==================== design 1
Figure 1. Metal layers overlaid (design 1).
Scale bar: 20 µm. Two of the layers only.
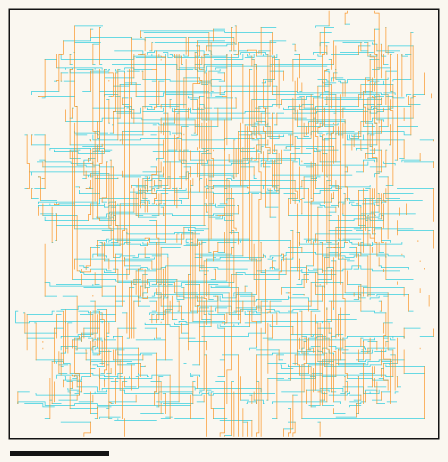
Figure 2. Signal wires on met3 (design 1).
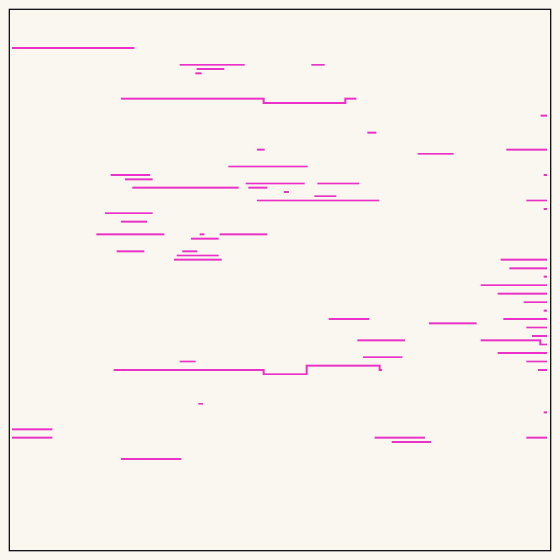
Figure 3. The metal 2 layer (design 1).
Scale bar: 20 µm.
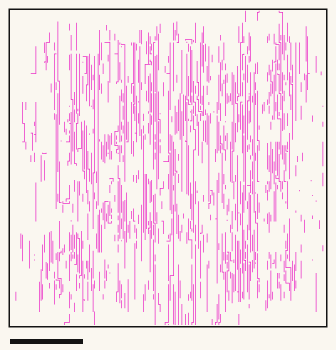
### config.mk
export PLATFORM = sky130hd
export DESIGN_NAME = call_scheduler
export DESIGN_NICKNAME = d
export VERILOG_FILES = /design/src/rtl/call_scheduler.sv
export SDC_FILE = /design/constraint.sdc
export NUM_CORES = 1
export LEC_CHECK = 0
export ABC_AREA = 1
export CORE_UTILIZATION = 55
export CTS_BUF_LIST = sky130_fd_sc_hd__clkbuf_16
export DETAILED_ROUTE_END_ITERATION = 10
export MAX_ROUTING_LAYER = met4
export PLACE_DENSITY_LB_ADDON = 0.08
export SLEW_MARGIN = 0
export SYNTH_ARGS = -nofsm -noshare
export SYNTH_HDL_FRONTEND = slang
export SYNTH_SLANG_ARGS = --single-unit
### constraint.sdc
create_clock -name clk -period 2.8 [get_ports clk]
set_input_delay 0.7 -clock clk [delete_from_list [all_inputs] [get_ports clk]]
set_output_delay 0.7 -clock clk [all_outputs]
set_load 0.01 [all_outputs]
### src/rtl/call_scheduler.sv
// Bank call scheduler: issues tickets, tracks five counters and presents one call/recall at a time.
// Build option CALL_RR_ARB_EN selects round-robin counter choice; otherwise fixed priority, A first.
module call_scheduler #(
  parameter int unsigned TKT_W      = 6,
  parameter int unsigned MAX_TICKET = 50
) (
  input  logic             clk,
  input  logic             rst,
  input  logic             take_ticket,
  input  logic [4:0]       done,
  input  logic [4:0]       recall,
  input  logic             call_ack,
  output logic [TKT_W-1:0] ticket_issued,
  output logic [TKT_W-1:0] waiting,
  output logic             queue_full,
  output logic [4:0]       counter_busy,
  output logic             call_valid,
  output logic [2:0]       call_counter,
  output logic [TKT_W-1:0] call_number,
  output logic             call_is_recall
);

  typedef enum logic [0:0] {StIdle, StCall} state_e;

  state_e           state_q;
  logic [TKT_W-1:0] issue_ptr_q;
  logic [TKT_W-1:0] serve_ptr_q;
  logic [TKT_W-1:0] waiting_q;
  logic [TKT_W-1:0] ticket_q;
  logic [4:0]       busy_q;
  logic [4:0]       rec_pend_q;
  logic [TKT_W-1:0] stored_q [5];
  logic             call_valid_q;
  logic [2:0]       call_counter_q;
  logic [TKT_W-1:0] call_number_q;
  logic             call_recall_q;

  logic       take_ok;
  logic       in_idle;
  logic [4:0] call_mask;
  logic [4:0] done_eff;
  logic [3:0] rec_sel;
  logic [3:0] free_sel;
  logic       do_recall;
  logic       do_assign;
  logic [2:0] sel_idx;
  logic [4:0] sel_mask;
  logic [2:0] start_idx;

  // Returns {found, index}: first set bit of mask scanning upward from start, wrapping E -> A.
  function automatic logic [3:0] pick(input logic [4:0] mask, input logic [2:0] start);
    logic [3:0] res;
    logic [3:0] pos;
    res = 4'b0;
    for (int k = 0; k < 5; k++) begin
      pos = {1'b0, start} + 4'(k);
      if (pos >= 4'd5) pos = pos - 4'd5;
      if (!res[3] && mask[pos[2:0]]) res = {1'b1, pos[2:0]};
    end
    return res;
  endfunction

  function automatic logic [TKT_W-1:0] next_ptr(input logic [TKT_W-1:0] p);
    return (p == TKT_W'(MAX_TICKET)) ? TKT_W'(1) : p + TKT_W'(1);
  endfunction

`ifdef CALL_RR_ARB_EN
  logic [2:0] last_q;
  assign start_idx = (last_q == 3'd4) ? 3'd0 : last_q + 3'd1;
`else
  assign start_idx = 3'd0;
`endif

  assign queue_full = (waiting_q == TKT_W'(MAX_TICKET));

  always_comb begin
    take_ok   = take_ticket && !queue_full;
    in_idle   = (state_q == StIdle);
    call_mask = 5'b0;
    // The counter whose call is on display cannot be released under it.
    if (state_q == StCall) call_mask = 5'b1 << (call_counter_q - 3'd1);
    done_eff  = done & ~call_mask;
    rec_sel   = pick(rec_pend_q, start_idx);
    free_sel  = pick(~busy_q, start_idx);
    do_recall = in_idle && rec_sel[3];
    do_assign = in_idle && !rec_sel[3] && free_sel[3] && (waiting_q != '0);
    sel_idx   = do_recall ? rec_sel[2:0] : free_sel[2:0];
    sel_mask  = 5'b1 << sel_idx;
  end

  always_ff @(posedge clk) begin
    if (rst) begin
      state_q        <= StIdle;
      issue_ptr_q    <= TKT_W'(1);
      serve_ptr_q    <= TKT_W'(1);
      waiting_q      <= '0;
      ticket_q       <= '0;
      busy_q         <= 5'b0;
      rec_pend_q     <= 5'b0;
      for (int i = 0; i < 5; i++) stored_q[i] <= '0;
      call_valid_q   <= 1'b0;
      call_counter_q <= 3'd0;
      call_number_q  <= '0;
      call_recall_q  <= 1'b0;
`ifdef CALL_RR_ARB_EN
      last_q         <= 3'd4;
`endif
    end else begin
      if (take_ok) begin
        ticket_q    <= issue_ptr_q;
        issue_ptr_q <= next_ptr(issue_ptr_q);
      end

      if (take_ok && !do_assign) begin
        waiting_q <= waiting_q + TKT_W'(1);
      end else if (!take_ok && do_assign) begin
        waiting_q <= waiting_q - TKT_W'(1);
      end

      busy_q     <= (busy_q & ~done_eff) | (do_assign ? sel_mask : 5'b0);
      rec_pend_q <= (rec_pend_q | (recall & busy_q)) & ~done_eff
                    & ~(do_recall ? sel_mask : 5'b0);

      if (do_assign) begin
        stored_q[sel_idx] <= serve_ptr_q;
        serve_ptr_q       <= next_ptr(serve_ptr_q);
      end

      unique case (state_q)
        StIdle: begin
          if (do_recall || do_assign) begin
            state_q        <= StCall;
            call_valid_q   <= 1'b1;
            call_counter_q <= sel_idx + 3'd1;
            call_number_q  <= do_recall ? stored_q[sel_idx] : serve_ptr_q;
            call_recall_q  <= do_recall;
`ifdef CALL_RR_ARB_EN
            last_q         <= sel_idx;
`endif
          end
        end
        StCall: begin
          if (call_ack) begin
            state_q        <= StIdle;
            call_valid_q   <= 1'b0;
            call_counter_q <= 3'd0;
            call_number_q  <= '0;
            call_recall_q  <= 1'b0;
          end
        end
        default: state_q <= StIdle;
      endcase
    end
  end

  assign ticket_issued  = ticket_q;
  assign waiting        = waiting_q;
  assign counter_busy   = busy_q;
  assign call_valid     = call_valid_q;
  assign call_counter   = call_counter_q;
  assign call_number    = call_number_q;
  assign call_is_recall = call_recall_q;

endmodule

==> flow_summary.json <==
{
  "grt_max_degree": 23,
  "layout_setup_ws_ps": 253.7,
  "run_status": "completed",
  "r2r_cells": 16,
  "n_fill_cell": 566,
  "buf_share_pct": 10.11,
  "die_h_um": 86.67,
  "holdPathStages": 2,
  "clock_latency_ps": 340,
  "nClkBuffers": 9,
  "dr.pass1.iters": 7,
  "sh_comb_area_pct": 37.99,
  "yosysUniqueCellTypes": 42,
  "ctsRootBufferMaster": "clkbuf_16",
  "die_x_um": 86.67,
  "netlist_area_um2": 3943,
  "met1_length_um": 4089,
  "cp.arrival_ps": 2770,
  "place_ws_ps": -24.70,
  "top_power_group": "combinational logic",
  "finalClockPeriodUsage_pct": 90.94
}
Notes on Figure 1 above:
cyan -> M1  # wire length 4090 µm
orange -> M2  # wire length 4270 µm

Notes on Figure 2 above:
nets with wire on the layer = 50
main direction = horizontal
GR Layer Usage met3: 5.619%
final wirelength: 8950 µm

Notes on Figure 3 above:
main direction = vertical
nets with wire on the layer = 436
share of all routed wire = 48%
vias: 3329
M2 GR Usage: 43.00%

-- logic make-up (layout without fill, tap and decap cells) --
| kind of cell | after synthesis | in the layout | share of synthesized area [%] |
|---|---|---|---|
| flip-flops | 76 | 76 | 46.21 |
| AND-OR/OR-AND | 71 | 71 | 10.47 |
| adder cells (fa/ha/maj) | 16 | 16 | 5.268 |
| buffers and inverters | 73 | 123 | 8.251 |
| XOR/XNOR | 5 | 5 | 1.111 |
| AND/OR/NAND/NOR | 232 | 232 | 28.69 |
-- synthesized netlist by cell type, drive strengths merged, types with 2 or more instances --
master | number | area, µm²
edfxtp | 30 | 900.9
o21ai | 22 | 113.9
nand4 | 10 | 62.56
inv | 57 | 219.0
a21oi | 34 | 177.7
dfxtp | 46 | 920.9
ha | 15 | 187.7
a21boi | 2 | 18.77
clkbuf | 5 | 18.77
nand2 | 109 | 454.2
nor2 | 69 | 339.1
nor3 | 5 | 25.02
a32oi | 3 | 26.28
xor2 | 3 | 26.28
o31ai | 3 | 22.52
buf | 9 | 80.06
xnor2 | 2 | 17.52
nand3b | 3 | 22.52
clkinv | 2 | 7.510
nand3 | 36 | 227.7
a211oi | 2 | 15.01

==================== design 2
Figure 4. The metal 2 layer (design 2).
Scale bar: 100 µm.
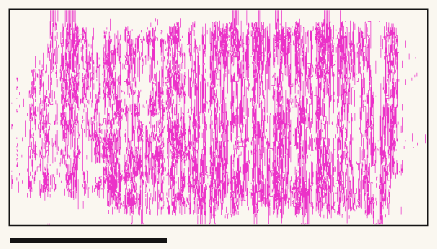
Figure 5. Floorplan with the power grid (design 2).
Scale bar: 100 µm. Pins as bars on the die edge.
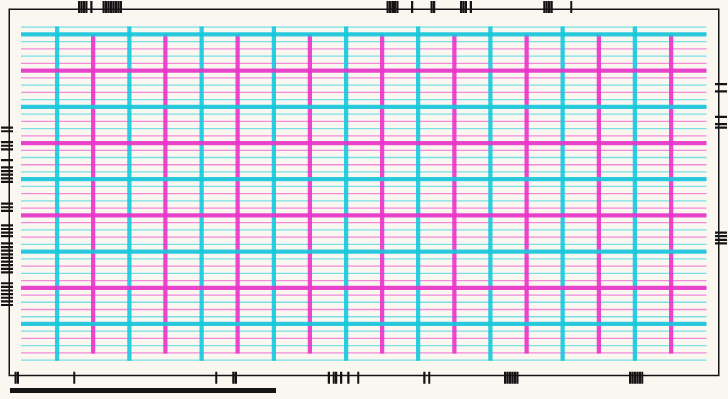
Figure 6. The clock network (design 2).
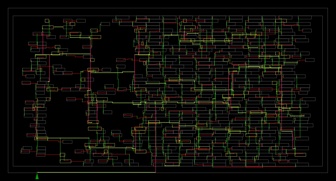
===== src/rtl/sound_out_pkg.sv =====
// Shared types and constants for the sound output stage: FSM states, multiplier
// geometry and the stereo pair carried through the sample FIFO.
package sound_out_pkg;

    typedef enum logic [1:0] {
        StIdle,
        StMul,
        StPush
    } out_state_e;

    // Volume is applied as m * (vol + 1) >> VOL_FRAC_SHIFT, one multiplier bit per step.
    localparam int unsigned VOL_FRAC_SHIFT = 3;
    localparam int unsigned MUL_STEPS      = 4;

    localparam int unsigned PAIR_SAMPLE_W = 20;

    typedef struct packed {
        logic [PAIR_SAMPLE_W-1:0] left;
        logic [PAIR_SAMPLE_W-1:0] right;
    } stereo_pair_t;

endpackage


===== src/rtl/sound_sample_fifo.sv =====
// First-word fall-through FIFO for stereo sample pairs. The head output holds its
// last shown value while the FIFO is empty; a push into a full FIFO without a pop is dropped.
module sound_sample_fifo #(
    parameter int unsigned Depth = 8,
    parameter int unsigned Width = 40
) (
    input  logic                     clk_i,
    input  logic                     rst_i,
    input  logic                     push_i,
    input  logic [Width-1:0]         push_data_i,
    input  logic                     pop_i,
    output logic [Width-1:0]         head_o,
    output logic                     valid_o,
    output logic                     full_o,
    output logic [$clog2(Depth):0]   level_o,
    output logic                     drop_o
);

    localparam int unsigned PtrW = $clog2(Depth);
    localparam int unsigned LvlW = PtrW + 1;

    if (Depth < 2 || (Depth & (Depth - 1)) != 0) begin : gen_depth_check
        $error("sound_sample_fifo: Depth must be a power of 2 and at least 2");
    end

    logic [Width-1:0] mem_q [Depth];
    logic [PtrW-1:0]  rd_ptr_q;
    logic [PtrW-1:0]  wr_ptr_q;
    logic [LvlW-1:0]  level_q;
    logic [Width-1:0] hold_q;
    logic             empty;
    logic             full;
    logic             do_pop;
    logic             do_push;

    assign empty   = (level_q == '0);
    assign full    = (level_q == LvlW'(Depth));
    assign do_pop  = pop_i && !empty;
    // A pop in the same cycle frees the slot the push needs.
    assign do_push = push_i && (!full || do_pop);
    assign drop_o  = push_i && full && !do_pop;

    always_ff @(posedge clk_i) begin
        if (rst_i) begin
            rd_ptr_q <= '0;
            wr_ptr_q <= '0;
            level_q  <= '0;
            hold_q   <= '0;
        end else begin
            if (do_push) begin
                wr_ptr_q <= wr_ptr_q + 1'b1;
            end
            if (do_pop) begin
                rd_ptr_q <= rd_ptr_q + 1'b1;
            end
            if (do_push && !do_pop) begin
                level_q <= level_q + 1'b1;
            end else if (!do_push && do_pop) begin
                level_q <= level_q - 1'b1;
            end
            if (!empty) begin
                hold_q <= mem_q[rd_ptr_q];
            end
        end
    end

    always_ff @(posedge clk_i) begin
        if (do_push && !rst_i) begin
            mem_q[wr_ptr_q] <= push_data_i;
        end
    end

    assign head_o  = empty ? hold_q : mem_q[rd_ptr_q];
    assign valid_o = !empty;
    assign full_o  = full;
    assign level_o = level_q;

endmodule


===== src/rtl/sound_output_stage.sv =====
// Decimates the sound_controller SO1/SO2 mix to a fixed sample rate, applies NR50 volume
// with a 4-step shift-add multiply and queues stereo pairs for the AC97 slot formatter.
module sound_output_stage
    import sound_out_pkg::*;
#(
    parameter int unsigned SAMPLE_DIV = 87,
    parameter int unsigned FIFO_DEPTH = 8,
    parameter int unsigned SAMPLE_W   = PAIR_SAMPLE_W
) (
    input  logic                          I_CLK,
    input  logic                          I_RESET,
    input  logic [SAMPLE_W-1:0]           I_SO1,
    input  logic [SAMPLE_W-1:0]           I_SO2,
    input  logic [7:0]                    I_NR50,
    input  logic                          I_SOUND_EN,
    input  logic                          I_READY,
    input  logic                          I_CLR_FLAGS,
    output logic [SAMPLE_W-1:0]           O_SAMPLE_L,
    output logic [SAMPLE_W-1:0]           O_SAMPLE_R,
    output logic                          O_VALID,
    output logic [$clog2(FIFO_DEPTH):0]   O_LEVEL,
    output logic                          O_OVERFLOW
);

    localparam int unsigned CntW = $clog2(SAMPLE_DIV);
    localparam int unsigned AccW = SAMPLE_W + VOL_FRAC_SHIFT;

    if (SAMPLE_DIV < 6) begin : gen_div_check
        $error("sound_output_stage: SAMPLE_DIV must be at least 6");
    end
    if (SAMPLE_W != PAIR_SAMPLE_W) begin : gen_width_check
        $error("sound_output_stage: SAMPLE_W must match the stereo pair width");
    end

    logic [CntW-1:0] cnt_q;
    logic            tick;

    out_state_e      state_q;
    logic [AccW-1:0] ml_q;
    logic [AccW-1:0] mr_q;
    logic [3:0]      vl_q;
    logic [3:0]      vr_q;
    logic [AccW-1:0] acc_l_q;
    logic [AccW-1:0] acc_r_q;
    logic [1:0]      step_q;

    logic            ovf_q;
    logic            fifo_push;
    logic            fifo_drop;
    logic            fifo_full;
    stereo_pair_t    push_pair;
    stereo_pair_t    head_pair;
    logic            unused_bits;

    assign tick = (cnt_q == CntW'(SAMPLE_DIV - 1));

    always_ff @(posedge I_CLK) begin
        if (I_RESET) begin
            cnt_q <= '0;
        end else if (tick) begin
            cnt_q <= '0;
        end else begin
            cnt_q <= cnt_q + 1'b1;
        end
    end

    always_ff @(posedge I_CLK) begin
        if (I_RESET) begin
            state_q <= StIdle;
            ml_q    <= '0;
            mr_q    <= '0;
            vl_q    <= '0;
            vr_q    <= '0;
            acc_l_q <= '0;
            acc_r_q <= '0;
            step_q  <= '0;
        end else begin
            unique case (state_q)
                StIdle: begin
                    if (tick) begin
                        ml_q    <= I_SOUND_EN ? AccW'(I_SO2) : '0;
                        mr_q    <= I_SOUND_EN ? AccW'(I_SO1) : '0;
                        vl_q    <= {1'b0, I_NR50[6:4]} + 4'd1;
                        vr_q    <= {1'b0, I_NR50[2:0]} + 4'd1;
                        acc_l_q <= '0;
                        acc_r_q <= '0;
                        step_q  <= '0;
                        state_q <= StMul;
                    end
                end
                StMul: begin
                    acc_l_q <= acc_l_q + (vl_q[step_q] ? (ml_q << step_q) : '0);
                    acc_r_q <= acc_r_q + (vr_q[step_q] ? (mr_q << step_q) : '0);
                    step_q  <= step_q + 1'b1;
                    if (step_q == 2'(MUL_STEPS - 1)) begin
                        state_q <= StPush;
                    end
                end
                StPush: begin
                    state_q <= StIdle;
                end
                default: begin
                    state_q <= StIdle;
                end
            endcase
        end
    end

    // m * 8 fits in AccW bits, so dropping the fraction never needs saturation.
    assign push_pair.left  = acc_l_q[AccW-1:VOL_FRAC_SHIFT];
    assign push_pair.right = acc_r_q[AccW-1:VOL_FRAC_SHIFT];
    assign fifo_push       = (state_q == StPush);

    sound_sample_fifo #(
        .Depth (FIFO_DEPTH),
        .Width ($bits(stereo_pair_t))
    ) u_fifo (
        .clk_i       (I_CLK),
        .rst_i       (I_RESET),
        .push_i      (fifo_push),
        .push_data_i (push_pair),
        .pop_i       (I_READY),
        .head_o      (head_pair),
        .valid_o     (O_VALID),
        .full_o      (fifo_full),
        .level_o     (O_LEVEL),
        .drop_o      (fifo_drop)
    );

    always_ff @(posedge I_CLK) begin
        if (I_RESET) begin
            ovf_q <= 1'b0;
        end else if (fifo_drop) begin
            ovf_q <= 1'b1;
        end else if (I_CLR_FLAGS) begin
            ovf_q <= 1'b0;
        end
    end

    assign O_SAMPLE_L = head_pair.left;
    assign O_SAMPLE_R = head_pair.right;
    assign O_OVERFLOW = ovf_q;

    // Fractional product bits, the Vin enables and the full flag are not needed here.
    assign unused_bits = ^{acc_l_q[VOL_FRAC_SHIFT-1:0], acc_r_q[VOL_FRAC_SHIFT-1:0],
                           I_NR50[7], I_NR50[3], fifo_full};

endmodule


===== config.mk =====
export PLATFORM = sky130hd
export DESIGN_NAME = sound_output_stage
export DESIGN_NICKNAME = d
export VERILOG_FILES = /design/src/rtl/sound_out_pkg.sv /design/src/rtl/sound_sample_fifo.sv /design/src/rtl/sound_output_stage.sv
export SDC_FILE = /design/constraint.sdc
export NUM_CORES = 1
export LEC_CHECK = 0
export CORE_ASPECT_RATIO = 0.5
export CORE_MARGIN = 4
export CORE_UTILIZATION = 64
export CTS_CLUSTER_DIAMETER = 30
export CTS_CLUSTER_SIZE = 20
export DETAILED_ROUTE_END_ITERATION = 12
export GPL_TIMING_DRIVEN = 1
export PLACE_DENSITY = 0.86
export SYNTH_ARGS = -nofsm -noshare
export SYNTH_HDL_FRONTEND = slang
export SYNTH_SLANG_ARGS = --single-unit

===== constraint.sdc =====
create_clock -name I_CLK -period 9.45 [get_ports I_CLK]
set_input_delay 2.835 -clock I_CLK [delete_from_list [all_inputs] [get_ports I_CLK]]
set_output_delay 2.835 -clock I_CLK [all_outputs]
set_load 0.03 [all_outputs]

==> flow_summary.json <==
{
  "critPathRequiredTime_ps": 6620,
  "cp.arrival_ps": 4120,
  "most_common_cell": "edfxtp_1",
  "wl_met2_um": 25690,
  "cts_setup_buffers": 0,
  "drc": 0,
  "comb_power_share_pct": 27.3,
  "fin_nets": 1772,
  "crit_path_top_delay_cell": "dfxtp_4",
  "synthToLayoutAreaGrowth_pct": 14.06,
  "reg2reg_from": "step_q[0]",
  "seq_area_um2": 12800,
  "ys_ff": 479,
  "postSynthSeqShare_pct": 60.03,
  "sw_frac_of_total_pct": 33.65,
  "layout_top_cell": "edfxtp_1",
  "yosys-top-cells-count": "320 x edfxtp_1, 159 x dfxtp_1, 138 x nand2_1",
  "io_pins": 99,
  "cts_tree": "built",
  "maxCapViolCount": 0,
  "clock_sinks": 479,
  "critPathLaunchType": "flip-flop",
  "tns_ps": 0,
  "p_per_area_nw_per_um2": 249.0,
  "largest_cell_class": "flip-flops and latches",
  "grt_pass1_wl_um": 84550,
  "overflow": 0,
  "ctsHoldBuffers": 0,
  "dr.pass1.iters": 8,
  "path_class": "reg -> out",
  "netSwitchingPower_uw": 2036,
  "power_frac_seq_pct": 39.7,
  "post_cts_resized": 0,
  "ys_cells": 1589,
  "p_clk_uw": 2000,
  "routabilityCongestion": 0.9268,
  "finalClockPeriodUsage_pct": 73.58,
  "setup_viol": 0,
  "layout-drive-gt1-share_pct": 14.91,
  "routedWlPerCell_um": 25.66,
  "clkPwrFrac_pct": 33.0,
  "route.vias.total": 14370,
  "synthAoiAreaFrac_pct": 8.948,
  "netlist_top_cells_area": "edfxtp_1 45%, dfxtp_1 15%, mux4_2 11%, ha_1 3.2%, nand2_1 2.4%",
  "synth_area_per_cell_um2": 13.41,
  "layout.comb_gates.multi_input": 1000,
  "r2r_cells": 12,
  "taps": 432,
  "ctsRootBufferMaster": "clkbuf_16",
  "wirelength_um": 54820,
  "initCoreUtil_pct": 66.12,
  "run_status": "completed",
  "cp-end-kind": "output pin",
  "grtUsageTotal_pct": 30.52,
  "max_freq_mhz": 143.8
}
## Picture notes: Figure 4
longest straight run = 70.0 µm
wire length on this layer = 25.7 mm
nets with wire on the layer = 1572
share of all routed wire = 47%

## Picture notes: Figure 5
cyan -> VSS
magenta -> VDD
rows = 46
met4 straps = 18
Die Y: 137.0 µm
total core area: 32230 µm²
Die X: 266.1 µm
VDD IR-drop max: 0.2729 mV

## Picture notes: Figure 6
Final Skew: 52.40 ps
CTS Buf Count: 49
flop count: 479
# clk buffers: 53
clk latency of the worst-skew pair: 610 ps

-- routing by layer --
layer | vias up | GRT usage, %
li1 | 6219 | -
met1 | 7077 | 42.86
met2 | 916 | 49.25
met3 | 158 | 6.323
met4 | 0 | 9.123
met5 | - | 0
-- worst max-delay path: cells and delay by family, from the launching register on --
kind	cells	cell delay, ps
DFF	1	940
muxes	2	890
buffers and inverters	2	1440
AOI/OAI and AO/OA	1	210
-- state kept, by name, summed over array words and instances, names as in the netlist, 3 cells and up, named ones only --
signal,cells
u_fifo.mem_q,320
u_fifo.hold_q,40
acc_l_q,23
acc_r_q,23
ml_q,20
mr_q,20
cnt_q,7
u_fifo.level_o,4
vl_q,4
vr_q,4
u_fifo.rd_ptr_q,3
u_fifo.wr_ptr_q,3
-- metrics by stage --
step	cells	worst slack [ps]	cell area, µm²	power [µW]
6_report	2136	2497	24310	6051
3_5_place_dp	2043	3179	22650	4032
5_1_grt	2135	2193	24300	6239
2_1_floorplan	1589	2356	21310	3438
3_3_place_gp	2043	3277	22650	3931
4_1_cts	2135	2434	24300	6053

==================== design 3
`src/rtl/full_logic_pkg.sv`:
```
// Shared types and helpers for the full_logic_nch datapath: FSM state encoding,
// a constant-safe log2 and the almost-full threshold clamp.
package full_logic_pkg;

    typedef enum logic [2:0] {
        RESET  = 3'd0,
        INIT   = 3'd1,
        IDLE   = 3'd2,
        ACTIVE = 3'd3,
        ERROR  = 3'd4
    } state_e;

    function automatic int clog2(input int value);
        int r;
        r = 0;
        while ((1 << r) < value) r++;
        return r;
    endfunction

    // A zero or out-of-range threshold means "only when completely full".
    function automatic int clamp_thr(input int value, input int depth);
        return ((value == 0) || (value > depth)) ? depth : value;
    endfunction

endpackage

```
`src/rtl/full_logic_nch_if.sv`:
```
// Control/data bundle of full_logic_nch. Statistics signals exist only when
// FULL_LOGIC_STATS_EN is defined.
interface full_logic_nch_if #(
    parameter int DATA_WIDTH = 6,
    parameter int ADDR_WIDTH = 2,
    parameter int NUM_CH     = 4
);
    logic                         init;
    logic                         wr_enable;
    logic [DATA_WIDTH-1:0]        data_in;
    logic [ADDR_WIDTH:0]          umbral_main;
    logic [ADDR_WIDTH:0]          umbral_ch;
    logic [NUM_CH-1:0]            pop;
    logic [NUM_CH*DATA_WIDTH-1:0] data_out;
    logic [NUM_CH-1:0]            valid_out;
    logic [NUM_CH-1:0]            empty_ch;
    logic [NUM_CH-1:0]            error_ch;
    logic                         main_almost_full;
    logic                         idle_out;
    logic                         active_out;
    logic                         error_out;
`ifdef FULL_LOGIC_STATS_EN
    logic [NUM_CH*16-1:0]         stat_words;
    logic [15:0]                  stat_drops;
`endif

    modport master (
        output init, wr_enable, data_in, umbral_main, umbral_ch, pop,
`ifdef FULL_LOGIC_STATS_EN
        input  stat_words, stat_drops,
`endif
        input  data_out, valid_out, empty_ch, error_ch, main_almost_full,
        input  idle_out, active_out, error_out
    );

    modport slave (
        input  init, wr_enable, data_in, umbral_main, umbral_ch, pop,
`ifdef FULL_LOGIC_STATS_EN
        output stat_words, stat_drops,
`endif
        output data_out, valid_out, empty_ch, error_ch, main_almost_full,
        output idle_out, active_out, error_out
    );
endinterface

```
`src/rtl/full_logic_nch_fifo.sv`:
```
// fifo_sync: single-clock FIFO whose registered read port always presents the
// current head word (first-word fall-through), so consumers can peek at it.
module fifo_sync #(
    parameter int DATA_WIDTH = 6,
    parameter int ADDR_WIDTH = 2
) (
    input  logic                  clk,
    input  logic                  rst_n,
    input  logic                  push,
    input  logic                  pop,
    input  logic [DATA_WIDTH-1:0] wdata,
    output logic [DATA_WIDTH-1:0] rdata,
    output logic [ADDR_WIDTH:0]   count,
    output logic                  empty,
    output logic                  full
);
    localparam int DEPTH = 1 << ADDR_WIDTH;
    localparam int CW    = ADDR_WIDTH + 1;

    logic [DATA_WIDTH-1:0] mem [DEPTH];
    logic [ADDR_WIDTH-1:0] wptr_q, wptr_d, rptr_q, rptr_d;
    logic [CW-1:0]         count_q, count_d;
    logic [DATA_WIDTH-1:0] rdata_q, rdata_d;
    logic                  do_push, do_pop;

    always_comb begin
        do_pop  = pop && (count_q != '0);
        do_push = push && ((count_q != CW'(DEPTH)) || do_pop);
        wptr_d  = do_push ? wptr_q + ADDR_WIDTH'(1) : wptr_q;
        rptr_d  = do_pop  ? rptr_q + ADDR_WIDTH'(1) : rptr_q;
        case ({do_push, do_pop})
            2'b10:   count_d = count_q + CW'(1);
            2'b01:   count_d = count_q - CW'(1);
            default: count_d = count_q;
        endcase
        // The slot being written becomes the head only when the FIFO drains to it.
        rdata_d = (do_push && (wptr_q == rptr_d)) ? wdata : mem[rptr_d];
    end

    always_ff @(posedge clk) begin
        if (do_push) mem[wptr_q] <= wdata;
    end

    always_ff @(posedge clk or negedge rst_n) begin
        if (!rst_n) begin
            wptr_q  <= '0;
            rptr_q  <= '0;
            count_q <= '0;
            rdata_q <= '0;
        end else begin
            wptr_q  <= wptr_d;
            rptr_q  <= rptr_d;
            count_q <= count_d;
            rdata_q <= rdata_d;
        end
    end

    assign rdata = rdata_q;
    assign count = count_q;
    assign empty = (count_q == '0);
    assign full  = (count_q == CW'(DEPTH));
endmodule

```
`src/rtl/full_logic_nch.sv`:
```
// full_logic_nch: one ingress FIFO routed by a selector field into NUM_CH
// destination FIFOs. Per-channel statistics are built with FULL_LOGIC_STATS_EN.
module full_logic_nch
    import full_logic_pkg::*;
#(
    parameter int DATA_WIDTH = 6,
    parameter int ADDR_WIDTH = 2,
    parameter int NUM_CH     = 4,
    parameter int SEL_LSB    = 4
) (
    input logic          clk,
    input logic          reset,
    full_logic_nch_if.slave bus
);
    localparam int CH_BITS = clog2(NUM_CH);
    localparam int DEPTH   = 1 << ADDR_WIDTH;
    localparam int CW      = ADDR_WIDTH + 1;

    state_e                state_q, state_d;
    logic [CW-1:0]         thr_main_q, thr_main_d, thr_ch_q, thr_ch_d;
    logic                  idle_q, idle_d, active_q, active_d, error_q, error_d;
    logic [NUM_CH-1:0]     err_ch_q, err_ch_d, valid_q, valid_d;
    logic [DATA_WIDTH-1:0] dout_q [NUM_CH];
    logic [DATA_WIDTH-1:0] dout_d [NUM_CH];

    logic                  in_push, in_empty, in_full, xfer, overflow, any_data, push_window;
    logic [DATA_WIDTH-1:0] in_head;
    logic [CW-1:0]         in_count;
    logic [CH_BITS-1:0]    target;
    logic [NUM_CH-1:0]     ch_push, ch_pop, ch_empty, ch_full;
    logic [DATA_WIDTH-1:0] ch_head  [NUM_CH];
    logic [CW-1:0]         ch_count [NUM_CH];
    logic [NUM_CH*DATA_WIDTH-1:0] data_out_flat;

    fifo_sync #(.DATA_WIDTH(DATA_WIDTH), .ADDR_WIDTH(ADDR_WIDTH)) u_ingress (
        .clk(clk), .rst_n(reset), .push(in_push), .pop(xfer), .wdata(bus.data_in),
        .rdata(in_head), .count(in_count), .empty(in_empty), .full(in_full)
    );

    for (genvar g = 0; g < NUM_CH; g++) begin : g_ch
        fifo_sync #(.DATA_WIDTH(DATA_WIDTH), .ADDR_WIDTH(ADDR_WIDTH)) u_fifo (
            .clk(clk), .rst_n(reset), .push(ch_push[g]), .pop(ch_pop[g]), .wdata(in_head),
            .rdata(ch_head[g]), .count(ch_count[g]), .empty(ch_empty[g]), .full(ch_full[g])
        );
    end

    // Strict head-of-line routing: a blocked head word stalls every channel.
    always_comb begin
        target      = in_head[SEL_LSB +: CH_BITS];
        push_window = (state_q == IDLE) || (state_q == ACTIVE);
        xfer        = (state_q == ACTIVE) && !in_empty &&
                      (ch_count[target] < thr_ch_q) && !ch_full[target];
        in_push     = push_window && bus.wr_enable && (!in_full || xfer);
        overflow    = push_window && bus.wr_enable && in_full && !xfer;
        ch_push     = '0;
        if (xfer) ch_push[target] = 1'b1;
        ch_pop      = (state_q != RESET) ? (bus.pop & ~ch_empty) : '0;
        any_data    = !in_empty || (ch_empty != '1);
    end

    always_comb begin
        state_d    = state_q;
        thr_main_d = thr_main_q;
        thr_ch_d   = thr_ch_q;
        case (state_q)
            RESET: state_d = INIT;
            INIT: begin
                if (bus.init) begin
                    thr_main_d = CW'(clamp_thr(int'(bus.umbral_main), DEPTH));
                    thr_ch_d   = CW'(clamp_thr(int'(bus.umbral_ch), DEPTH));
                end else begin
                    state_d = IDLE;
                end
            end
            IDLE, ACTIVE: begin
                if (overflow)                 state_d = ERROR;
                else if (bus.init)            state_d = INIT;
                else if (any_data || in_push) state_d = ACTIVE;
                else                          state_d = IDLE;
            end
            ERROR:   state_d = ERROR;
            default: state_d = RESET;
        endcase
        idle_d   = (state_d == IDLE);
        active_d = (state_d == ACTIVE);
        error_d  = (state_d == ERROR);
        err_ch_d = err_ch_q | ((state_q != RESET) ? (bus.pop & ch_empty) : '0);
        valid_d  = ch_pop;
        for (int i = 0; i < NUM_CH; i++) begin
            dout_d[i] = ch_pop[i] ? ch_head[i] : dout_q[i];
        end
    end

    always_ff @(posedge clk or negedge reset) begin
        if (!reset) begin
            state_q    <= RESET;
            thr_main_q <= CW'(DEPTH);
            thr_ch_q   <= CW'(DEPTH);
            idle_q     <= 1'b0;
            active_q   <= 1'b0;
            error_q    <= 1'b0;
            err_ch_q   <= '0;
            valid_q    <= '0;
            for (int i = 0; i < NUM_CH; i++) dout_q[i] <= '0;
        end else begin
            state_q    <= state_d;
            thr_main_q <= thr_main_d;
            thr_ch_q   <= thr_ch_d;
            idle_q     <= idle_d;
            active_q   <= active_d;
            error_q    <= error_d;
            err_ch_q   <= err_ch_d;
            valid_q    <= valid_d;
            for (int i = 0; i < NUM_CH; i++) dout_q[i] <= dout_d[i];
        end
    end

    always_comb begin
        data_out_flat = '0;
        for (int i = 0; i < NUM_CH; i++) data_out_flat[i*DATA_WIDTH +: DATA_WIDTH] = dout_q[i];
    end

    assign bus.data_out         = data_out_flat;
    assign bus.valid_out        = valid_q;
    assign bus.empty_ch         = ch_empty;
    assign bus.error_ch         = err_ch_q;
    assign bus.main_almost_full = (in_count >= thr_main_q);
    assign bus.idle_out         = idle_q;
    assign bus.active_out       = active_q;
    assign bus.error_out        = error_q;

`ifdef FULL_LOGIC_STATS_EN
    logic [15:0]          words_q [NUM_CH];
    logic [15:0]          words_d [NUM_CH];
    logic [15:0]          drops_q, drops_d;
    logic [NUM_CH*16-1:0] words_flat;

    // Counters saturate rather than wrap.
    always_comb begin
        words_flat = '0;
        for (int i = 0; i < NUM_CH; i++) begin
            words_d[i] = (ch_push[i] && (words_q[i] != 16'hFFFF)) ? words_q[i] + 16'd1 : words_q[i];
            words_flat[i*16 +: 16] = words_q[i];
        end
        drops_d = (overflow && (drops_q != 16'hFFFF)) ? drops_q + 16'd1 : drops_q;
    end

    always_ff @(posedge clk or negedge reset) begin
        if (!reset) begin
            drops_q <= '0;
            for (int i = 0; i < NUM_CH; i++) words_q[i] <= '0;
        end else begin
            drops_q <= drops_d;
            for (int i = 0; i < NUM_CH; i++) words_q[i] <= words_d[i];
        end
    end

    assign bus.stat_words = words_flat;
    assign bus.stat_drops = drops_q;
`else
    // Statistics counters are not built in this configuration.
`endif
endmodule

```
`src/flat_wrapper.sv`:
```
// flat-port wrapper written by rule: the top's interface ports become plain ports
module full_logic_nch_flat import full_logic_pkg::*;
#(
    parameter int DATA_WIDTH = 6,
    parameter int ADDR_WIDTH = 2,
    parameter int NUM_CH     = 4,
    parameter int SEL_LSB    = 4
)
  (clk, reset, bus_init, bus_wr_enable, bus_data_in, bus_umbral_main, bus_umbral_ch, bus_pop, bus_data_out, bus_valid_out, bus_empty_ch, bus_error_ch, bus_main_almost_full, bus_idle_out, bus_active_out, bus_error_out);
  full_logic_nch_if #(.DATA_WIDTH(DATA_WIDTH), .ADDR_WIDTH(ADDR_WIDTH), .NUM_CH(NUM_CH)) bus_i ();
  input logic clk;
  input logic reset;
  input wire logic [$bits(bus_i.init)-1:0] bus_init;
  input wire logic [$bits(bus_i.wr_enable)-1:0] bus_wr_enable;
  input wire logic [$bits(bus_i.data_in)-1:0] bus_data_in;
  input wire logic [$bits(bus_i.umbral_main)-1:0] bus_umbral_main;
  input wire logic [$bits(bus_i.umbral_ch)-1:0] bus_umbral_ch;
  input wire logic [$bits(bus_i.pop)-1:0] bus_pop;
  output wire logic [$bits(bus_i.data_out)-1:0] bus_data_out;
  output wire logic [$bits(bus_i.valid_out)-1:0] bus_valid_out;
  output wire logic [$bits(bus_i.empty_ch)-1:0] bus_empty_ch;
  output wire logic [$bits(bus_i.error_ch)-1:0] bus_error_ch;
  output wire logic [$bits(bus_i.main_almost_full)-1:0] bus_main_almost_full;
  output wire logic [$bits(bus_i.idle_out)-1:0] bus_idle_out;
  output wire logic [$bits(bus_i.active_out)-1:0] bus_active_out;
  output wire logic [$bits(bus_i.error_out)-1:0] bus_error_out;
  assign bus_i.init = bus_init;
  assign bus_i.wr_enable = bus_wr_enable;
  assign bus_i.data_in = bus_data_in;
  assign bus_i.umbral_main = bus_umbral_main;
  assign bus_i.umbral_ch = bus_umbral_ch;
  assign bus_i.pop = bus_pop;
  assign bus_data_out = bus_i.data_out;
  assign bus_valid_out = bus_i.valid_out;
  assign bus_empty_ch = bus_i.empty_ch;
  assign bus_error_ch = bus_i.error_ch;
  assign bus_main_almost_full = bus_i.main_almost_full;
  assign bus_idle_out = bus_i.idle_out;
  assign bus_active_out = bus_i.active_out;
  assign bus_error_out = bus_i.error_out;
  full_logic_nch #(.DATA_WIDTH(DATA_WIDTH), .ADDR_WIDTH(ADDR_WIDTH), .NUM_CH(NUM_CH), .SEL_LSB(SEL_LSB)) u_core (.clk(clk), .reset(reset), .bus(bus_i));
endmodule
```
`config.mk`:
```
export PLATFORM = sky130hd
export DESIGN_NAME = full_logic_nch_flat
export DESIGN_NICKNAME = d
export VERILOG_FILES = /design/src/rtl/full_logic_pkg.sv /design/src/rtl/full_logic_nch_if.sv /design/src/rtl/full_logic_nch_fifo.sv /design/src/rtl/full_logic_nch.sv /design/src/flat_wrapper.sv
export SDC_FILE = /design/constraint.sdc
export NUM_CORES = 1
export LEC_CHECK = 0
export ABC_AREA = 1
export ABC_CLOCK_PERIOD_IN_PS = 3300
export CAP_MARGIN = 20
export CORE_AREA = 2 2 189 135
export DETAILED_ROUTE_END_ITERATION = 12
export DIE_AREA = 0 0 191 137
export PLACE_DENSITY_LB_ADDON = 0.1
export SYNTH_ARGS = -nofsm -noshare
export SYNTH_HDL_FRONTEND = slang
export SYNTH_SLANG_ARGS = --single-unit
```
`constraint.sdc`:
```
create_clock -name clk -period 3.3 [get_ports clk]
set_clock_uncertainty 0.05 [all_clocks]
set_input_delay 0.495 -clock clk [delete_from_list [all_inputs] [get_ports clk]]
set_output_delay 0.495 -clock clk [all_outputs]
set_load 0.01 [all_outputs]
```
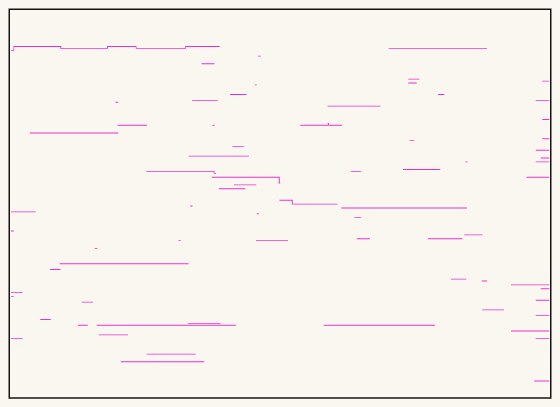
Figure 7: design 3, signal wires on met3.
main direction = horizontal
wire length on this layer = 753 µm
longest straight run = 49.0 µm
share of all routed wire = 3.5%
nets with wire on the layer = 44
vias: 6640
GR Layer Usage met3: 3.000%
final wirelength: 21770 µm

-- Yosys cell counts (all sizes together), types with 10 or more instances --
library cell	n	area, µm²
nand3	58	315.3
dfrtp	107	2678
o21ai	66	330.3
or2	20	125.1
xor2	18	232.7
buf	14	95.09
nand4	10	62.56
o211ai	19	142.6
a21oi	17	107.6
nand2	222	984.7
ha	32	400.4
inv	114	430.4
nor2	77	396.6
o21bai	10	75.07
edfxtp	120	3603
-- critical path: cells and delay by family (launching register included) --
family	cells	cell delay [ps]
flops	1	430
compound gates	2	220
fa+ha+maj	1	280
buf+inv	3	400
simple gates	12	1580
-- per-stage QoR --
| step | hold slack (ps) | TNS (ps) | total power, µW | worst slack, ps | instance area, µm² |
|---|---|---|---|---|---|
| 6_report | 387.3 | 0 | 12470 | 276.8 | 12270 |
| 3_5_place_dp | 380.9 | 0 | 9864 | 59.10 | 11410 |
| 2_1_floorplan | 149.4 | 0 | 8058 | 63.56 | 10330 |
| 5_1_grt | 412.6 | -18.33 | 13480 | -18.33 | 12270 |
| 4_1_cts | 391.0 | 0 | 12590 | 42.63 | 12210 |
| 3_3_place_gp | 376.3 | 0 | 9823 | 178.6 | 11410 |
==> flow_summary.json <==
{
  "run_status": "completed",
  "drc": 0,
  "flop_cell": "edfxtp_1",
  "cp.arrival_ps": 3420,
  "reg2reg_to": "u_core.u_ingress.rdata[4]",
  "grt_pass1_wl_um": 35300,
  "io_pins": 60,
  "core-area_um2": 24320,
  "max_freq_mhz": 330.8,
  "die_h_um": 137,
  "simple_gate_area_share_pct": 19.24,
  "die_x_um": 191,
  "dr.max_layer_used": "met4",
  "maxCapViolCount": 0,
  "grtUsageTotal_pct": 17.21,
  "dr.pass1.iters": 4,
  "clk_share_pct": 6.381,
  "cp-end-kind": "flip-flop",
  "n_fill_cell": 2241,
  "fin_cells": 1382,
  "layout-drive-gt1-share_pct": 14.38,
  "syn_nets": 994,
  "nClkBuffers": 37,
  "worst_pin_slew_ps": 929.9,
  "htree_levels": 1,
  "clock_latency_ps": 510,
  "regMostFlops": "u_core.g_ch.u_fifo.mem",
  "slew_headroom_pct": 38.00
}

==================== design 4
Figure 8. Signal wires on met3 (design 4).
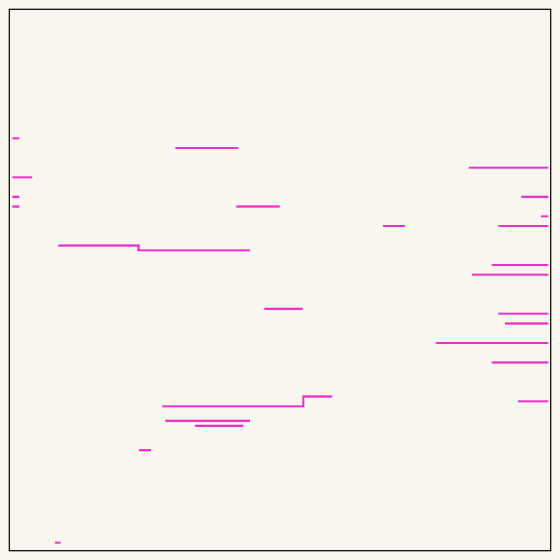
Figure 9. Floorplan with the power grid (design 4).
Scale bar: 20 µm. Pins as bars on the die edge.
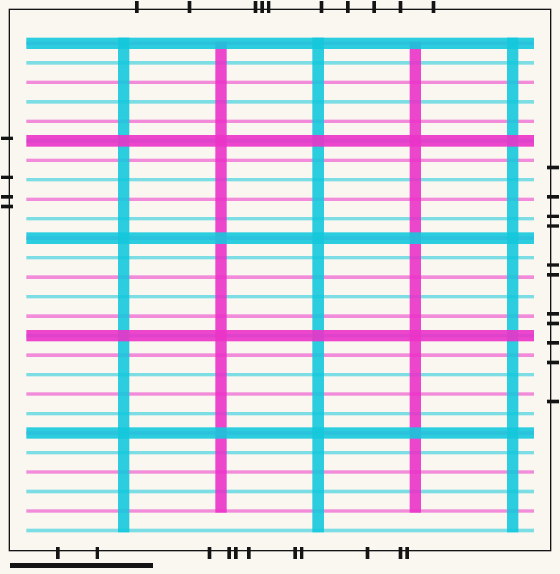
File: config.mk
export PLATFORM = sky130hd
export DESIGN_NAME = serial_add_ctrl
export DESIGN_NICKNAME = d
export VERILOG_FILES = /design/src/rtl/serial_add_ctrl.sv
export SDC_FILE = /design/constraint.sdc
export NUM_CORES = 1
export LEC_CHECK = 0
export ABC_AREA = 1
export CAP_MARGIN = 30
export CORE_MARGIN = 2
export CORE_UTILIZATION = 35
export CTS_CLUSTER_SIZE = 30
export DETAILED_ROUTE_END_ITERATION = 8
export HOLD_SLACK_MARGIN = 0.05
export PLACE_DENSITY = 0.55
export SYNTH_ARGS = -nofsm -noshare
export SYNTH_HDL_FRONTEND = slang
export SYNTH_SLANG_ARGS = --single-unit
File: constraint.sdc
create_clock -name clk -period 2.2 [get_ports clk]
set_clock_uncertainty 0.1 [all_clocks]
set_input_delay 0.33 -clock clk [delete_from_list [all_inputs] [get_ports clk]]
set_output_delay 0.33 -clock clk [all_outputs]
set_load 0.01 [all_outputs]
File: src/rtl/serial_add_ctrl.sv
`default_nettype none
// ============================================================================
// serial_add_ctrl : bit-serial adder controller, one full-adder bit per clock
// Revision        : 1.0  initial release
// ============================================================================
module serial_add_ctrl #(
  parameter int WIDTH = 8
) (
  input  logic             clk,
  input  logic             rst_n,
  input  logic             start,
  input  logic [WIDTH-1:0] a_in,
  input  logic [WIDTH-1:0] b_in,
  input  logic             cin,
  input  logic             fa_s,
  input  logic             fa_cout,
  output logic             fa_a,
  output logic             fa_b,
  output logic             fa_c,
  output logic             busy,
  output logic             done,
  output logic [WIDTH-1:0] sum,
  output logic             cout
);

  localparam int            CW      = $clog2(WIDTH + 1);
  localparam logic [CW-1:0] C_LAST  = CW'(WIDTH - 1);

  typedef enum logic [1:0] {
    S_IDLE = 2'd0,
    S_RUN  = 2'd1,
    S_DONE = 2'd2
  } state_t;

  state_t           state_q;
  logic [WIDTH-1:0] a_q;
  logic [WIDTH-1:0] b_q;
  logic [WIDTH-1:0] sh_q;
  logic [WIDTH-1:0] sum_q;
  logic [CW-1:0]    cnt_q;
  logic             carry_q;
  logic             cout_q;
  logic             busy_q;
  logic             done_q;

  logic [WIDTH-1:0] sh_d;
  logic             w_run;

  // Incoming sum bit enters at the MSB so that after WIDTH shifts bit 0 is LSB.
  generate
    if (WIDTH == 1) begin : g_sh_single
      assign sh_d = fa_s;
    end else begin : g_sh_multi
      assign sh_d = {fa_s, sh_q[WIDTH-1:1]};
    end
  endgenerate

  always_ff @(posedge clk or negedge rst_n) begin
    if (!rst_n) begin
      state_q <= S_IDLE;
      a_q     <= '0;
      b_q     <= '0;
      sh_q    <= '0;
      sum_q   <= '0;
      cnt_q   <= '0;
      carry_q <= 1'b0;
      cout_q  <= 1'b0;
      busy_q  <= 1'b0;
      done_q  <= 1'b0;
    end else begin
      case (state_q)
        S_IDLE: begin
          if (start) begin
            a_q     <= a_in;
            b_q     <= b_in;
            carry_q <= cin;
            cnt_q   <= '0;
            busy_q  <= 1'b1;
            state_q <= S_RUN;
          end
        end
        S_RUN: begin
          a_q     <= a_q >> 1;
          b_q     <= b_q >> 1;
          sh_q    <= sh_d;
          carry_q <= fa_cout;
          cnt_q   <= cnt_q + CW'(1);
          if (cnt_q == C_LAST) begin
            sum_q   <= sh_d;
            cout_q  <= fa_cout;
            done_q  <= 1'b1;
            state_q <= S_DONE;
          end
        end
        S_DONE: begin
          done_q  <= 1'b0;
          busy_q  <= 1'b0;
          state_q <= S_IDLE;
        end
        default: begin
          done_q  <= 1'b0;
          busy_q  <= 1'b0;
          state_q <= S_IDLE;
        end
      endcase
    end
  end

  // Adder inputs come only from registers, never from fa_s/fa_cout.
  assign w_run = (state_q == S_RUN);
  assign fa_a  = w_run & a_q[0];
  assign fa_b  = w_run & b_q[0];
  assign fa_c  = w_run & carry_q;

  assign busy  = busy_q;
  assign done  = done_q;
  assign sum   = sum_q;
  assign cout  = cout_q;

endmodule
`default_nettype wire
==> flow_summary.json <==
{
  "r2r_setup_slack_ps": 520,
  "cts_setup_buffers": 0,
  "yosysUniqueCellTypes": 17,
  "worst_pin_slew_ps": 451.4,
  "dpl_cell_area_um2": 2153,
  "cts_made_buffers": 5,
  "path_delay_family": "buffers and inverters",
  "yosys-stat-area_um2": 1783,
  "netSwitchingPower_uw": 1063,
  "comb_power_share_pct": 37.6,
  "synth-edff-count": 0,
  "run_status": "completed",
  "synthArstFlopShare_pct": 100.0,
  "layout_setup_ws_ps": 186.8,
  "ys_cells": 201,
  "sw_frac_of_total_pct": 36.41,
  "grt_use_met1_pct": 20.29,
  "grt_pass1_vias": 1242,
  "cts_tree": "built",
  "flop_cell": "dfrtp_1",
  "netlist_area_um2": 1783,
  "cp-end-kind": "output pin",
  "ctsRootBufferMaster": "clkbuf_8",
  "grt_pass1_wl_um": 5899,
  "use_met2_pct": 18.94,
  "p_int_uw": 1857,
  "yosys-top-cells-count": "71 x nand2_1, 47 x nand3_1, 41 x dfrtp_1",
  "grt_max_degree": 36,
  "final_util_pct": 47.01,
  "max_freq_mhz": 496.7,
  "wirelength_um": 3567,
  "ctsHoldBuffers": 1,
  "p_clk_uw": 539,
  "slew_headroom_pct": 69.87,
  "crit_path_top_delay_cell": "clkdlybuf4s50_1",
  "place_ws_ps": 486.4,
  "critPathLaunchType": "flip-flop",
  "rsz0062_at_grt": "false",
  "std_cell_rows": 25,
  "drc": 0,
  "detail-route-antenna-nets": 0,
  "dp.cells": 296,
  "tns_ps": 0,
  "syn_nets": 224,
  "hold_viol_final": 0,
  "finalClockPeriodUsage_pct": 91.51,
  "holdCritPathClass": "in -> async",
  "setup_viol": 0,
  "wl_met3_um": 177,
  "top_power_group": "sequential cells",
  "layout-drive-gt1-share_pct": 8.403,
  "dp.final_hpwl_um": 2326
}
Notes on Figure 8 above:
share of all routed wire = 5.0%
main direction = horizontal

Notes on Figure 9 above:
magenta -> VDD
cyan -> VSS
met5 straps = 5
signal pins = 36
total core area: 4817 µm²
Die Y: 75.38 µm
VDD IR-drop max: 0.5115 mV

==> state kept, by name, summed over array words and instances (netlist names) <==
| name | count |
|---|---|
| a_q | 8 |
| b_q | 8 |
| sum | 8 |
| sh_q | 7 |
| cnt_q | 4 |
| state_q | 2 |
| busy | 1 |
| carry_q | 1 |
| cout | 1 |
| done | 1 |
==> kinds of logic (layout without fill, tap and decap cells) <==
group | Yosys count | in the layout | synth area share [%]
buffers and inverters | 22 | 59 | 7.578
and+or+nand+nor | 128 | 128 | 31.65
AOI/OAI and AO/OA | 9 | 9 | 2.526
adders and majority gates | 1 | 1 | 0.7016
DFF | 41 | 41 | 57.54
==> final timing paths <==
path	start	to	cells after the start
worst max register to register	cnt_q[0]	sum[3]	6
max in group asynchronous	rst_n	b_q[6]	3
worst min-delay path	rst_n	sum[3]	2
worst min register to register	sum[5]	sum[5]	2
min in group clk	sum[5]	sum[5]	2
worst max-delay path	state_q[1]	fa_a	4
==> final cells by class <==
type,instances,share of cell area [%]
sequential,41,45.30
multi-input combinational,138,27.46
tap,67,3.702
clock inverter,1,0.2210
inverter,11,2.044
clock buffer,7,4.254
timing repair buffer,40,17.02

==================== design 5
Figure 10. Signal wires on met3 (design 5).
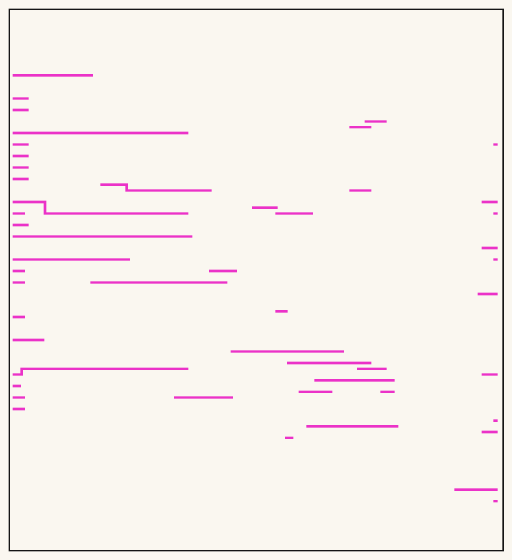
Figure 11. Floorplan with the power grid (design 5).
Scale bar: 20 µm. Pins as bars on the die edge.
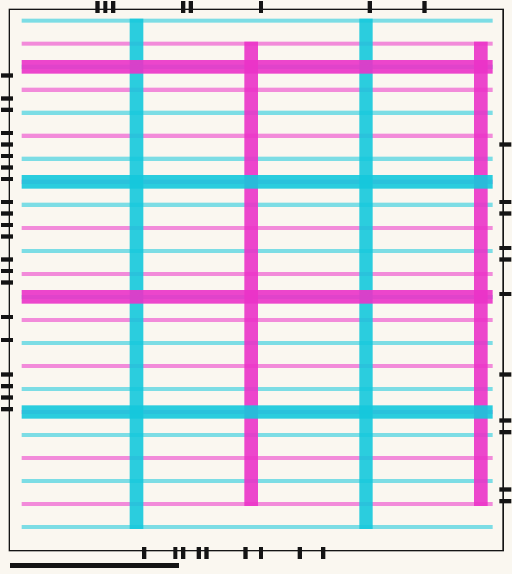
[src/rtl/egress_drain_reader_if.sv]
// Reader-side bundle for the D0/D1 destination FIFOs and the forwarded output stream.
// The master modport is the drain reader; the slave modport is the FIFO/downstream side.
interface egress_drain_reader_if #(
    parameter int BW = 6
);
    logic          D0_empty;
    logic          D1_empty;
    logic [BW-1:0] D0_data_out;
    logic [BW-1:0] D1_data_out;
    logic          D0_rd;
    logic          D1_rd;
    logic          out_valid;
    logic          out_ready;
    logic [BW-1:0] out_data;
    logic          out_src;

    modport master (
        input  D0_empty, D1_empty, D0_data_out, D1_data_out, out_ready,
        output D0_rd, D1_rd, out_valid, out_data, out_src
    );

    modport slave (
        output D0_empty, D1_empty, D0_data_out, D1_data_out, out_ready,
        input  D0_rd, D1_rd, out_valid, out_data, out_src
    );
endinterface

[src/rtl/egress_drain_reader.sv]
// Drains the D0/D1 destination FIFOs onto one valid/ready stream with per-source counters and sticky errors.
// Define DRAIN_STRICT_PRIO_EN for fixed D0 priority; the default build arbitrates round-robin.
module egress_drain_reader #(
    parameter int BW = 6,
    parameter int CW = 8
) (
    input  logic                  clk,
    input  logic                  reset_L,
    input  logic                  init,
    egress_drain_reader_if.master bus,
    input  logic                  D0_error_output,
    input  logic                  D1_error_output,
    output logic [CW-1:0]         D0_count,
    output logic [CW-1:0]         D1_count,
    output logic [1:0]            err_sticky,
    output logic                  idle_out
);

    typedef enum logic [1:0] {
        IDLE = 2'd0,
        PEND = 2'd1,
        HOLD = 2'd2
    } state_t;

    state_t state, state_nxt;
    logic   sel_p0;
    logic   last_src;
    logic   pick;
    logic   grant;

    function automatic logic [CW-1:0] wrap_inc(input logic [CW-1:0] v);
        return v + CW'(1);
    endfunction

    always_comb begin
        pick      = 1'b0;
        grant     = 1'b0;
        state_nxt = state;
`ifdef DRAIN_STRICT_PRIO_EN
        pick = bus.D0_empty;
`else
        if (!bus.D0_empty && !bus.D1_empty)
            pick = ~last_src;
        else
            pick = bus.D0_empty;
`endif
        // Only one read may be in flight, so a new pop is legal only when nothing is pending or held.
        grant = reset_L && !init && !(bus.D0_empty && bus.D1_empty) &&
                ((state == IDLE) || ((state == HOLD) && bus.out_ready));
        case (state)
            IDLE:    if (grant) state_nxt = PEND;
            PEND:    state_nxt = HOLD;
            HOLD:    if (bus.out_ready) state_nxt = grant ? PEND : IDLE;
            default: state_nxt = IDLE;
        endcase
        if (init)
            state_nxt = IDLE;
    end

    assign bus.D0_rd = grant & ~pick;
    assign bus.D1_rd = grant & pick;
    assign idle_out  = (state == IDLE) && bus.D0_empty && bus.D1_empty;

    always_ff @(posedge clk or negedge reset_L) begin
        if (!reset_L)
            state <= IDLE;
        else
            state <= state_nxt;
    end

    always_ff @(posedge clk or negedge reset_L) begin
        if (!reset_L) begin
            sel_p0        <= 1'b0;
            last_src      <= 1'b1;
            bus.out_valid <= 1'b0;
            bus.out_data  <= '0;
            bus.out_src   <= 1'b0;
            D0_count      <= '0;
            D1_count      <= '0;
            err_sticky    <= 2'b00;
        end else if (init) begin
            bus.out_valid <= 1'b0;
            D0_count      <= '0;
            D1_count      <= '0;
            err_sticky    <= 2'b00;
        end else begin
            err_sticky <= err_sticky | {D1_error_output, D0_error_output};
            if (grant) begin
                sel_p0   <= pick;
                last_src <= pick;
            end
            // PEND -> HOLD: FIFO read data is valid one cycle after the pop.
            case (state)
                PEND: begin
                    bus.out_data  <= sel_p0 ? bus.D1_data_out : bus.D0_data_out;
                    bus.out_src   <= sel_p0;
                    bus.out_valid <= 1'b1;
                end
                HOLD: begin
                    if (bus.out_ready) begin
                        bus.out_valid <= 1'b0;
                        if (bus.out_src)
                            D1_count <= wrap_inc(D1_count);
                        else
                            D0_count <= wrap_inc(D0_count);
                    end
                end
                default: ;
            endcase
        end
    end

endmodule

[src/flat_wrapper.sv]
// flat-port wrapper written by rule: the top's interface ports become plain ports
module egress_drain_reader_flat 
#(
    parameter int BW = 6,
    parameter int CW = 8
)
  (clk, reset_L, init, D0_error_output, D1_error_output, D0_count, D1_count, err_sticky, idle_out, bus_D0_empty, bus_D1_empty, bus_D0_data_out, bus_D1_data_out, bus_out_ready, bus_D0_rd, bus_D1_rd, bus_out_valid, bus_out_data, bus_out_src);
  egress_drain_reader_if #(.BW(BW)) bus_i ();
  input  logic clk;
  input  logic reset_L;
  input  logic init;
  input  logic D0_error_output;
  input  logic D1_error_output;
  output logic [CW-1:0] D0_count;
  output logic [CW-1:0] D1_count;
  output logic [1:0] err_sticky;
  output logic idle_out;
  input wire logic [$bits(bus_i.D0_empty)-1:0] bus_D0_empty;
  input wire logic [$bits(bus_i.D1_empty)-1:0] bus_D1_empty;
  input wire logic [$bits(bus_i.D0_data_out)-1:0] bus_D0_data_out;
  input wire logic [$bits(bus_i.D1_data_out)-1:0] bus_D1_data_out;
  input wire logic [$bits(bus_i.out_ready)-1:0] bus_out_ready;
  output wire logic [$bits(bus_i.D0_rd)-1:0] bus_D0_rd;
  output wire logic [$bits(bus_i.D1_rd)-1:0] bus_D1_rd;
  output wire logic [$bits(bus_i.out_valid)-1:0] bus_out_valid;
  output wire logic [$bits(bus_i.out_data)-1:0] bus_out_data;
  output wire logic [$bits(bus_i.out_src)-1:0] bus_out_src;
  assign bus_i.D0_empty = bus_D0_empty;
  assign bus_i.D1_empty = bus_D1_empty;
  assign bus_i.D0_data_out = bus_D0_data_out;
  assign bus_i.D1_data_out = bus_D1_data_out;
  assign bus_i.out_ready = bus_out_ready;
  assign bus_D0_rd = bus_i.D0_rd;
  assign bus_D1_rd = bus_i.D1_rd;
  assign bus_out_valid = bus_i.out_valid;
  assign bus_out_data = bus_i.out_data;
  assign bus_out_src = bus_i.out_src;
  egress_drain_reader #(.BW(BW), .CW(CW)) u_core (.clk(clk), .reset_L(reset_L), .init(init), .bus(bus_i), .D0_error_output(D0_error_output), .D1_error_output(D1_error_output), .D0_count(D0_count), .D1_count(D1_count), .err_sticky(err_sticky), .idle_out(idle_out));
endmodule
[config.mk]
export PLATFORM = sky130hd
export DESIGN_NAME = egress_drain_reader_flat
export DESIGN_NICKNAME = d
export VERILOG_FILES = /design/src/rtl/egress_drain_reader_if.sv /design/src/rtl/egress_drain_reader.sv /design/src/flat_wrapper.sv
export SDC_FILE = /design/constraint.sdc
export NUM_CORES = 1
export LEC_CHECK = 0
export ABC_AREA = 1
export CORE_ASPECT_RATIO = 1.1
export CORE_UTILIZATION = 46
export CTS_BUF_LIST = sky130_fd_sc_hd__clkbuf_4 sky130_fd_sc_hd__clkbuf_8 sky130_fd_sc_hd__clkbuf_16
export CTS_CLUSTER_SIZE = 14
export DETAILED_ROUTE_END_ITERATION = 6
export HOLD_SLACK_MARGIN = 0.1
export PLACE_DENSITY_LB_ADDON = 0.25
export SLEW_MARGIN = 0
export SYNTH_ARGS = -nofsm -noshare
export SYNTH_HDL_FRONTEND = slang
export SYNTH_SLANG_ARGS = --single-unit
[constraint.sdc]
create_clock -name clk -period 1.4 [get_ports clk]
set_clock_uncertainty 0.05 [all_clocks]
set_input_delay 0.28 -clock clk [delete_from_list [all_inputs] [get_ports clk]]
set_output_delay 0.28 -clock clk [all_outputs]
set_load 0.05 [all_outputs]
==> flow_summary.json <==
{
  "run_status": "complete, but fails checks",
  "violations": "setup timing",
  "synth_area_per_cell_um2": 7.762,
  "cp.arrival_ps": 1420,
  "die_x_um": 58.22,
  "routabilityCongestion": 0.7974,
  "design_area_um2": 2643,
  "muxShareOfSynthArea_pct": 0,
  "synthAoiAreaFrac_pct": 6.808,
  "overflow": 0,
  "critPathLaunchType": "flip-flop",
  "top_cell_area_share_pct": 45.38,
  "setup_viol": 3,
  "p_per_area_nw_per_um2": 1074,
  "fa_ha_area_share_pct": 1.565,
  "synthArstFlopShare_pct": 100.0,
  "maxCapViolCount": 0,
  "fin_cells": 320,
  "netlist_area_um2": 1599,
  "ys_cells": 206,
  "io_buffers": 48,
  "layout_setup_ws_ps": -354.7
}
Notes on Figure 10 above:
nets with wire on the layer = 45
longest straight run = 20.9 µm
wire length on this layer = 249 µm
main direction = horizontal

Notes on Figure 11 above:
magenta -> VDD
cyan -> VSS
signal pins = 49
met1 rails = 23
met5 straps = 4
VDD IR-drop max: 0.9339 mV
total core area: 3331 µm²

==> report_power, final <==
group / total, µW / switching, µW / leakage [µW] / internal, µW
Combinational: 1140 / 597 / 0.000776 / 545
Sequential: 1130 / 147 / 0.000380 / 984
Clock: 566 / 304 / 0.0000387 / 263
Total: 2840 / 1050 / 0.00119 / 1790
==> final cells by class <==
cell class	instances	area, µm²
clock inverters	1	5.005
repair buffers	62	902.1
well taps	48	60.06
flip-flops and latches	30	759.5
inverters	25	98.84
clock buffers	7	58.81
fillers	214	688.2
multi-input cells	147	758.2
==> path summary, 6_finish.rpt <==
kind	start	endpoint	slack, ps	depth (start not counted)
min reg2reg	u_core.last_src	u_core.last_src	430	2
max reg2reg	u_core.state[0]	u_core.D1_count[2]	90	9
max	u_core.last_src	bus_D1_rd	-350	6
min in group clk	bus_out_ready	u_core.state[1]	430	4
min	reset_L	u_core.D0_count[4]	120	2
max in group asynchronous	reset_L	u_core.last_src	870	2
==> per-layer routing <==
metal	vias to the layer above	GRT usage (%)
met1	749	27.57
li1	792	-
met4	0	9.226
met2	62	35.63
met3	7	8.502
met5	-	0

==================== design 6
Figure 12. Metal layers overlaid (design 6).
Scale bar: 20 µm. Two of the layers only.
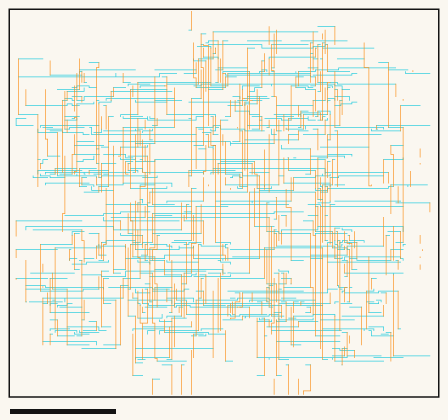
Figure 13. The clock network (design 6).
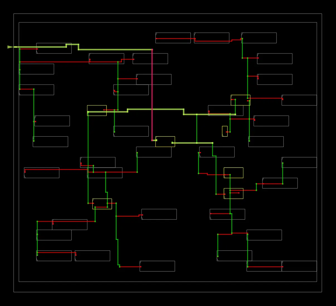
Figure 14. Floorplan with the power grid (design 6).
Scale bar: 20 µm. Pins as bars on the die edge.
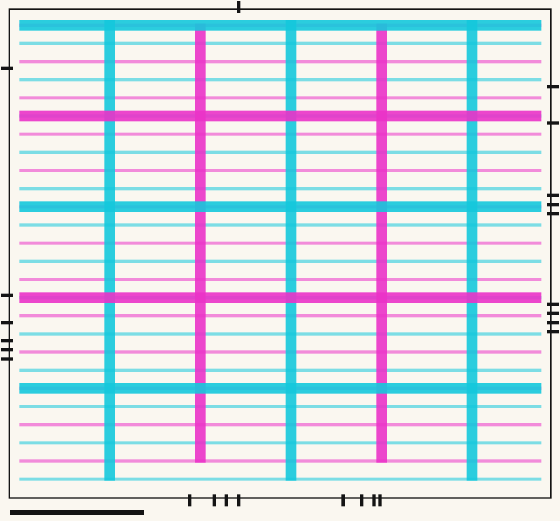
[src/rtl/reaction_pkg.sv]
// reaction_pkg: shared definitions for the reaction-timer blocks.
//   state_t        - measurement FSM states (2-bit encoding)
//   BCD_MAX_DIGIT  - largest legal BCD digit value
//   NUM_DIGITS     - number of BCD digits in the ms count
//   DEFAULT_CLK_HZ - default system clock frequency
package reaction_pkg;
    typedef enum logic [1:0] {
        IDLE  = 2'd0,
        COUNT = 2'd1,
        HOLD  = 2'd2
    } state_t;

    localparam logic [3:0] BCD_MAX_DIGIT  = 4'd9;
    localparam int         NUM_DIGITS     = 4;
    localparam int         DEFAULT_CLK_HZ = 50_000_000;
endpackage

[src/rtl/reaction_ms_counter_if.sv]
// reaction_ms_counter_if: control inputs and result outputs of the
// reaction ms counter.
//   clear, start_clock, stop_clock - controls from the reaction-timer FSM
//   bcd0..bcd3                     - ms result digits, units first
//   busy, valid, overflow          - status flags
//   cheat                          - stop before start (RCNT_CHEAT_DETECT_EN only)
// master drives the controls, slave (the counter) drives the results.
interface reaction_ms_counter_if;
    logic       clear;
    logic       start_clock;
    logic       stop_clock;
    logic [3:0] bcd0;
    logic [3:0] bcd1;
    logic [3:0] bcd2;
    logic [3:0] bcd3;
    logic       busy;
    logic       valid;
    logic       overflow;
`ifdef RCNT_CHEAT_DETECT_EN
    logic       cheat;
`endif

    modport master (
        output clear, start_clock, stop_clock,
`ifdef RCNT_CHEAT_DETECT_EN
        input  cheat,
`endif
        input  bcd0, bcd1, bcd2, bcd3, busy, valid, overflow
    );

    modport slave (
        input  clear, start_clock, stop_clock,
`ifdef RCNT_CHEAT_DETECT_EN
        output cheat,
`endif
        output bcd0, bcd1, bcd2, bcd3, busy, valid, overflow
    );
endinterface

[src/rtl/bcd4_counter.sv]
// bcd4_counter: NUM_DIGITS cascaded BCD digits that saturate at all nines.
//   clk, reset - clock, async active-high reset
//   clr        - synchronous clear to zero (highest synchronous priority)
//   set_max    - load all nines
//   inc        - increment by one unless already saturated
//   sat        - all digits are 9
//   digits     - BCD value, digits[0] is the units digit
module bcd4_counter
    import reaction_pkg::*;
(
    input  logic                       clk,
    input  logic                       reset,
    input  logic                       inc,
    input  logic                       clr,
    input  logic                       set_max,
    output logic                       sat,
    output logic [NUM_DIGITS-1:0][3:0] digits
);
    logic [NUM_DIGITS-1:0][3:0] r_digits;
    logic [NUM_DIGITS-1:0][3:0] w_next;
    logic                       w_carry;
    logic                       w_sat;

    // Ripple the +1 upward: a 9 wraps to 0 and passes the carry on.
    always_comb begin
        w_next  = r_digits;
        w_carry = 1'b1;
        for (int i = 0; i < NUM_DIGITS; i++) begin
            if (w_carry) begin
                if (r_digits[i] == BCD_MAX_DIGIT) begin
                    w_next[i] = 4'd0;
                end else begin
                    w_next[i] = r_digits[i] + 4'd1;
                    w_carry   = 1'b0;
                end
            end
        end
    end

    always_comb begin
        w_sat = 1'b1;
        for (int i = 0; i < NUM_DIGITS; i++) begin
            if (r_digits[i] != BCD_MAX_DIGIT) w_sat = 1'b0;
        end
    end

    always_ff @(posedge clk or posedge reset) begin
        if (reset) begin
            r_digits <= '0;
        end else if (clr) begin
            r_digits <= '0;
        end else if (set_max) begin
            r_digits <= {NUM_DIGITS{BCD_MAX_DIGIT}};
        end else if (inc && !w_sat) begin
            r_digits <= w_next;
        end
    end

    assign sat    = w_sat;
    assign digits = r_digits;
endmodule

[src/rtl/reaction_ms_counter.sv]
// reaction_ms_counter: measures milliseconds between a start_clock rising
// edge and a stop_clock rising edge as 4-digit BCD (0000-9999), then holds
// the result.
//   clk   - system clock
//   reset - async active-high reset
//   bus   - reaction_ms_counter_if.slave (controls in, digits/flags out)
// Parameters: CLK_HZ system clock in Hz; TICK_DIV clocks per ms (>= 2).
// Optional macro RCNT_CHEAT_DETECT_EN: a stop edge while IDLE flags cheat,
// loads 9999 and holds it as a valid result.
module reaction_ms_counter
    import reaction_pkg::*;
#(
    parameter int CLK_HZ   = DEFAULT_CLK_HZ,
    parameter int TICK_DIV = CLK_HZ / 1000
) (
    input  logic                        clk,
    input  logic                        reset,
    reaction_ms_counter_if.slave        bus
);
    localparam int            PW        = $clog2(TICK_DIV);
    localparam logic [PW-1:0] PRESC_MAX = PW'(TICK_DIV - 1);

    state_t                     r_state;
    logic [PW-1:0]              r_presc;
    logic                       r_start_d;
    logic                       r_stop_d;
    logic                       r_busy;
    logic                       r_valid;
    logic                       r_overflow;
    logic                       w_start_rise;
    logic                       w_stop_rise;
    logic                       w_tick;
    logic                       w_restart;
    logic                       w_set_max;
    logic                       w_sat;
    logic [NUM_DIGITS-1:0][3:0] w_digits;

    assign w_start_rise = bus.start_clock & ~r_start_d;
    assign w_stop_rise  = bus.stop_clock  & ~r_stop_d;
    assign w_tick       = (r_state == COUNT) && (r_presc == PRESC_MAX);
    // A start edge outside COUNT (IDLE or HOLD) begins a fresh measurement.
    assign w_restart    = w_start_rise && (r_state != COUNT);

`ifdef RCNT_CHEAT_DETECT_EN
    logic r_cheat;
    assign w_set_max = !bus.clear && (r_state == IDLE) && w_stop_rise && !w_start_rise;
    assign bus.cheat = r_cheat;
`else
    assign w_set_max = 1'b0;
`endif

    bcd4_counter u_bcd (
        .clk     (clk),
        .reset   (reset),
        .inc     (w_tick),
        .clr     (bus.clear | w_restart),
        .set_max (w_set_max),
        .sat     (w_sat),
        .digits  (w_digits)
    );

    always_ff @(posedge clk or posedge reset) begin
        if (reset) begin
            r_state    <= IDLE;
            r_presc    <= '0;
            r_start_d  <= 1'b0;
            r_stop_d   <= 1'b0;
            r_busy     <= 1'b0;
            r_valid    <= 1'b0;
            r_overflow <= 1'b0;
`ifdef RCNT_CHEAT_DETECT_EN
            r_cheat    <= 1'b0;
`endif
        end else begin
            r_start_d <= bus.start_clock;
            r_stop_d  <= bus.stop_clock;
            if (bus.clear) begin
                r_state    <= IDLE;
                r_presc    <= '0;
                r_busy     <= 1'b0;
                r_valid    <= 1'b0;
                r_overflow <= 1'b0;
`ifdef RCNT_CHEAT_DETECT_EN
                r_cheat    <= 1'b0;
`endif
            end else begin
                case (r_state)
                    IDLE, HOLD: begin
                        if (w_start_rise) begin
                            r_presc    <= '0;
                            r_overflow <= 1'b0;
`ifdef RCNT_CHEAT_DETECT_EN
                            r_cheat    <= 1'b0;
`endif
                            // Simultaneous stop: a zero-length measurement.
                            if (w_stop_rise) begin
                                r_state <= HOLD;
                                r_busy  <= 1'b0;
                                r_valid <= 1'b1;
                            end else begin
                                r_state <= COUNT;
                                r_busy  <= 1'b1;
                                r_valid <= 1'b0;
                            end
                        end
`ifdef RCNT_CHEAT_DETECT_EN
                        else if (r_state == IDLE && w_stop_rise) begin
                            r_state <= HOLD;
                            r_valid <= 1'b1;
                            r_cheat <= 1'b1;
                        end
`endif
                    end
                    COUNT: begin
                        r_presc <= w_tick ? '0 : r_presc + 1'b1;
                        // Overflow means a tick arrived with nowhere to go.
                        if (w_tick && w_sat) r_overflow <= 1'b1;
                        if (w_stop_rise) begin
                            r_state <= HOLD;
                            r_busy  <= 1'b0;
                            r_valid <= 1'b1;
                        end
                    end
                    default: begin
                        r_state <= IDLE;
                        r_busy  <= 1'b0;
                        r_valid <= 1'b0;
                    end
                endcase
            end
        end
    end

    assign bus.bcd0     = w_digits[0];
    assign bus.bcd1     = w_digits[1];
    assign bus.bcd2     = w_digits[2];
    assign bus.bcd3     = w_digits[3];
    assign bus.busy     = r_busy;
    assign bus.valid    = r_valid;
    assign bus.overflow = r_overflow;
endmodule

[src/flat_wrapper.sv]
// flat-port wrapper written by rule: the top's interface ports become plain ports
module reaction_ms_counter_flat import reaction_pkg::*;
#(
    parameter int CLK_HZ   = DEFAULT_CLK_HZ,
    parameter int TICK_DIV = CLK_HZ / 1000
)
  (clk, reset, bus_clear, bus_start_clock, bus_stop_clock, bus_bcd0, bus_bcd1, bus_bcd2, bus_bcd3, bus_busy, bus_valid, bus_overflow);
  reaction_ms_counter_if bus_i ();
  input  logic clk;
  input  logic reset;
  input wire logic [$bits(bus_i.clear)-1:0] bus_clear;
  input wire logic [$bits(bus_i.start_clock)-1:0] bus_start_clock;
  input wire logic [$bits(bus_i.stop_clock)-1:0] bus_stop_clock;
  output wire logic [$bits(bus_i.bcd0)-1:0] bus_bcd0;
  output wire logic [$bits(bus_i.bcd1)-1:0] bus_bcd1;
  output wire logic [$bits(bus_i.bcd2)-1:0] bus_bcd2;
  output wire logic [$bits(bus_i.bcd3)-1:0] bus_bcd3;
  output wire logic [$bits(bus_i.busy)-1:0] bus_busy;
  output wire logic [$bits(bus_i.valid)-1:0] bus_valid;
  output wire logic [$bits(bus_i.overflow)-1:0] bus_overflow;
  assign bus_i.clear = bus_clear;
  assign bus_i.start_clock = bus_start_clock;
  assign bus_i.stop_clock = bus_stop_clock;
  assign bus_bcd0 = bus_i.bcd0;
  assign bus_bcd1 = bus_i.bcd1;
  assign bus_bcd2 = bus_i.bcd2;
  assign bus_bcd3 = bus_i.bcd3;
  assign bus_busy = bus_i.busy;
  assign bus_valid = bus_i.valid;
  assign bus_overflow = bus_i.overflow;
  reaction_ms_counter #(.CLK_HZ(CLK_HZ), .TICK_DIV(TICK_DIV)) u_core (.clk(clk), .reset(reset), .bus(bus_i));
endmodule
[config.mk]
export PLATFORM = sky130hd
export DESIGN_NAME = reaction_ms_counter_flat
export DESIGN_NICKNAME = d
export VERILOG_FILES = /design/src/rtl/reaction_pkg.sv /design/src/rtl/reaction_ms_counter_if.sv /design/src/rtl/bcd4_counter.sv /design/src/rtl/reaction_ms_counter.sv /design/src/flat_wrapper.sv
export SDC_FILE = /design/constraint.sdc
export NUM_CORES = 1
export LEC_CHECK = 0
export ABC_AREA = 0
export CAP_MARGIN = 5
export CORE_ASPECT_RATIO = 0.9
export CORE_UTILIZATION = 40
export DETAILED_ROUTE_END_ITERATION = 10
export GPL_TIMING_DRIVEN = 0
export MAX_ROUTING_LAYER = met4
export PLACE_DENSITY_LB_ADDON = 0.05
export SLEW_MARGIN = 20
export SYNTH_ARGS = -nofsm -noshare
export SYNTH_HDL_FRONTEND = slang
export SYNTH_SLANG_ARGS = --single-unit
[constraint.sdc]
create_clock -name clk -period 5.1 [get_ports clk]
set_clock_uncertainty 0.15 [all_clocks]
set_input_delay 0.765 -clock clk [delete_from_list [all_inputs] [get_ports clk]]
set_output_delay 0.765 -clock clk [all_outputs]
set_load 0.01 [all_outputs]
==> flow_summary.json <==
{
  "run_status": "completed",
  "overflow": 0,
  "layout-drive-gt1-share_pct": 9.231,
  "clkPwrFrac_pct": 38.7,
  "dr.max_layer_used": "met4",
  "buf_share_pct": 11.72,
  "p_int_uw": 416.6,
  "maxCapViolCount": 0,
  "htree_levels": 2,
  "dpl_cell_area_um2": 2582,
  "max_freq_mhz": 400.9,
  "met3_usage_pct": 4.125,
  "most_common_cell": "dfrtp_1",
  "ys_ff": 37,
  "yosysUniqueCellTypes": 48,
  "layout_top_cells": "37 x dfrtp_1, 23 x clkdlybuf4s50_1, 16 x nand2_1",
  "buffers_excl_clock": 32,
  "cpPeakStageDelay_ps": 510,
  "postSynthSeqShare_pct": 41.32,
  "hold_viol_final": 0,
  "wl_met2_um": 2250,
  "dp.cells": 320,
  "crit_end": "u_core.r_presc[15]",
  "layout_setup_ws_ps": 2605,
  "taps": 67,
  "syn_nets": 243,
  "largest_cell_class": "logic gates",
  "clkSlewWorstSetupHoldPaths_ps": 80,
  "yosys-top-cells-count": "37 x dfrtp_1, 16 x nand2_1, 15 x a21oi_1, 15 x nand3_1, 13 x o31ai_1",
  "synthArstFlopShare_pct": 100.0,
  "r2r_cells": 6,
  "top_usage_layer": "met2",
  "place_ws_ps": 2294,
  "yosys.area.top_type": "dfrtp_1",
  "grt_max_degree": 21,
  "io_pins": 24,
  "grt_pass1_vias": 1724,
  "die-area_um2": 5906,
  "fin_cells": 327,
  "setup_viol": 0,
  "final_util_pct": 50.19,
  "reg2reg_to": "u_core.u_bcd.digits[2]",
  "layout_top_cell": "dfrtp_1",
  "leakage_uw": 0.001053,
  "synthCells": 229,
  "cts_setup_buffers": 0,
  "synth_area_per_cell_um2": 9.786,
  "sw_frac_of_total_pct": 24.15,
  "cp.arrival_ps": 2560,
  "seq-cell-share_pct": 34.69,
  "io_buffers": 23,
  "initCoreUtil_pct": 42.14,
  "fin_nets": 274,
  "power_frac_seq_pct": 54.1,
  "n_all_inverters": 9,
  "post_cts_resized": 0,
  "grt_pass1_wl_um": 8763,
  "p_per_area_nw_per_um2": 205.8,
  "worst_pin_slew_ps": 935.2,
  "netlist_top_cells_area": "dfrtp_1 41%, ha_1 5.0%, o31ai_1 4.4%, mux2i_1 4.0%, or4_1 4.0%",
  "startpoint": "bus_start_clock",
  "critPathLaunchType": "input port",
  "path_class": "in -> reg",
  "ctsRootBufferMaster": "clkbuf_8",
  "yosys-stat-area_um2": 2241,
  "reg2reg_from": "u_core.u_bcd.digits[13]",
  "path_cells": "clkdlybuf4s50_1 -> nor3b_2 -> o31ai_1 -> or4_1 -> a21oi_1",
  "met1_length_um": 2716
}
## Picture notes: Figure 12
orange -> M2  # wire length 2250 µm
cyan -> M1  # wire length 2720 µm
average routed wire per standard cell: 15.80 µm
Tot GR Track Use: 20.33%

## Picture notes: Figure 13
flop count: 37
CTS Buf Count: 5
# clk buffers: 7
Clk. pwr: 213 µW
Num Clock Sinks: 37

## Picture notes: Figure 14
cyan -> VSS
magenta -> VDD
met1 rails = 26
signal pins = 24
rows = 25
met5 straps = 5
met4 straps = 5
VDD IR-drop max: 0.1092 mV
Die Y: 73.01 µm
Die X: 80.90 µm
total core area: 5318 µm²

[cell families after synthesis]
| family | count (synthesis) | synth area share (%) |
|---|---|---|
| mux | 9 | 4.020 |
| compound gates | 45 | 13.07 |
| xor+xnor | 4 | 1.564 |
| simple gates | 108 | 31.05 |
| buf+inv | 17 | 3.964 |
| flops | 37 | 41.32 |
| fa+ha+maj | 9 | 5.025 |
[power groups by stage]
stage               registers [µW]  clock network (µW)  logic [µW]
floorplan                      303                   0        23.1
global placement               303                   0        37.0
detailed placement             303                   0        40.2
CTS                            297                 219        40.3
global route                   297                 230        44.4
finish                         297                 213        39.2
[critical path, delay by kind of cell]
kind / cells / cell delay, ps
buffers and inverters: 1 / 480
AND/OR/NAND/NOR: 2 / 890
AND-OR/OR-AND: 2 / 430
[how the worst min path moves through the flow]
stage,slack [ps],depth (start not counted),endpoint,startpoint
floorplan,350,1,u_core.r_presc[0],u_core.r_presc[0]
global placement,370,2,u_core.bus.overflow,u_core.bus.overflow
global route,410,1,u_core.r_presc[1],u_core.r_presc[1]
finish,370,2,u_core.bus.overflow,u_core.bus.overflow
detailed placement,340,2,u_core.bus.overflow,u_core.bus.overflow
CTS,380,2,u_core.bus.overflow,u_core.bus.overflow

==================== design 7
Figure 15. The clock network (design 7).
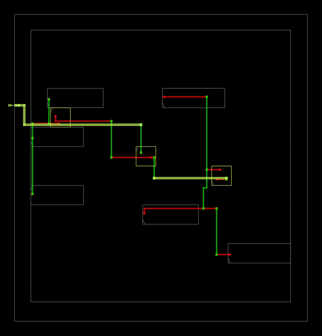
## src/rtl/mult_ctrl.sv

```systemverilog
// -----------------------------------------------------------------------------
// mult_ctrl
// Sequencing FSM for the add-shift signed multiplier datapath (X:A:B).
// For each multiplier bit it issues one ADD cycle (conditional add of S into
// X:A, a subtract on the final bit) followed by one SHIFT cycle (X:A:B >> 1).
// It also handles the operand clear/load request and the Run/Done handshake.
//
// Optional feature: define MULT_CTRL_AUTOCLR_EN to insert a CLEAR cycle at the
// start of every multiply so X:A starts at zero each time. Without it, X:A is
// cleared only by ClearA_LoadB in IDLE, so repeated Run chains multiplies.
//
// Parameters
//   WIDTH        operand width, also the number of add/shift iterations (>=2)
// Ports
//   Clk          in  clock
//   Reset        in  synchronous, active-high reset
//   Run          in  start request (level); must drop after Done to re-arm
//   ClearA_LoadB in  in IDLE: clear X:A and load B from the switches
//   M            in  current multiplier LSB (B[0])
//   Clr_XA       out clear X and A this cycle
//   Ld_XA        out load adder result into X:A this cycle
//   Ld_B         out load B from switch data this cycle
//   Shift_En     out shift X:A:B right by one this cycle
//   Fn           out adder function: 0 = A+S, 1 = A-S
//   Busy         out high while a multiply is in progress
//   Done         out high while the product is held in A:B
// -----------------------------------------------------------------------------
`timescale 1ns/1ps

module mult_ctrl #(
  parameter int WIDTH = 8
) (
  input  logic Clk,
  input  logic Reset,
  input  logic Run,
  input  logic ClearA_LoadB,
  input  logic M,
  output logic Clr_XA,
  output logic Ld_XA,
  output logic Ld_B,
  output logic Shift_En,
  output logic Fn,
  output logic Busy,
  output logic Done
);

  localparam int CNT_W = (WIDTH > 1) ? $clog2(WIDTH) : 1;
  localparam logic [CNT_W-1:0] CNT_LAST = CNT_W'(WIDTH - 1);
  localparam logic [CNT_W-1:0] CNT_ZERO = CNT_W'(0);
  localparam logic [CNT_W-1:0] CNT_ONE  = CNT_W'(1);

  typedef enum logic [2:0] {
    S_IDLE  = 3'd0,
`ifdef MULT_CTRL_AUTOCLR_EN
    S_CLEAR = 3'd1,
`endif
    S_ADD   = 3'd2,
    S_SHIFT = 3'd3,
    S_HOLD  = 3'd4
  } state_t;

  state_t           state_r;
  state_t           state_s;
  logic [CNT_W-1:0] cnt_r;
  logic [CNT_W-1:0] cnt_s;

  logic clr_xa_s;
  logic ld_xa_s;
  logic ld_b_s;
  logic shift_en_s;
  logic fn_s;
  logic busy_s;
  logic done_s;

  // State and iteration counter registers with synchronous reset.
  always_ff @(posedge Clk) begin
    if (Reset) begin
      state_r <= S_IDLE;
      cnt_r   <= CNT_ZERO;
    end else begin
      state_r <= state_s;
      cnt_r   <= cnt_s;
    end
  end

  // Next-state, counter update and raw (ungated) control outputs.
  always_comb begin
    state_s    = state_r;
    cnt_s      = cnt_r;
    clr_xa_s   = 1'b0;
    ld_xa_s    = 1'b0;
    ld_b_s     = 1'b0;
    shift_en_s = 1'b0;
    fn_s       = 1'b0;
    busy_s     = 1'b0;
    done_s     = 1'b0;

    case (state_r)
      S_IDLE: begin
        // A start request takes priority over a pending clear/load.
        if (Run) begin
          cnt_s = CNT_ZERO;
`ifdef MULT_CTRL_AUTOCLR_EN
          state_s = S_CLEAR;
`else
          state_s = S_ADD;
`endif
        end else begin
          ld_b_s   = ClearA_LoadB;
          clr_xa_s = ClearA_LoadB;
        end
      end

`ifdef MULT_CTRL_AUTOCLR_EN
      S_CLEAR: begin
        clr_xa_s = 1'b1;
        busy_s   = 1'b1;
        state_s  = S_ADD;
      end
`endif

      S_ADD: begin
        // The top multiplier bit carries negative weight, hence subtract.
        ld_xa_s = M;
        fn_s    = (cnt_r == CNT_LAST);
        busy_s  = 1'b1;
        state_s = S_SHIFT;
      end

      S_SHIFT: begin
        shift_en_s = 1'b1;
        busy_s     = 1'b1;
        // The counter is left at its last value so it saturates in HOLD.
        if (cnt_r == CNT_LAST) begin
          state_s = S_HOLD;
        end else begin
          cnt_s   = cnt_r + CNT_ONE;
          state_s = S_ADD;
        end
      end

      S_HOLD: begin
        done_s = 1'b1;
        if (Run) begin
          state_s = S_HOLD;
        end else begin
          state_s = S_IDLE;
        end
      end

      default: begin
        state_s = S_IDLE;
        cnt_s   = CNT_ZERO;
      end
    endcase
  end

  // Force every output low while Reset is asserted, whatever the inputs.
  always_comb begin
    if (Reset) begin
      Clr_XA   = 1'b0;
      Ld_XA    = 1'b0;
      Ld_B     = 1'b0;
      Shift_En = 1'b0;
      Fn       = 1'b0;
      Busy     = 1'b0;
      Done     = 1'b0;
    end else begin
      Clr_XA   = clr_xa_s;
      Ld_XA    = ld_xa_s;
      Ld_B     = ld_b_s;
      Shift_En = shift_en_s;
      Fn       = fn_s;
      Busy     = busy_s;
      Done     = done_s;
    end
  end

endmodule

```

## config.mk

```make
export PLATFORM = sky130hd
export DESIGN_NAME = mult_ctrl
export DESIGN_NICKNAME = d
export VERILOG_FILES = /design/src/rtl/mult_ctrl.sv
export SDC_FILE = /design/constraint.sdc
export NUM_CORES = 1
export LEC_CHECK = 0
export ABC_AREA = 1
export CORE_AREA = 2 2 39 41
export CTS_CLUSTER_DIAMETER = 80
export DETAILED_ROUTE_END_ITERATION = 7
export DIE_AREA = 0 0 41 43
export PLACE_DENSITY = 0.59
export SETUP_SLACK_MARGIN = 0.2
export SKIP_CTS_REPAIR_TIMING = 1
export SYNTH_ARGS = -nofsm -noshare
export SYNTH_HDL_FRONTEND = slang
export SYNTH_SLANG_ARGS = --single-unit
```

## constraint.sdc

```tcl
create_clock -name Clk -period 1.74 [get_ports Clk]
set_clock_uncertainty 0.2 [all_clocks]
set_input_delay 0.174 -clock Clk [delete_from_list [all_inputs] [get_ports Clk]]
set_output_delay 0.174 -clock Clk [all_outputs]
set_load 0.005 [all_outputs]
```

==> flow_summary.json <==
{
  "yosysUniqueCellTypes": 17,
  "n_all_inverters": 12,
  "reg2reg_from": "cnt_r[0]",
  "run_status": "completed",
  "hold_end": "cnt_r[1]",
  "clkSlewWorstSetupHoldPaths_ps": 40,
  "die_h_um": 43,
  "holdPathStages": 4,
  "synth_area_per_cell_um2": 6.694,
  "synthAoiAreaFrac_pct": 4.050,
  "yosys.area.top_type": "dfxtp_1",
  "clockBufferDepth": 2,
  "cpPeakStageDelay_ps": 320,
  "finalCriticalPeriod_ps": 1575,
  "slew_headroom_pct": 85.67,
  "path_class": "reg -> out",
  "dr.max_layer_used": "met3",
  "dp.final_hpwl_um": 735.5,
  "initCoreUtil_pct": 29.02,
  "netlist_area_um2": 401.6,
  "htree_levels": 1
}
Notes on Figure 15 above:
Clk. pwr: 134 µW
CTS Buf Count: 3
Num Clock Sinks: 6
# clk buffers: 3
clk latency of the worst-skew pair: 250 ps

power breakdown:
group / internal [µW] / total (µW) / switching, µW
registers: 149 / 159 / 10.2
logic: 59.8 / 120 / 60.2
clock network: 78.4 / 134 / 55.5
layout by cell type (no fill, tap or decap):
| cell type | instances |
|---|---|
| nand2_1 | 9 |
| clkinv_2 | 1 |
| nor3_2 | 1 |
| a31oi_1 | 1 |
| nor2_1 | 7 |
| ha_1 | 1 |
| nand4_1 | 1 |
| nand3_1 | 2 |
| buf_6 | 1 |
| clkdlybuf4s50_1 | 4 |
| ha_2 | 1 |
| inv_4 | 1 |
| a21oi_1 | 2 |
| nor2_2 | 4 |
| nand3_2 | 1 |
| nand2_2 | 2 |
| dfxtp_2 | 2 |
| nor2_4 | 2 |
| clkbuf_4 | 3 |
| dlymetal6s2s_1 | 3 |
| nand2_4 | 2 |
| clkbuf_2 | 1 |
| buf_4 | 11 |
| nand3_4 | 1 |
| inv_1 | 10 |
| nor3b_1 | 1 |
| buf_2 | 3 |
| dfxtp_1 | 2 |
| nor3b_2 | 2 |
| dfxtp_4 | 2 |
sequential cells by signal (all words and copies together) (netlist names):
name,count
cnt_r,3
state_r,3

==================== design 8
Figure 16. Floorplan with the power grid (design 8).
Scale bar: 50 µm. Pins as bars on the die edge.
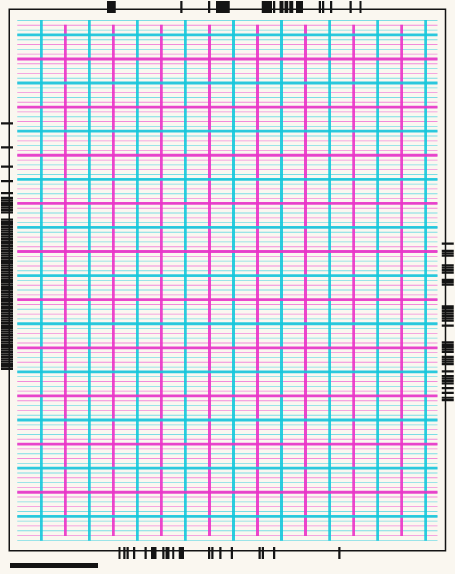
Figure 17. The metal 2 layer (design 8).
Scale bar: 50 µm.
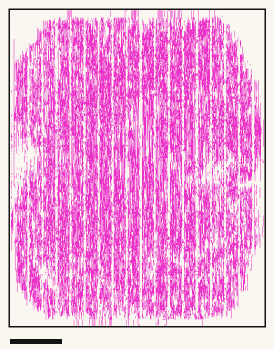
--- config.mk ---
export PLATFORM = sky130hd
export DESIGN_NAME = simd_shader_processor
export DESIGN_NICKNAME = d
export VERILOG_FILES = /design/src/rtl/simd_shader_processor.sv
export SDC_FILE = /design/constraint.sdc
export NUM_CORES = 2
export LEC_CHECK = 0
export CAP_MARGIN = 40
export CORE_ASPECT_RATIO = 1.25
export CORE_MARGIN = 4
export CORE_UTILIZATION = 54
export CTS_CLUSTER_DIAMETER = 60
export DETAILED_ROUTE_END_ITERATION = 16
export GPL_TIMING_DRIVEN = 0
export PLACE_DENSITY = 0.86
export SYNTH_ARGS = -nofsm -noshare
export SYNTH_HDL_FRONTEND = slang
export SYNTH_SLANG_ARGS = --single-unit
--- constraint.sdc ---
create_clock -name clk -period 8.7 [get_ports clk]
set_input_delay 1.74 -clock clk [delete_from_list [all_inputs] [get_ports clk]]
set_output_delay 1.74 -clock clk [all_outputs]
set_load 0.05 [all_outputs]
--- src/rtl/simd_shader_processor.sv ---
// simd_shader_processor
//   Minimal 4-lane SIMD shader core for demo/debug use. Every cycle one
//   instruction is fetched from a constant 16-entry program ROM, one ALU op
//   (ADD/MUL/AND/OR) is applied to each lane enabled by the instruction mask,
//   and the enabled lane accumulators are written back. The PC then advances
//   and wraps from 15 to 0.
//
// Ports
//   clk             : single clock, all state updates on the rising edge
//   rst             : synchronous active-low reset
//   current_pc      : PC of the instruction being executed this cycle
//   current_result  : ALU result of the lowest-numbered enabled lane (0 if mask is 0)
//   current_op      : op of the current instruction (00 ADD, 01 MUL, 10 AND, 11 OR)
//   current_mask    : lane enable mask of the current instruction (bit i = lane i)
//   reg0_value..reg3_value : lane 0..3 accumulator contents
//
// The current_* outputs are combinational and preview the write-back that
// will happen on the next rising edge.

module simd_shader_processor #(
   parameter int DATA_W    = 32,
   parameter int NUM_LANES = 4,
   parameter int PROG_LEN  = 16
) (
   input  logic              clk,
   input  logic              rst,
   output logic [3:0]        current_pc,
   output logic [DATA_W-1:0] current_result,
   output logic [1:0]        current_op,
   output logic [3:0]        current_mask,
   output logic [DATA_W-1:0] reg0_value,
   output logic [DATA_W-1:0] reg1_value,
   output logic [DATA_W-1:0] reg2_value,
   output logic [DATA_W-1:0] reg3_value
);

   localparam int PC_W = $clog2(PROG_LEN);

   typedef enum logic [1:0] {
      OP_ADD = 2'b00,
      OP_MUL = 2'b01,
      OP_AND = 2'b10,
      OP_OR  = 2'b11
   } op_e;

   // The instruction word is {op[1:0], mask[3:0], reserved[1:0], imm[7:0]}.
   // The reserved bits are always zero, so the ROM stores only the
   // meaningful fields as {op, mask, imm}. Entries 8-15 repeat 0-7, hence
   // only the low three address bits select the entry.
   function automatic logic [13:0] rom_fetch(input logic [PC_W-1:0] addr);
      logic [13:0] entry;
      case (addr[2:0])
         3'd0:    entry = {OP_ADD, 4'b1111, 8'h01};
         3'd1:    entry = {OP_MUL, 4'b1111, 8'h02};
         3'd2:    entry = {OP_AND, 4'b0101, 8'h0F};
         3'd3:    entry = {OP_OR,  4'b1010, 8'h80};
         3'd4:    entry = {OP_ADD, 4'b0011, 8'h10};
         3'd5:    entry = {OP_MUL, 4'b1100, 8'h03};
         3'd6:    entry = {OP_ADD, 4'b0000, 8'hFF};
         default: entry = {OP_OR,  4'b1111, 8'h01};
      endcase
      return entry;
   endfunction

   logic [PC_W-1:0]   pc_q, pc_d;
   logic [DATA_W-1:0] lane_q [NUM_LANES];
   logic [DATA_W-1:0] lane_d [NUM_LANES];

   logic [13:0]       instr;
   op_e               op;
   logic [3:0]        mask;
   logic [7:0]        imm;
   logic [DATA_W-1:0] operand [NUM_LANES];
   logic [DATA_W-1:0] lane_result [NUM_LANES];

   // Decode the instruction at the current PC.
   always_comb begin
      instr = rom_fetch(pc_q);
      op    = op_e'(instr[13:12]);
      mask  = instr[11:8];
      imm   = instr[7:0];
   end

   // Per-lane ALU. Each lane sees the immediate offset by its lane index so
   // lanes diverge even when running the same instruction. MUL keeps only
   // the low DATA_W bits of the product, which the DATA_W-wide context gives.
   always_comb begin
      for (int i = 0; i < NUM_LANES; i++) begin
         operand[i] = {{(DATA_W-8){1'b0}}, imm} + DATA_W'(i);
         case (op)
            OP_ADD:  lane_result[i] = lane_q[i] + operand[i];
            OP_MUL:  lane_result[i] = lane_q[i] * operand[i];
            OP_AND:  lane_result[i] = lane_q[i] & operand[i];
            default: lane_result[i] = lane_q[i] | operand[i];
         endcase
      end
   end

   // Next-state: enabled lanes take their ALU result, masked-off lanes hold,
   // and the PC always advances (natural wrap at the PC width).
   always_comb begin
      pc_d = pc_q + 1'b1;
      for (int i = 0; i < NUM_LANES; i++) begin
         lane_d[i] = lane_q[i];
         if (mask[i]) begin
            lane_d[i] = lane_result[i];
         end
      end
   end

   // Observation result: scan from the highest lane down so the lowest
   // enabled lane wins; an all-zero mask leaves the default of zero.
   always_comb begin
      current_result = '0;
      for (int i = NUM_LANES - 1; i >= 0; i--) begin
         if (mask[i]) begin
            current_result = lane_result[i];
         end
      end
   end

   // State registers. Reset seeds each lane with its own index and takes
   // priority over any write-back scheduled for the same edge.
   always_ff @(posedge clk) begin
      if (!rst) begin
         pc_q <= '0;
         for (int i = 0; i < NUM_LANES; i++) begin
            lane_q[i] <= DATA_W'(i);
         end
      end else begin
         pc_q <= pc_d;
         for (int i = 0; i < NUM_LANES; i++) begin
            lane_q[i] <= lane_d[i];
         end
      end
   end

   assign current_pc   = pc_q;
   assign current_op   = op;
   assign current_mask = mask;
   assign reg0_value   = lane_q[0];
   assign reg1_value   = lane_q[1];
   assign reg2_value   = lane_q[2];
   assign reg3_value   = lane_q[3];

endmodule

==> flow_summary.json <==
{
  "topCombFamilyByArea": "adder cells",
  "critPathRequiredTime_ps": 6960,
  "reg2reg_from": "current_pc[0]",
  "pg_seq_uw": 1170,
  "violations": "setup timing",
  "synth-edff-count": 0,
  "clk_share_pct": 1.226,
  "clkPwrFrac_pct": 4.6,
  "buffers_excl_clock": 643,
  "core-area_um2": 69730,
  "most_common_cell": "inv_1",
  "layout_setup_ws_ps": -1215,
  "xor_share_pct": 3.918,
  "run_status": "complete, but fails checks",
  "setup_viol": 25,
  "warnings": 68,
  "r2r_cells": 36,
  "initCoreUtil_pct": 54.69,
  "crit_top_cell": "fa_1",
  "synthArstFlopShare_pct": 0,
  "overflow": 0,
  "min_from": "current_pc[3]",
  "p_int_uw": 7091,
  "critPathLaunchType": "flip-flop",
  "drc": 0,
  "yosys.area.top_type": "fa_1",
  "comb_power_share_pct": 88.6,
  "drtIter0Drc": 4986,
  "sh_comb_area_pct": 72.76,
  "clockBufferDepth": 2,
  "r2r_setup_slack_ps": 1090,
  "fin_cells": 6251,
  "die-area_um2": 74960,
  "ys_cells": 4761
}
Notes on Figure 16 above:
magenta -> VDD
cyan -> VSS
met4 straps = 17
rows = 108
met1 rails = 109

Notes on Figure 17 above:
share of all routed wire = 44%
longest straight run = 141 µm
nets with wire on the layer = 5541
main direction = vertical
wire length on this layer = 76.5 mm
M2 GR Usage: 69.28%
vias: 39762
final wirelength: 174500 µm

sequential cells by signal (all words and copies together), names as in the netlist:
name        flops
lane_q        128
current_pc      4
stage by stage:
step / total power (µW) / hold slack [ps] / TNS (ps)
2_1_floorplan: 9137 / 556.5 / -249.6
3_3_place_gp: 12730 / 501.7 / -147830
3_5_place_dp: 13070 / 507.8 / -73000
4_1_cts: 15500 / 538.8 / -17520
5_1_grt: 18200 / 582.6 / -22040
6_report: 17370 / 542.6 / -20830
timing repair:
item / 4_1_cts / 5_1_grt
pin swaps: 138 / 134
buffers inserted: 83 / 48
gates resized: 567 / 178
setup endpoints to repair: 42 / 28
cell usage in the layout, fill, tap and decap left out, types with 40 or more instances in the layout:
master           count
a211oi_1            43
a21o_1              42
a21oi_1            232
and2_1             133
and3_1              82
buf_4              116
buf_6               66
buf_8               40
clkbuf_1           188
clkdlybuf4s50_1    144
conb_1             154
dfxtp_1            129
fa_1               688
ha_1               195
inv_1              808
nand2_1            625
nand3_1             58
nor2_1             309
nor3_1              45
o21ai_0            200
xnor2_1             98
xor2_1              44
tightest hold or removal path, stage by stage, from the launching register on:
cell and delay, ps:
dfxtp_1 350, xor2_1 80, nor2_1 80

==================== design 9
Figure 18. The clock network (design 9).
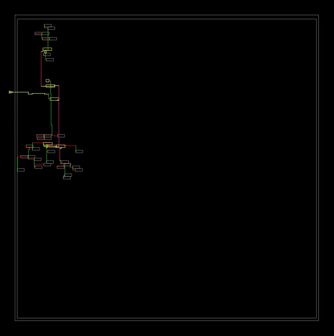
Figure 19. Signal wires on met3 (design 9).
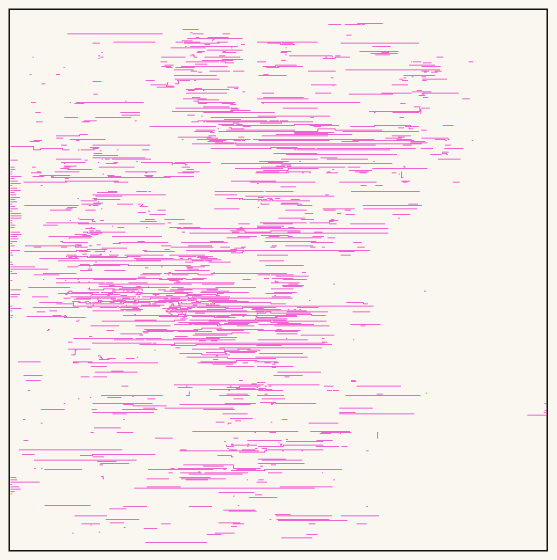
`src/rtl/alu_pkg.sv`:
```
// Shared binary32 constants and the common round/pack helper.
// Used by the ALU top and its add/sub datapath.
package alu_pkg;

  localparam int EXP_W  = 8;
  localparam int FRAC_W = 23;
  localparam int BIAS   = 127;

  localparam logic [2:0] OP_ADD = 3'b000;
  localparam logic [2:0] OP_SUB = 3'b001;
  localparam logic [2:0] OP_MUL = 3'b010;

  localparam logic [31:0] QNAN    = 32'h7FC0_0000;
  localparam logic [7:0]  EXP_MAX = 8'hFF;

  // m holds 1.f (24 bits) followed by guard, round, sticky; e is biased.
  function automatic logic [31:0] fp_round(
    input logic              s,
    input logic signed [9:0] e,
    input logic [26:0]       m
  );
    logic              rup;
    logic [24:0]       sig;
    logic signed [9:0] er;
    logic [22:0]       frac;
    rup  = m[2] & (m[1] | m[0] | m[3]);
    sig  = {1'b0, m[26:3]} + {24'd0, rup};
    er   = sig[24] ? e + 10'sd1 : e;
    frac = sig[24] ? sig[23:1] : sig[22:0];
    if (er >= 10'sd255) begin
      return {s, EXP_MAX, 23'd0};
    end else if (er <= 10'sd0) begin
      return {s, 31'd0};
    end
    return {s, er[7:0], frac};
  endfunction

endpackage

```
`src/rtl/fp_add_sub.sv`:
```
// Combinational binary32 add/subtract for finite, non-zero normal operands.
// Zero, infinity and NaN handling is done by the caller.
module fp_add_sub
  import alu_pkg::*;
(
  input  logic [31:0] a_i,
  input  logic [31:0] b_i,
  input  logic        sub_i,
  output logic [31:0] y_o
);

  logic              a_big;
  logic              sb;
  logic              s_l;
  logic              s_s;
  logic              eff_sub;
  logic [7:0]        e_l;
  logic [7:0]        e_s;
  logic [7:0]        d;
  logic [26:0]       m_l;
  logic [26:0]       m_s;
  logic [26:0]       m_al;
  logic [26:0]       m_n;
  logic [53:0]       sh;
  logic [27:0]       sum;
  logic [4:0]        lz;
  logic              found;
  logic signed [9:0] e_n;

  always_comb begin
    sb    = b_i[31] ^ sub_i;
    a_big = a_i[30:0] >= b_i[30:0];
    s_l   = a_big ? a_i[31] : sb;
    s_s   = a_big ? sb : a_i[31];
    e_l   = a_big ? a_i[30:23] : b_i[30:23];
    e_s   = a_big ? b_i[30:23] : a_i[30:23];
    m_l   = a_big ? {1'b1, a_i[22:0], 3'b000}
                  : {1'b1, b_i[22:0], 3'b000};
    m_s   = a_big ? {1'b1, b_i[22:0], 3'b000}
                  : {1'b1, a_i[22:0], 3'b000};
    d     = e_l - e_s;
    sh    = {m_s, 27'd0} >> d;
    // Bits shifted past the round position fold into the sticky bit.
    m_al  = (d >= 8'd26) ? 27'd1
          : {sh[53:28], sh[27] | (|sh[26:0])};
    eff_sub = s_l ^ s_s;
    sum = eff_sub ? {1'b0, m_l} - {1'b0, m_al}
                  : {1'b0, m_l} + {1'b0, m_al};

    lz    = 5'd0;
    found = 1'b0;
    for (int i = 26; i >= 0; i--) begin
      if (!found) begin
        if (sum[i]) found = 1'b1;
        else        lz    = lz + 5'd1;
      end
    end

    if (sum[27]) begin
      m_n = {sum[27:2], sum[1] | sum[0]};
      e_n = $signed({2'b00, e_l}) + 10'sd1;
    end else begin
      m_n = sum[26:0] << lz;
      e_n = $signed({2'b00, e_l}) - $signed({5'd0, lz});
    end

    if (sum == 28'd0) y_o = 32'h0000_0000;
    else              y_o = fp_round(s_l, e_n, m_n);
  end

endmodule

```
`src/rtl/alu.sv`:
```
// Single-cycle binary32 ALU: ADD, SUB, MUL with registered result.
// Special operands are resolved here; finite add/sub goes to fp_add_sub.
module alu
  import alu_pkg::*;
#(
  parameter int WIDTH = 32
) (
  input  logic             clk,
  input  logic             rst,
  input  logic [WIDTH-1:0] A,
  input  logic [WIDTH-1:0] B,
  input  logic [2:0]       OPERATIONCODE,
  output logic [WIDTH-1:0] O
);

  logic              sa;
  logic              sb;
  logic              sbe;
  logic [7:0]        ea;
  logic [7:0]        eb;
  logic [22:0]       fa;
  logic [22:0]       fb;
  logic              a_nan;
  logic              b_nan;
  logic              a_inf;
  logic              b_inf;
  logic              a_zero;
  logic              b_zero;
  logic              is_sub;
  logic [31:0]       as_y;
  logic [31:0]       add_y;
  logic [31:0]       mul_y;
  logic [47:0]       prod;
  logic [26:0]       pm;
  logic signed [9:0] pe;
  logic [31:0]       o_d;
  logic [31:0]       o_q;

  assign is_sub = OPERATIONCODE == OP_SUB;

  fp_add_sub u_add_sub (
    .a_i   (A[31:0]),
    .b_i   (B[31:0]),
    .sub_i (is_sub),
    .y_o   (as_y)
  );

  always_comb begin
    sa = A[31];
    sb = B[31];
    ea = A[30:23];
    eb = B[30:23];
    fa = A[22:0];
    fb = B[22:0];
    sbe = sb ^ is_sub;
    a_nan  = (ea == EXP_MAX) && (fa != 23'd0);
    b_nan  = (eb == EXP_MAX) && (fb != 23'd0);
    a_inf  = (ea == EXP_MAX) && (fa == 23'd0);
    b_inf  = (eb == EXP_MAX) && (fb == 23'd0);
    a_zero = ea == 8'd0;
    b_zero = eb == 8'd0;

    if (a_nan | b_nan)       add_y = QNAN;
    else if (a_inf & b_inf)  add_y = (sa == sbe) ? A[31:0] : QNAN;
    else if (a_inf)          add_y = A[31:0];
    else if (b_inf)          add_y = {sbe, EXP_MAX, 23'd0};
    else if (a_zero & b_zero) add_y = {sa & sbe, 31'd0};
    else if (b_zero)         add_y = A[31:0];
    else if (a_zero)         add_y = {sbe, B[30:0]};
    else                     add_y = as_y;

    prod = {24'd0, 1'b1, fa} * {24'd0, 1'b1, fb};
    pe   = $signed({2'b00, ea}) + $signed({2'b00, eb}) - 10'sd127;
    if (prod[47]) begin
      pm = {prod[47:22], |prod[21:0]};
      pe = pe + 10'sd1;
    end else begin
      pm = {prod[46:21], |prod[20:0]};
    end

    if (a_nan | b_nan)                         mul_y = QNAN;
    else if ((a_inf & b_zero) | (a_zero & b_inf)) mul_y = QNAN;
    else if (a_inf | b_inf)                    mul_y = {sa ^ sb, EXP_MAX, 23'd0};
    else if (a_zero | b_zero)                  mul_y = {sa ^ sb, 31'd0};
    else                                       mul_y = fp_round(sa ^ sb, pe, pm);

    case (OPERATIONCODE)
      OP_ADD:  o_d = add_y;
      OP_SUB:  o_d = add_y;
      OP_MUL:  o_d = mul_y;
      default: o_d = 32'h0000_0000;
    endcase
  end

  always_ff @(posedge clk) begin
    if (rst) o_q <= 32'h0000_0000;
    else     o_q <= o_d;
  end

  assign O = o_q;

endmodule

```
`config.mk`:
```
export PLATFORM = sky130hd
export DESIGN_NAME = alu
export DESIGN_NICKNAME = d
export VERILOG_FILES = /design/src/rtl/alu_pkg.sv /design/src/rtl/fp_add_sub.sv /design/src/rtl/alu.sv
export SDC_FILE = /design/constraint.sdc
export NUM_CORES = 2
export LEC_CHECK = 0
export CORE_AREA = 2 2 313 315
export CTS_CLUSTER_DIAMETER = 40
export CTS_CLUSTER_SIZE = 10
export DETAILED_ROUTE_END_ITERATION = 12
export DIE_AREA = 0 0 315 317
export HOLD_SLACK_MARGIN = 0.12
export MAX_ROUTING_LAYER = met4
export PLACE_DENSITY = 0.61
export REMOVE_ABC_BUFFERS = 1
export SLEW_MARGIN = 20
export SYNTH_ARGS = -nofsm -noshare
export SYNTH_HDL_FRONTEND = slang
export SYNTH_SLANG_ARGS = --single-unit
```
`constraint.sdc`:
```
create_clock -name clk -period 53.4 [get_ports clk]
set_input_delay 16.02 -clock clk [delete_from_list [all_inputs] [get_ports clk]]
set_output_delay 16.02 -clock clk [all_outputs]
set_load 0.01 [all_outputs]
```
==> flow_summary.json <==
{
  "netlist_top_cells_area": "fa_1 25%, ha_1 10%, nand2_1 6.5%, inv_1 6.4%, and2_1 3.8%",
  "yosysUniqueCellTypes": 126,
  "largest_reg_flops": 32,
  "htree_levels": 2,
  "die_x_um": 315,
  "ys_cells": 5118,
  "initCoreUtil_pct": 39.69,
  "cts_tree": "built",
  "muxShareOfSynthArea_pct": 3.582,
  "critPathLaunchType": "input port",
  "setup_viol": 0,
  "synthArstFlopShare_pct": 0,
  "grtUsageTotal_pct": 31.06,
  "warnings": 59,
  "slew_headroom_pct": 22.63,
  "finalClockPeriodUsage_pct": 86.57,
  "synth-edff-count": 0,
  "yosys_warnings": 0,
  "grt_max_degree": 85,
  "die-area_um2": 99860,
  "crit_top_cell": "ha_1",
  "yosys-stat-area_um2": 38220,
  "simple_gate_area_share_pct": 24.12,
  "ys_ff": 32,
  "grt_pass1_vias": 37813,
  "path_class": "in -> reg",
  "synth_area_per_cell_um2": 7.467,
  "max_freq_mhz": 21.63,
  "cp-end-kind": "flip-flop",
  "path_max_fanout": 32,
  "layout-drive-gt1-share_pct": 5.460,
  "layout_top_cells": "666 x nand2_1, 653 x inv_1, 484 x fa_1",
  "drtIter0Drc": 4346,
  "routedWlPerCell_um": 24.05,
  "most_common_cell": "nand2_1",
  "post_cts_resized": 0,
  "worst_pin_slew_ps": 1150,
  "fa_ha_area_share_pct": 35.36,
  "critPathBufInv": 15,
  "top_cell_area_share_pct": 25.35,
  "flop_cell": "dfxtp_1",
  "synthToLayoutAreaGrowth_pct": 6.437,
  "run_status": "completed",
  "yosys-top-cells-count": "666 x nand2_1, 653 x inv_1, 484 x fa_1",
  "topCombFamilyByArea": "adder cells",
  "clkSlewWorstSetupHoldPaths_ps": 60,
  "cts_setup_buffers": 0,
  "ctsRootBufferMaster": "clkbuf_16",
  "synthAoiAreaFrac_pct": 19.34,
  "vias_per_cell": 6.065,
  "dr.pass1.iters": 9,
  "tns_ps": 0,
  "netlist_area_um2": 38220,
  "ctsHoldBuffers": 0,
  "slew_violations": 0,
  "postSynthSeqShare_pct": 1.676,
  "holdCritPathClass": "in -> reg",
  "rsz0062_at_grt": "false",
  "clockBufferDepth": 2,
  "yosys.area.top_type": "fa_1"
}
About Figure 18:
CTS Buf Count: 5
flop count: 32
# clk buffers: 5
Num Clock Sinks: 32

About Figure 19:
share of all routed wire = 9.5%
nets with wire on the layer = 605
GR Layer Usage met3: 5.211%
vias: 38325
final wirelength: 152000 µm

[per-layer routing]
metal	vias up	routed length, µm	GRT usage, %
met2	1985	67320	48.14
met4	0	7651	12.66
met1	18691	62590	40.24
met3	430	14420	5.211
met5	-	0	-
li1	17219	-	-
[layout make-up]
cell class	count	area, µm²
sequential	32	640.6
inverter	658	2470
multi-input combinational	4127	33990
clock buffer	5	125.1
fill	9982	55600
timing repair buffer	212	1822
antenna	6	15.01
tap	1276	1597
clock inverter	3	18.77
[logic make-up (layout without fill, tap and decap cells)]
family | Yosys count | after routing
DFF | 32 | 32
buffers and inverters | 959 | 878
other | 0 | 6
adders and majority gates | 790 | 790
AOI/OAI and AO/OA | 1085 | 1085
and+or+nand+nor | 1878 | 1878
muxes | 122 | 122
xor gates and xnor gates | 252 | 252
[metrics by stage]
stage	worst slack (ps)	util, %
5_1_grt	4865	42.25
3_3_place_gp	8153	42.08
6_report	7169	42.25
3_5_place_dp	7740	42.08
4_1_cts	7911	42.23
2_1_floorplan	8701	-
[worst paths after layout]
check / startpoint / endpoint / slack [ps] / depth (start not counted)
worst max-delay path: B[27] / O[3] / 7170 / 128
worst min-delay path: A[13] / O[13] / 16340 / 3

==================== design 10
## src/rtl/param_bank_pkg.sv

```systemverilog
// Shared constants and helpers for the parameter bank.
// Holds the slot width, the named float default constants and a multi-hot detector.
package param_bank_pkg;

    localparam int DATA_W = 32;

    localparam logic [DATA_W-1:0] F_GAMMA_80  = 32'h42A0_0000;
    localparam logic [DATA_W-1:0] F_PPS_COEF  = 32'h3F66_6666;
    localparam logic [DATA_W-1:0] BDAMP_1     = 32'h3E71_4120;
    localparam logic [DATA_W-1:0] BDAMP_2     = 32'h3D14_4674;
    localparam logic [DATA_W-1:0] BDAMP_CHAIN = 32'h3C58_44D0;

    localparam logic [15:0] CNT_MAX = 16'hFFFF;

    // True when more than one bit of v is set (clearing the lowest set bit leaves something).
    function automatic logic multi_hot(input logic [63:0] v);
        return (v & (v - 64'd1)) != 64'd0;
    endfunction

endpackage

```

## src/rtl/param_bank_slot.sv

```systemverilog
// One parameter slot: shadow register, active register and pending flag.
// In commit mode writes land in shadow and are promoted on a commit pulse.
module param_bank_slot
    import param_bank_pkg::*;
#(
    parameter int                COMMIT_MODE = 1,
    parameter logic [DATA_W-1:0] RESET_VAL   = '0
) (
    input  logic              clk,
    input  logic              reset,
    input  logic              wr_en,
    input  logic [DATA_W-1:0] wr_data,
    input  logic              commit,
    input  logic              restore,
    output logic [DATA_W-1:0] active,
    output logic              pending
);

    logic [DATA_W-1:0] shadow_r;
    logic [DATA_W-1:0] active_r;
    logic              pending_r;

    // Slot state update; a commit reads the shadow value from before a same-cycle write.
    always_ff @(posedge clk) begin
        if (reset || restore) begin
            shadow_r  <= RESET_VAL;
            active_r  <= RESET_VAL;
            pending_r <= 1'b0;
        end else if (COMMIT_MODE == 0) begin
            if (wr_en) begin
                shadow_r <= wr_data;
                active_r <= wr_data;
            end
            pending_r <= 1'b0;
        end else begin
            if (commit && pending_r) begin
                active_r <= shadow_r;
            end
            if (wr_en) begin
                shadow_r  <= wr_data;
                pending_r <= 1'b1;
            end else if (commit) begin
                pending_r <= 1'b0;
            end
        end
    end

    assign active  = active_r;
    assign pending = pending_r;

endmodule

```

## src/rtl/param_bank.sv

```systemverilog
// Bank of NREG shadowed 32-bit parameters with commit counting,
// multi-write error flag and registered readback.
module param_bank
    import param_bank_pkg::*;
#(
    parameter int                       NREG        = 16,
    parameter int                       COMMIT_MODE = 1,
    parameter logic [NREG*DATA_W-1:0]   DEFAULTS    = '0
) (
    input  logic                     clk,
    input  logic                     reset,
    input  logic [NREG-1:0]          wr_trig,
    input  logic [15:0]              wr_lo,
    input  logic [15:0]              wr_hi,
    input  logic                     commit_tick,
    input  logic                     restore_defaults,
    input  logic [$clog2(NREG)-1:0]  rd_sel,
    output logic [DATA_W-1:0]        rd_data,
    output logic [NREG*DATA_W-1:0]   params_out,
    output logic [NREG-1:0]          pending,
    output logic [15:0]              commit_cnt,
    output logic                     err_multi
);

    localparam int RD_W = $clog2(NREG);

    logic [DATA_W-1:0] wr_data_s;
    logic [DATA_W-1:0] active_s [NREG];
    logic [NREG-1:0]   pending_s;
    logic [DATA_W-1:0] rd_word_s;
    logic              commit_eff_s;
    logic              multi_s;
    logic [DATA_W-1:0] rd_data_r;
    logic [15:0]       commit_cnt_r;
    logic              err_multi_r;

    assign wr_data_s = {wr_hi, wr_lo};

    for (genvar k = 0; k < NREG; k++) begin : g_slot
        param_bank_slot #(
            .COMMIT_MODE (COMMIT_MODE),
            .RESET_VAL   (DEFAULTS[k*DATA_W +: DATA_W])
        ) u_slot (
            .clk     (clk),
            .reset   (reset),
            .wr_en   (wr_trig[k]),
            .wr_data (wr_data_s),
            .commit  (commit_tick),
            .restore (restore_defaults),
            .active  (active_s[k]),
            .pending (pending_s[k])
        );
        assign params_out[k*DATA_W +: DATA_W] = active_s[k];
    end

    assign pending = pending_s;

    // Commit counts only when it actually promotes something and is not overridden by a restore.
    always_comb begin
        commit_eff_s = 1'b0;
        multi_s      = 1'b0;
        if ((COMMIT_MODE != 0) && commit_tick && !restore_defaults && (|pending_s)) begin
            commit_eff_s = 1'b1;
        end else begin
            commit_eff_s = 1'b0;
        end
        if (!restore_defaults) begin
            multi_s = multi_hot(64'(wr_trig));
        end else begin
            multi_s = 1'b0;
        end
    end

    // Readback select; unmatched (out of range) selects read zero.
    always_comb begin
        rd_word_s = '0;
        for (int k = 0; k < NREG; k++) begin
            rd_word_s = rd_word_s | (active_s[k] & {DATA_W{rd_sel == RD_W'(k)}});
        end
    end

    // Registered readback, saturating commit counter and sticky multi-write flag.
    always_ff @(posedge clk) begin
        if (reset) begin
            rd_data_r    <= '0;
            commit_cnt_r <= 16'd0;
            err_multi_r  <= 1'b0;
        end else begin
            rd_data_r <= rd_word_s;
            if (commit_eff_s && (commit_cnt_r != CNT_MAX)) begin
                commit_cnt_r <= commit_cnt_r + 16'd1;
            end
            if (multi_s) begin
                err_multi_r <= 1'b1;
            end
        end
    end

    assign rd_data    = rd_data_r;
    assign commit_cnt = commit_cnt_r;
    assign err_multi  = err_multi_r;

endmodule

```

## config.mk

```make
export PLATFORM = sky130hd
export DESIGN_NAME = param_bank
export DESIGN_NICKNAME = d
export VERILOG_FILES = /design/src/rtl/param_bank_pkg.sv /design/src/rtl/param_bank_slot.sv /design/src/rtl/param_bank.sv
export SDC_FILE = /design/constraint.sdc
export NUM_CORES = 2
export LEC_CHECK = 0
export CORE_MARGIN = 10
export CORE_UTILIZATION = 40
export CTS_BUF_LIST = sky130_fd_sc_hd__clkbuf_8 sky130_fd_sc_hd__clkbuf_16
export CTS_CLUSTER_SIZE = 30
export DETAILED_ROUTE_END_ITERATION = 12
export GPL_TIMING_DRIVEN = 0
export PLACE_DENSITY = 0.68
export SYNTH_ARGS = -nofsm -noshare
export SYNTH_HDL_FRONTEND = slang
export SYNTH_SLANG_ARGS = --single-unit
```

## constraint.sdc

```tcl
create_clock -name clk -period 2.35 [get_ports clk]
set_clock_uncertainty 0.15 [all_clocks]
set_input_delay 0.47 -clock clk [delete_from_list [all_inputs] [get_ports clk]]
set_output_delay 0.47 -clock clk [all_outputs]
set_load 0.05 [all_outputs]
```

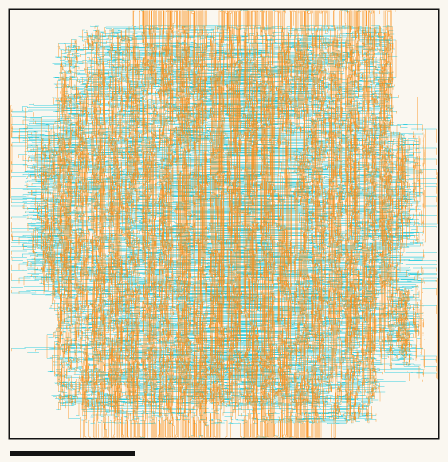
Figure 20: design 10, metal layers overlaid.
Scale bar: 100 µm. Two of the layers only.
orange -> M2  # wire length 102 mm
cyan -> M1  # wire length 92.8 mm
vias: 41419
average routed wire per standard cell: 34.42 µm
final wirelength: 240200 µm
Tot GR Track Use: 38.80%

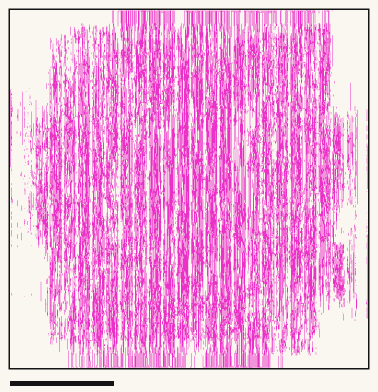
Figure 21: design 10, the metal 2 layer.
Scale bar: 100 µm.
wire length on this layer = 102 mm
main direction = vertical
nets with wire on the layer = 4511
share of all routed wire = 43%
longest straight run = 182 µm
M2 GR Usage: 58.64%

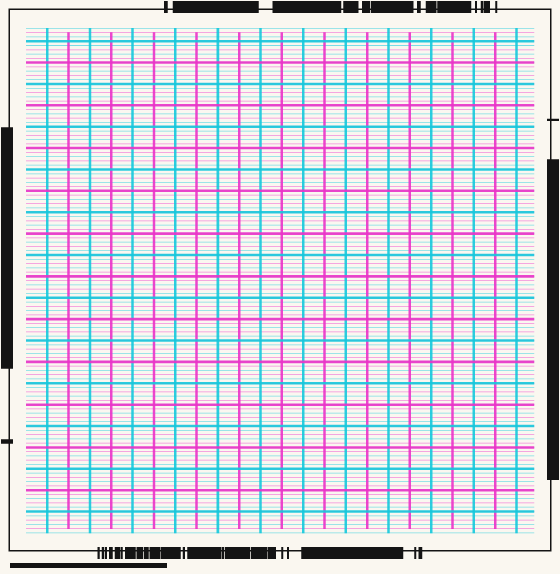
Figure 22: design 10, floorplan with the power grid.
Scale bar: 100 µm. Pins as bars on the die edge.
magenta -> VDD
cyan -> VSS
signal pins = 633
met1 rails = 119

==> flow_summary.json <==
{
  "cts_made_buffers": 107,
  "synth_area_per_cell_um2": 8.767,
  "hold_viol_final": 0,
  "core-area_um2": 103800,
  "synthArstFlopShare_pct": 0,
  "p_int_uw": 29280,
  "cts_setup_buffers": 9,
  "layout_setup_ws_ps": -128.8,
  "final_util_pct": 52.39,
  "top_cell_area_share_pct": 52.06,
  "ys_cells": 4776,
  "slew_headroom_pct": 2.066,
  "reg2reg_from": "g_slot[9].u_slot.pending",
  "met3_usage_pct": 9.988,
  "r2r_setup_slack_ps": -10,
  "setup_viol": 211,
  "yosys_warnings": 0,
  "critPathLaunchType": "input port",
  "design_area_um2": 54380,
  "xor_share_pct": 0.06275,
  "crit_path_top_delay_cell": "clkdlybuf4s50_1",
  "clockBufferDepth": 3,
  "ys_ff": 1089,
  "layout-drive-gt1-share_pct": 17.15,
  "die_x_um": 343.5,
  "vias_per_cell": 5.936,
  "fin_nets": 5561,
  "yosys-stat-area_um2": 41870,
  "most_common_cell": "dfxtp_1",
  "finalCriticalPeriod_ps": 2479,
  "flop_cell": "dfxtp_1",
  "maxCapViolCount": 0,
  "grt_max_degree": 17,
  "cp.arrival_ps": 2920,
  "grt_use_met1_pct": 51.14,
  "run_status": "complete, but fails checks",
  "vdd_ir_drop_max_mv": 0.5567,
  "tns_ps": -8933,
  "startpoint": "restore_defaults",
  "violations": "setup timing",
  "yosys.area.top_type": "dfxtp_1",
  "netSwitchingPower_uw": 10420
}
-- sequential cells by signal, summed over array words and instances (netlist names) --
register                cells
g_slot.u_slot.active      512
rd_data                    32
g_slot.u_slot.shadow_r    512
err_multi                   1
g_slot.u_slot.pending      16
commit_cnt                 16
-- worst max-delay path by stage --
stage / slack, ps / end / cells after the start
after floorplan: 30 / commit_cnt[6] / 6
final: -130 / g_slot[15].u_slot.shadow_r[14] / 7
after global placement: -2460 / rd_data[20] / 8
after global routing: -60 / commit_cnt[3] / 6
after CTS: -20 / pending[3] / 2
after detailed placement: -2420 / rd_data[20] / 8
-- power by group through the flow --
stage | logic [µW] | clock network (µW) | registers, µW
6_report | 3360 | 17300 | 19000
4_1_cts | 3210 | 17200 | 19000
3_3_place_gp | 3120 | 0 | 19400
3_5_place_dp | 3140 | 0 | 19400
2_1_floorplan | 1660 | 0 | 19400
5_1_grt | 3400 | 18000 | 19000
-- layout make-up --
class	instances	area (µm²)
Sequential cell	1089	21880
Multi-Input combinational cell	3257	18690
Fill cell	9740	49420
Antenna cell	6	15.01
Timing Repair Buffer	629	6475
Inverter	9	37.54
Buffer	411	2016
Clock buffer	137	3090
Clock inverter	60	445.4
Tap cell	1380	1727


## Gallery

The metal 2 layer.
image #1
Scale bar: 50 µm.
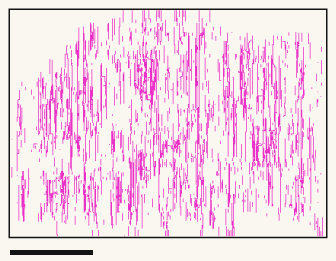
image #2
Scale bar: 100 µm.
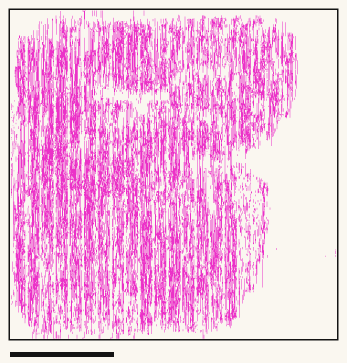
image #3
Scale bar: 20 µm.
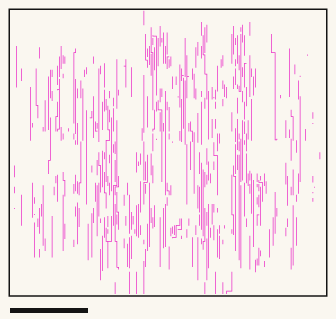
image #4
Scale bar: 10 µm.
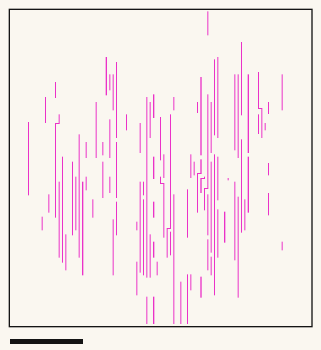
image #5
Scale bar: 20 µm.
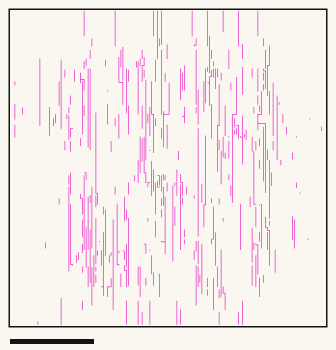
image #6
Scale bar: 20 µm.
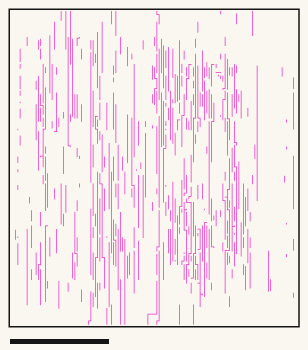
The one with the largest die is image #2.
The one with the smallest die is image #4.
image #4 -> design 7
image #5 -> design 4
image #3 -> design 6
image #1 -> design 3
image #6 -> design 5
image #2 -> design 9


==> screenshots <==
Floorplan with the power grid.
shot_01.png
Scale bar: 20 µm. Pins as bars on the die edge.
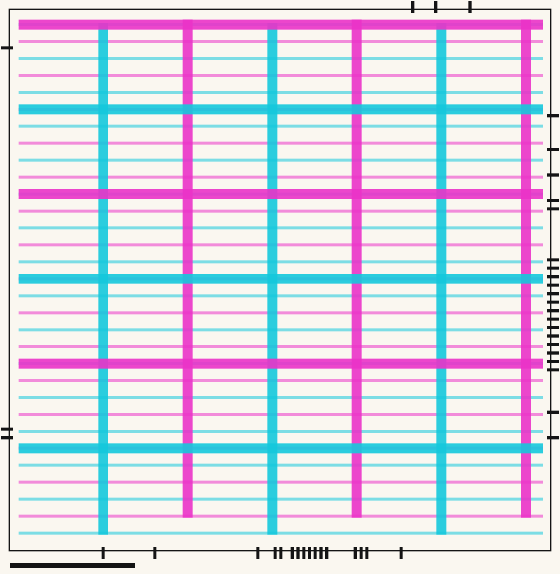
shot_02.png
Scale bar: 10 µm. Pins as bars on the die edge.
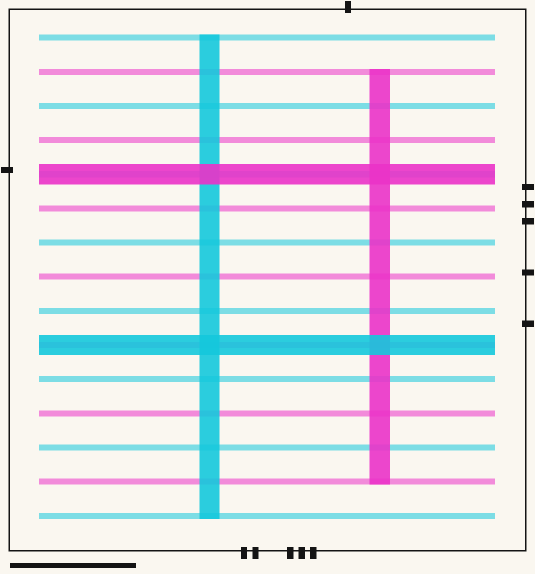
shot_03.png
Scale bar: 50 µm. Pins as bars on the die edge.
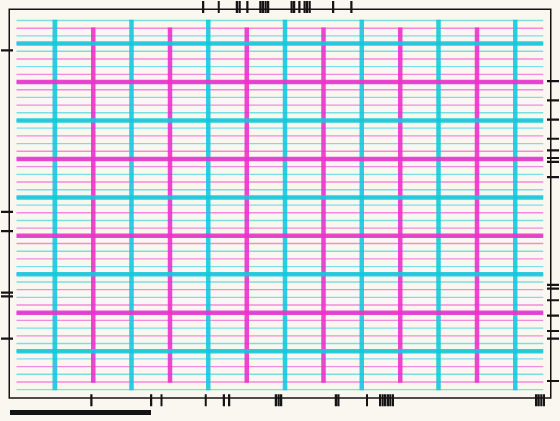
shot_04.png
Scale bar: 100 µm. Pins as bars on the die edge.
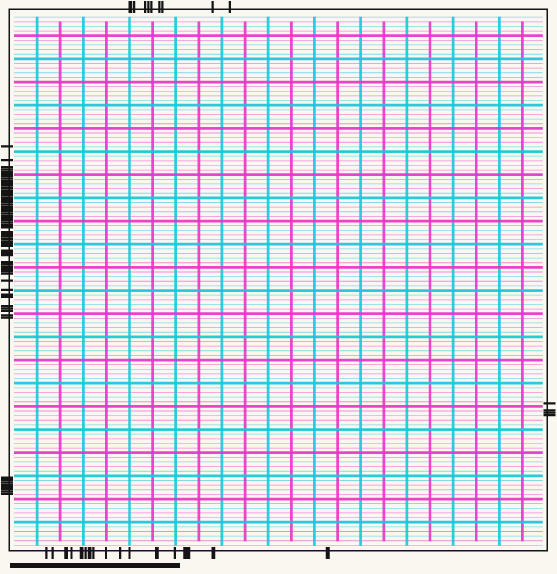
The one with the most pins is shot_04.png.
- shot_03.png = design 3
- shot_02.png = design 7
- shot_04.png = design 9
- shot_01.png = design 1

No activity file was given, so power comes from the tool's default toggle rates.
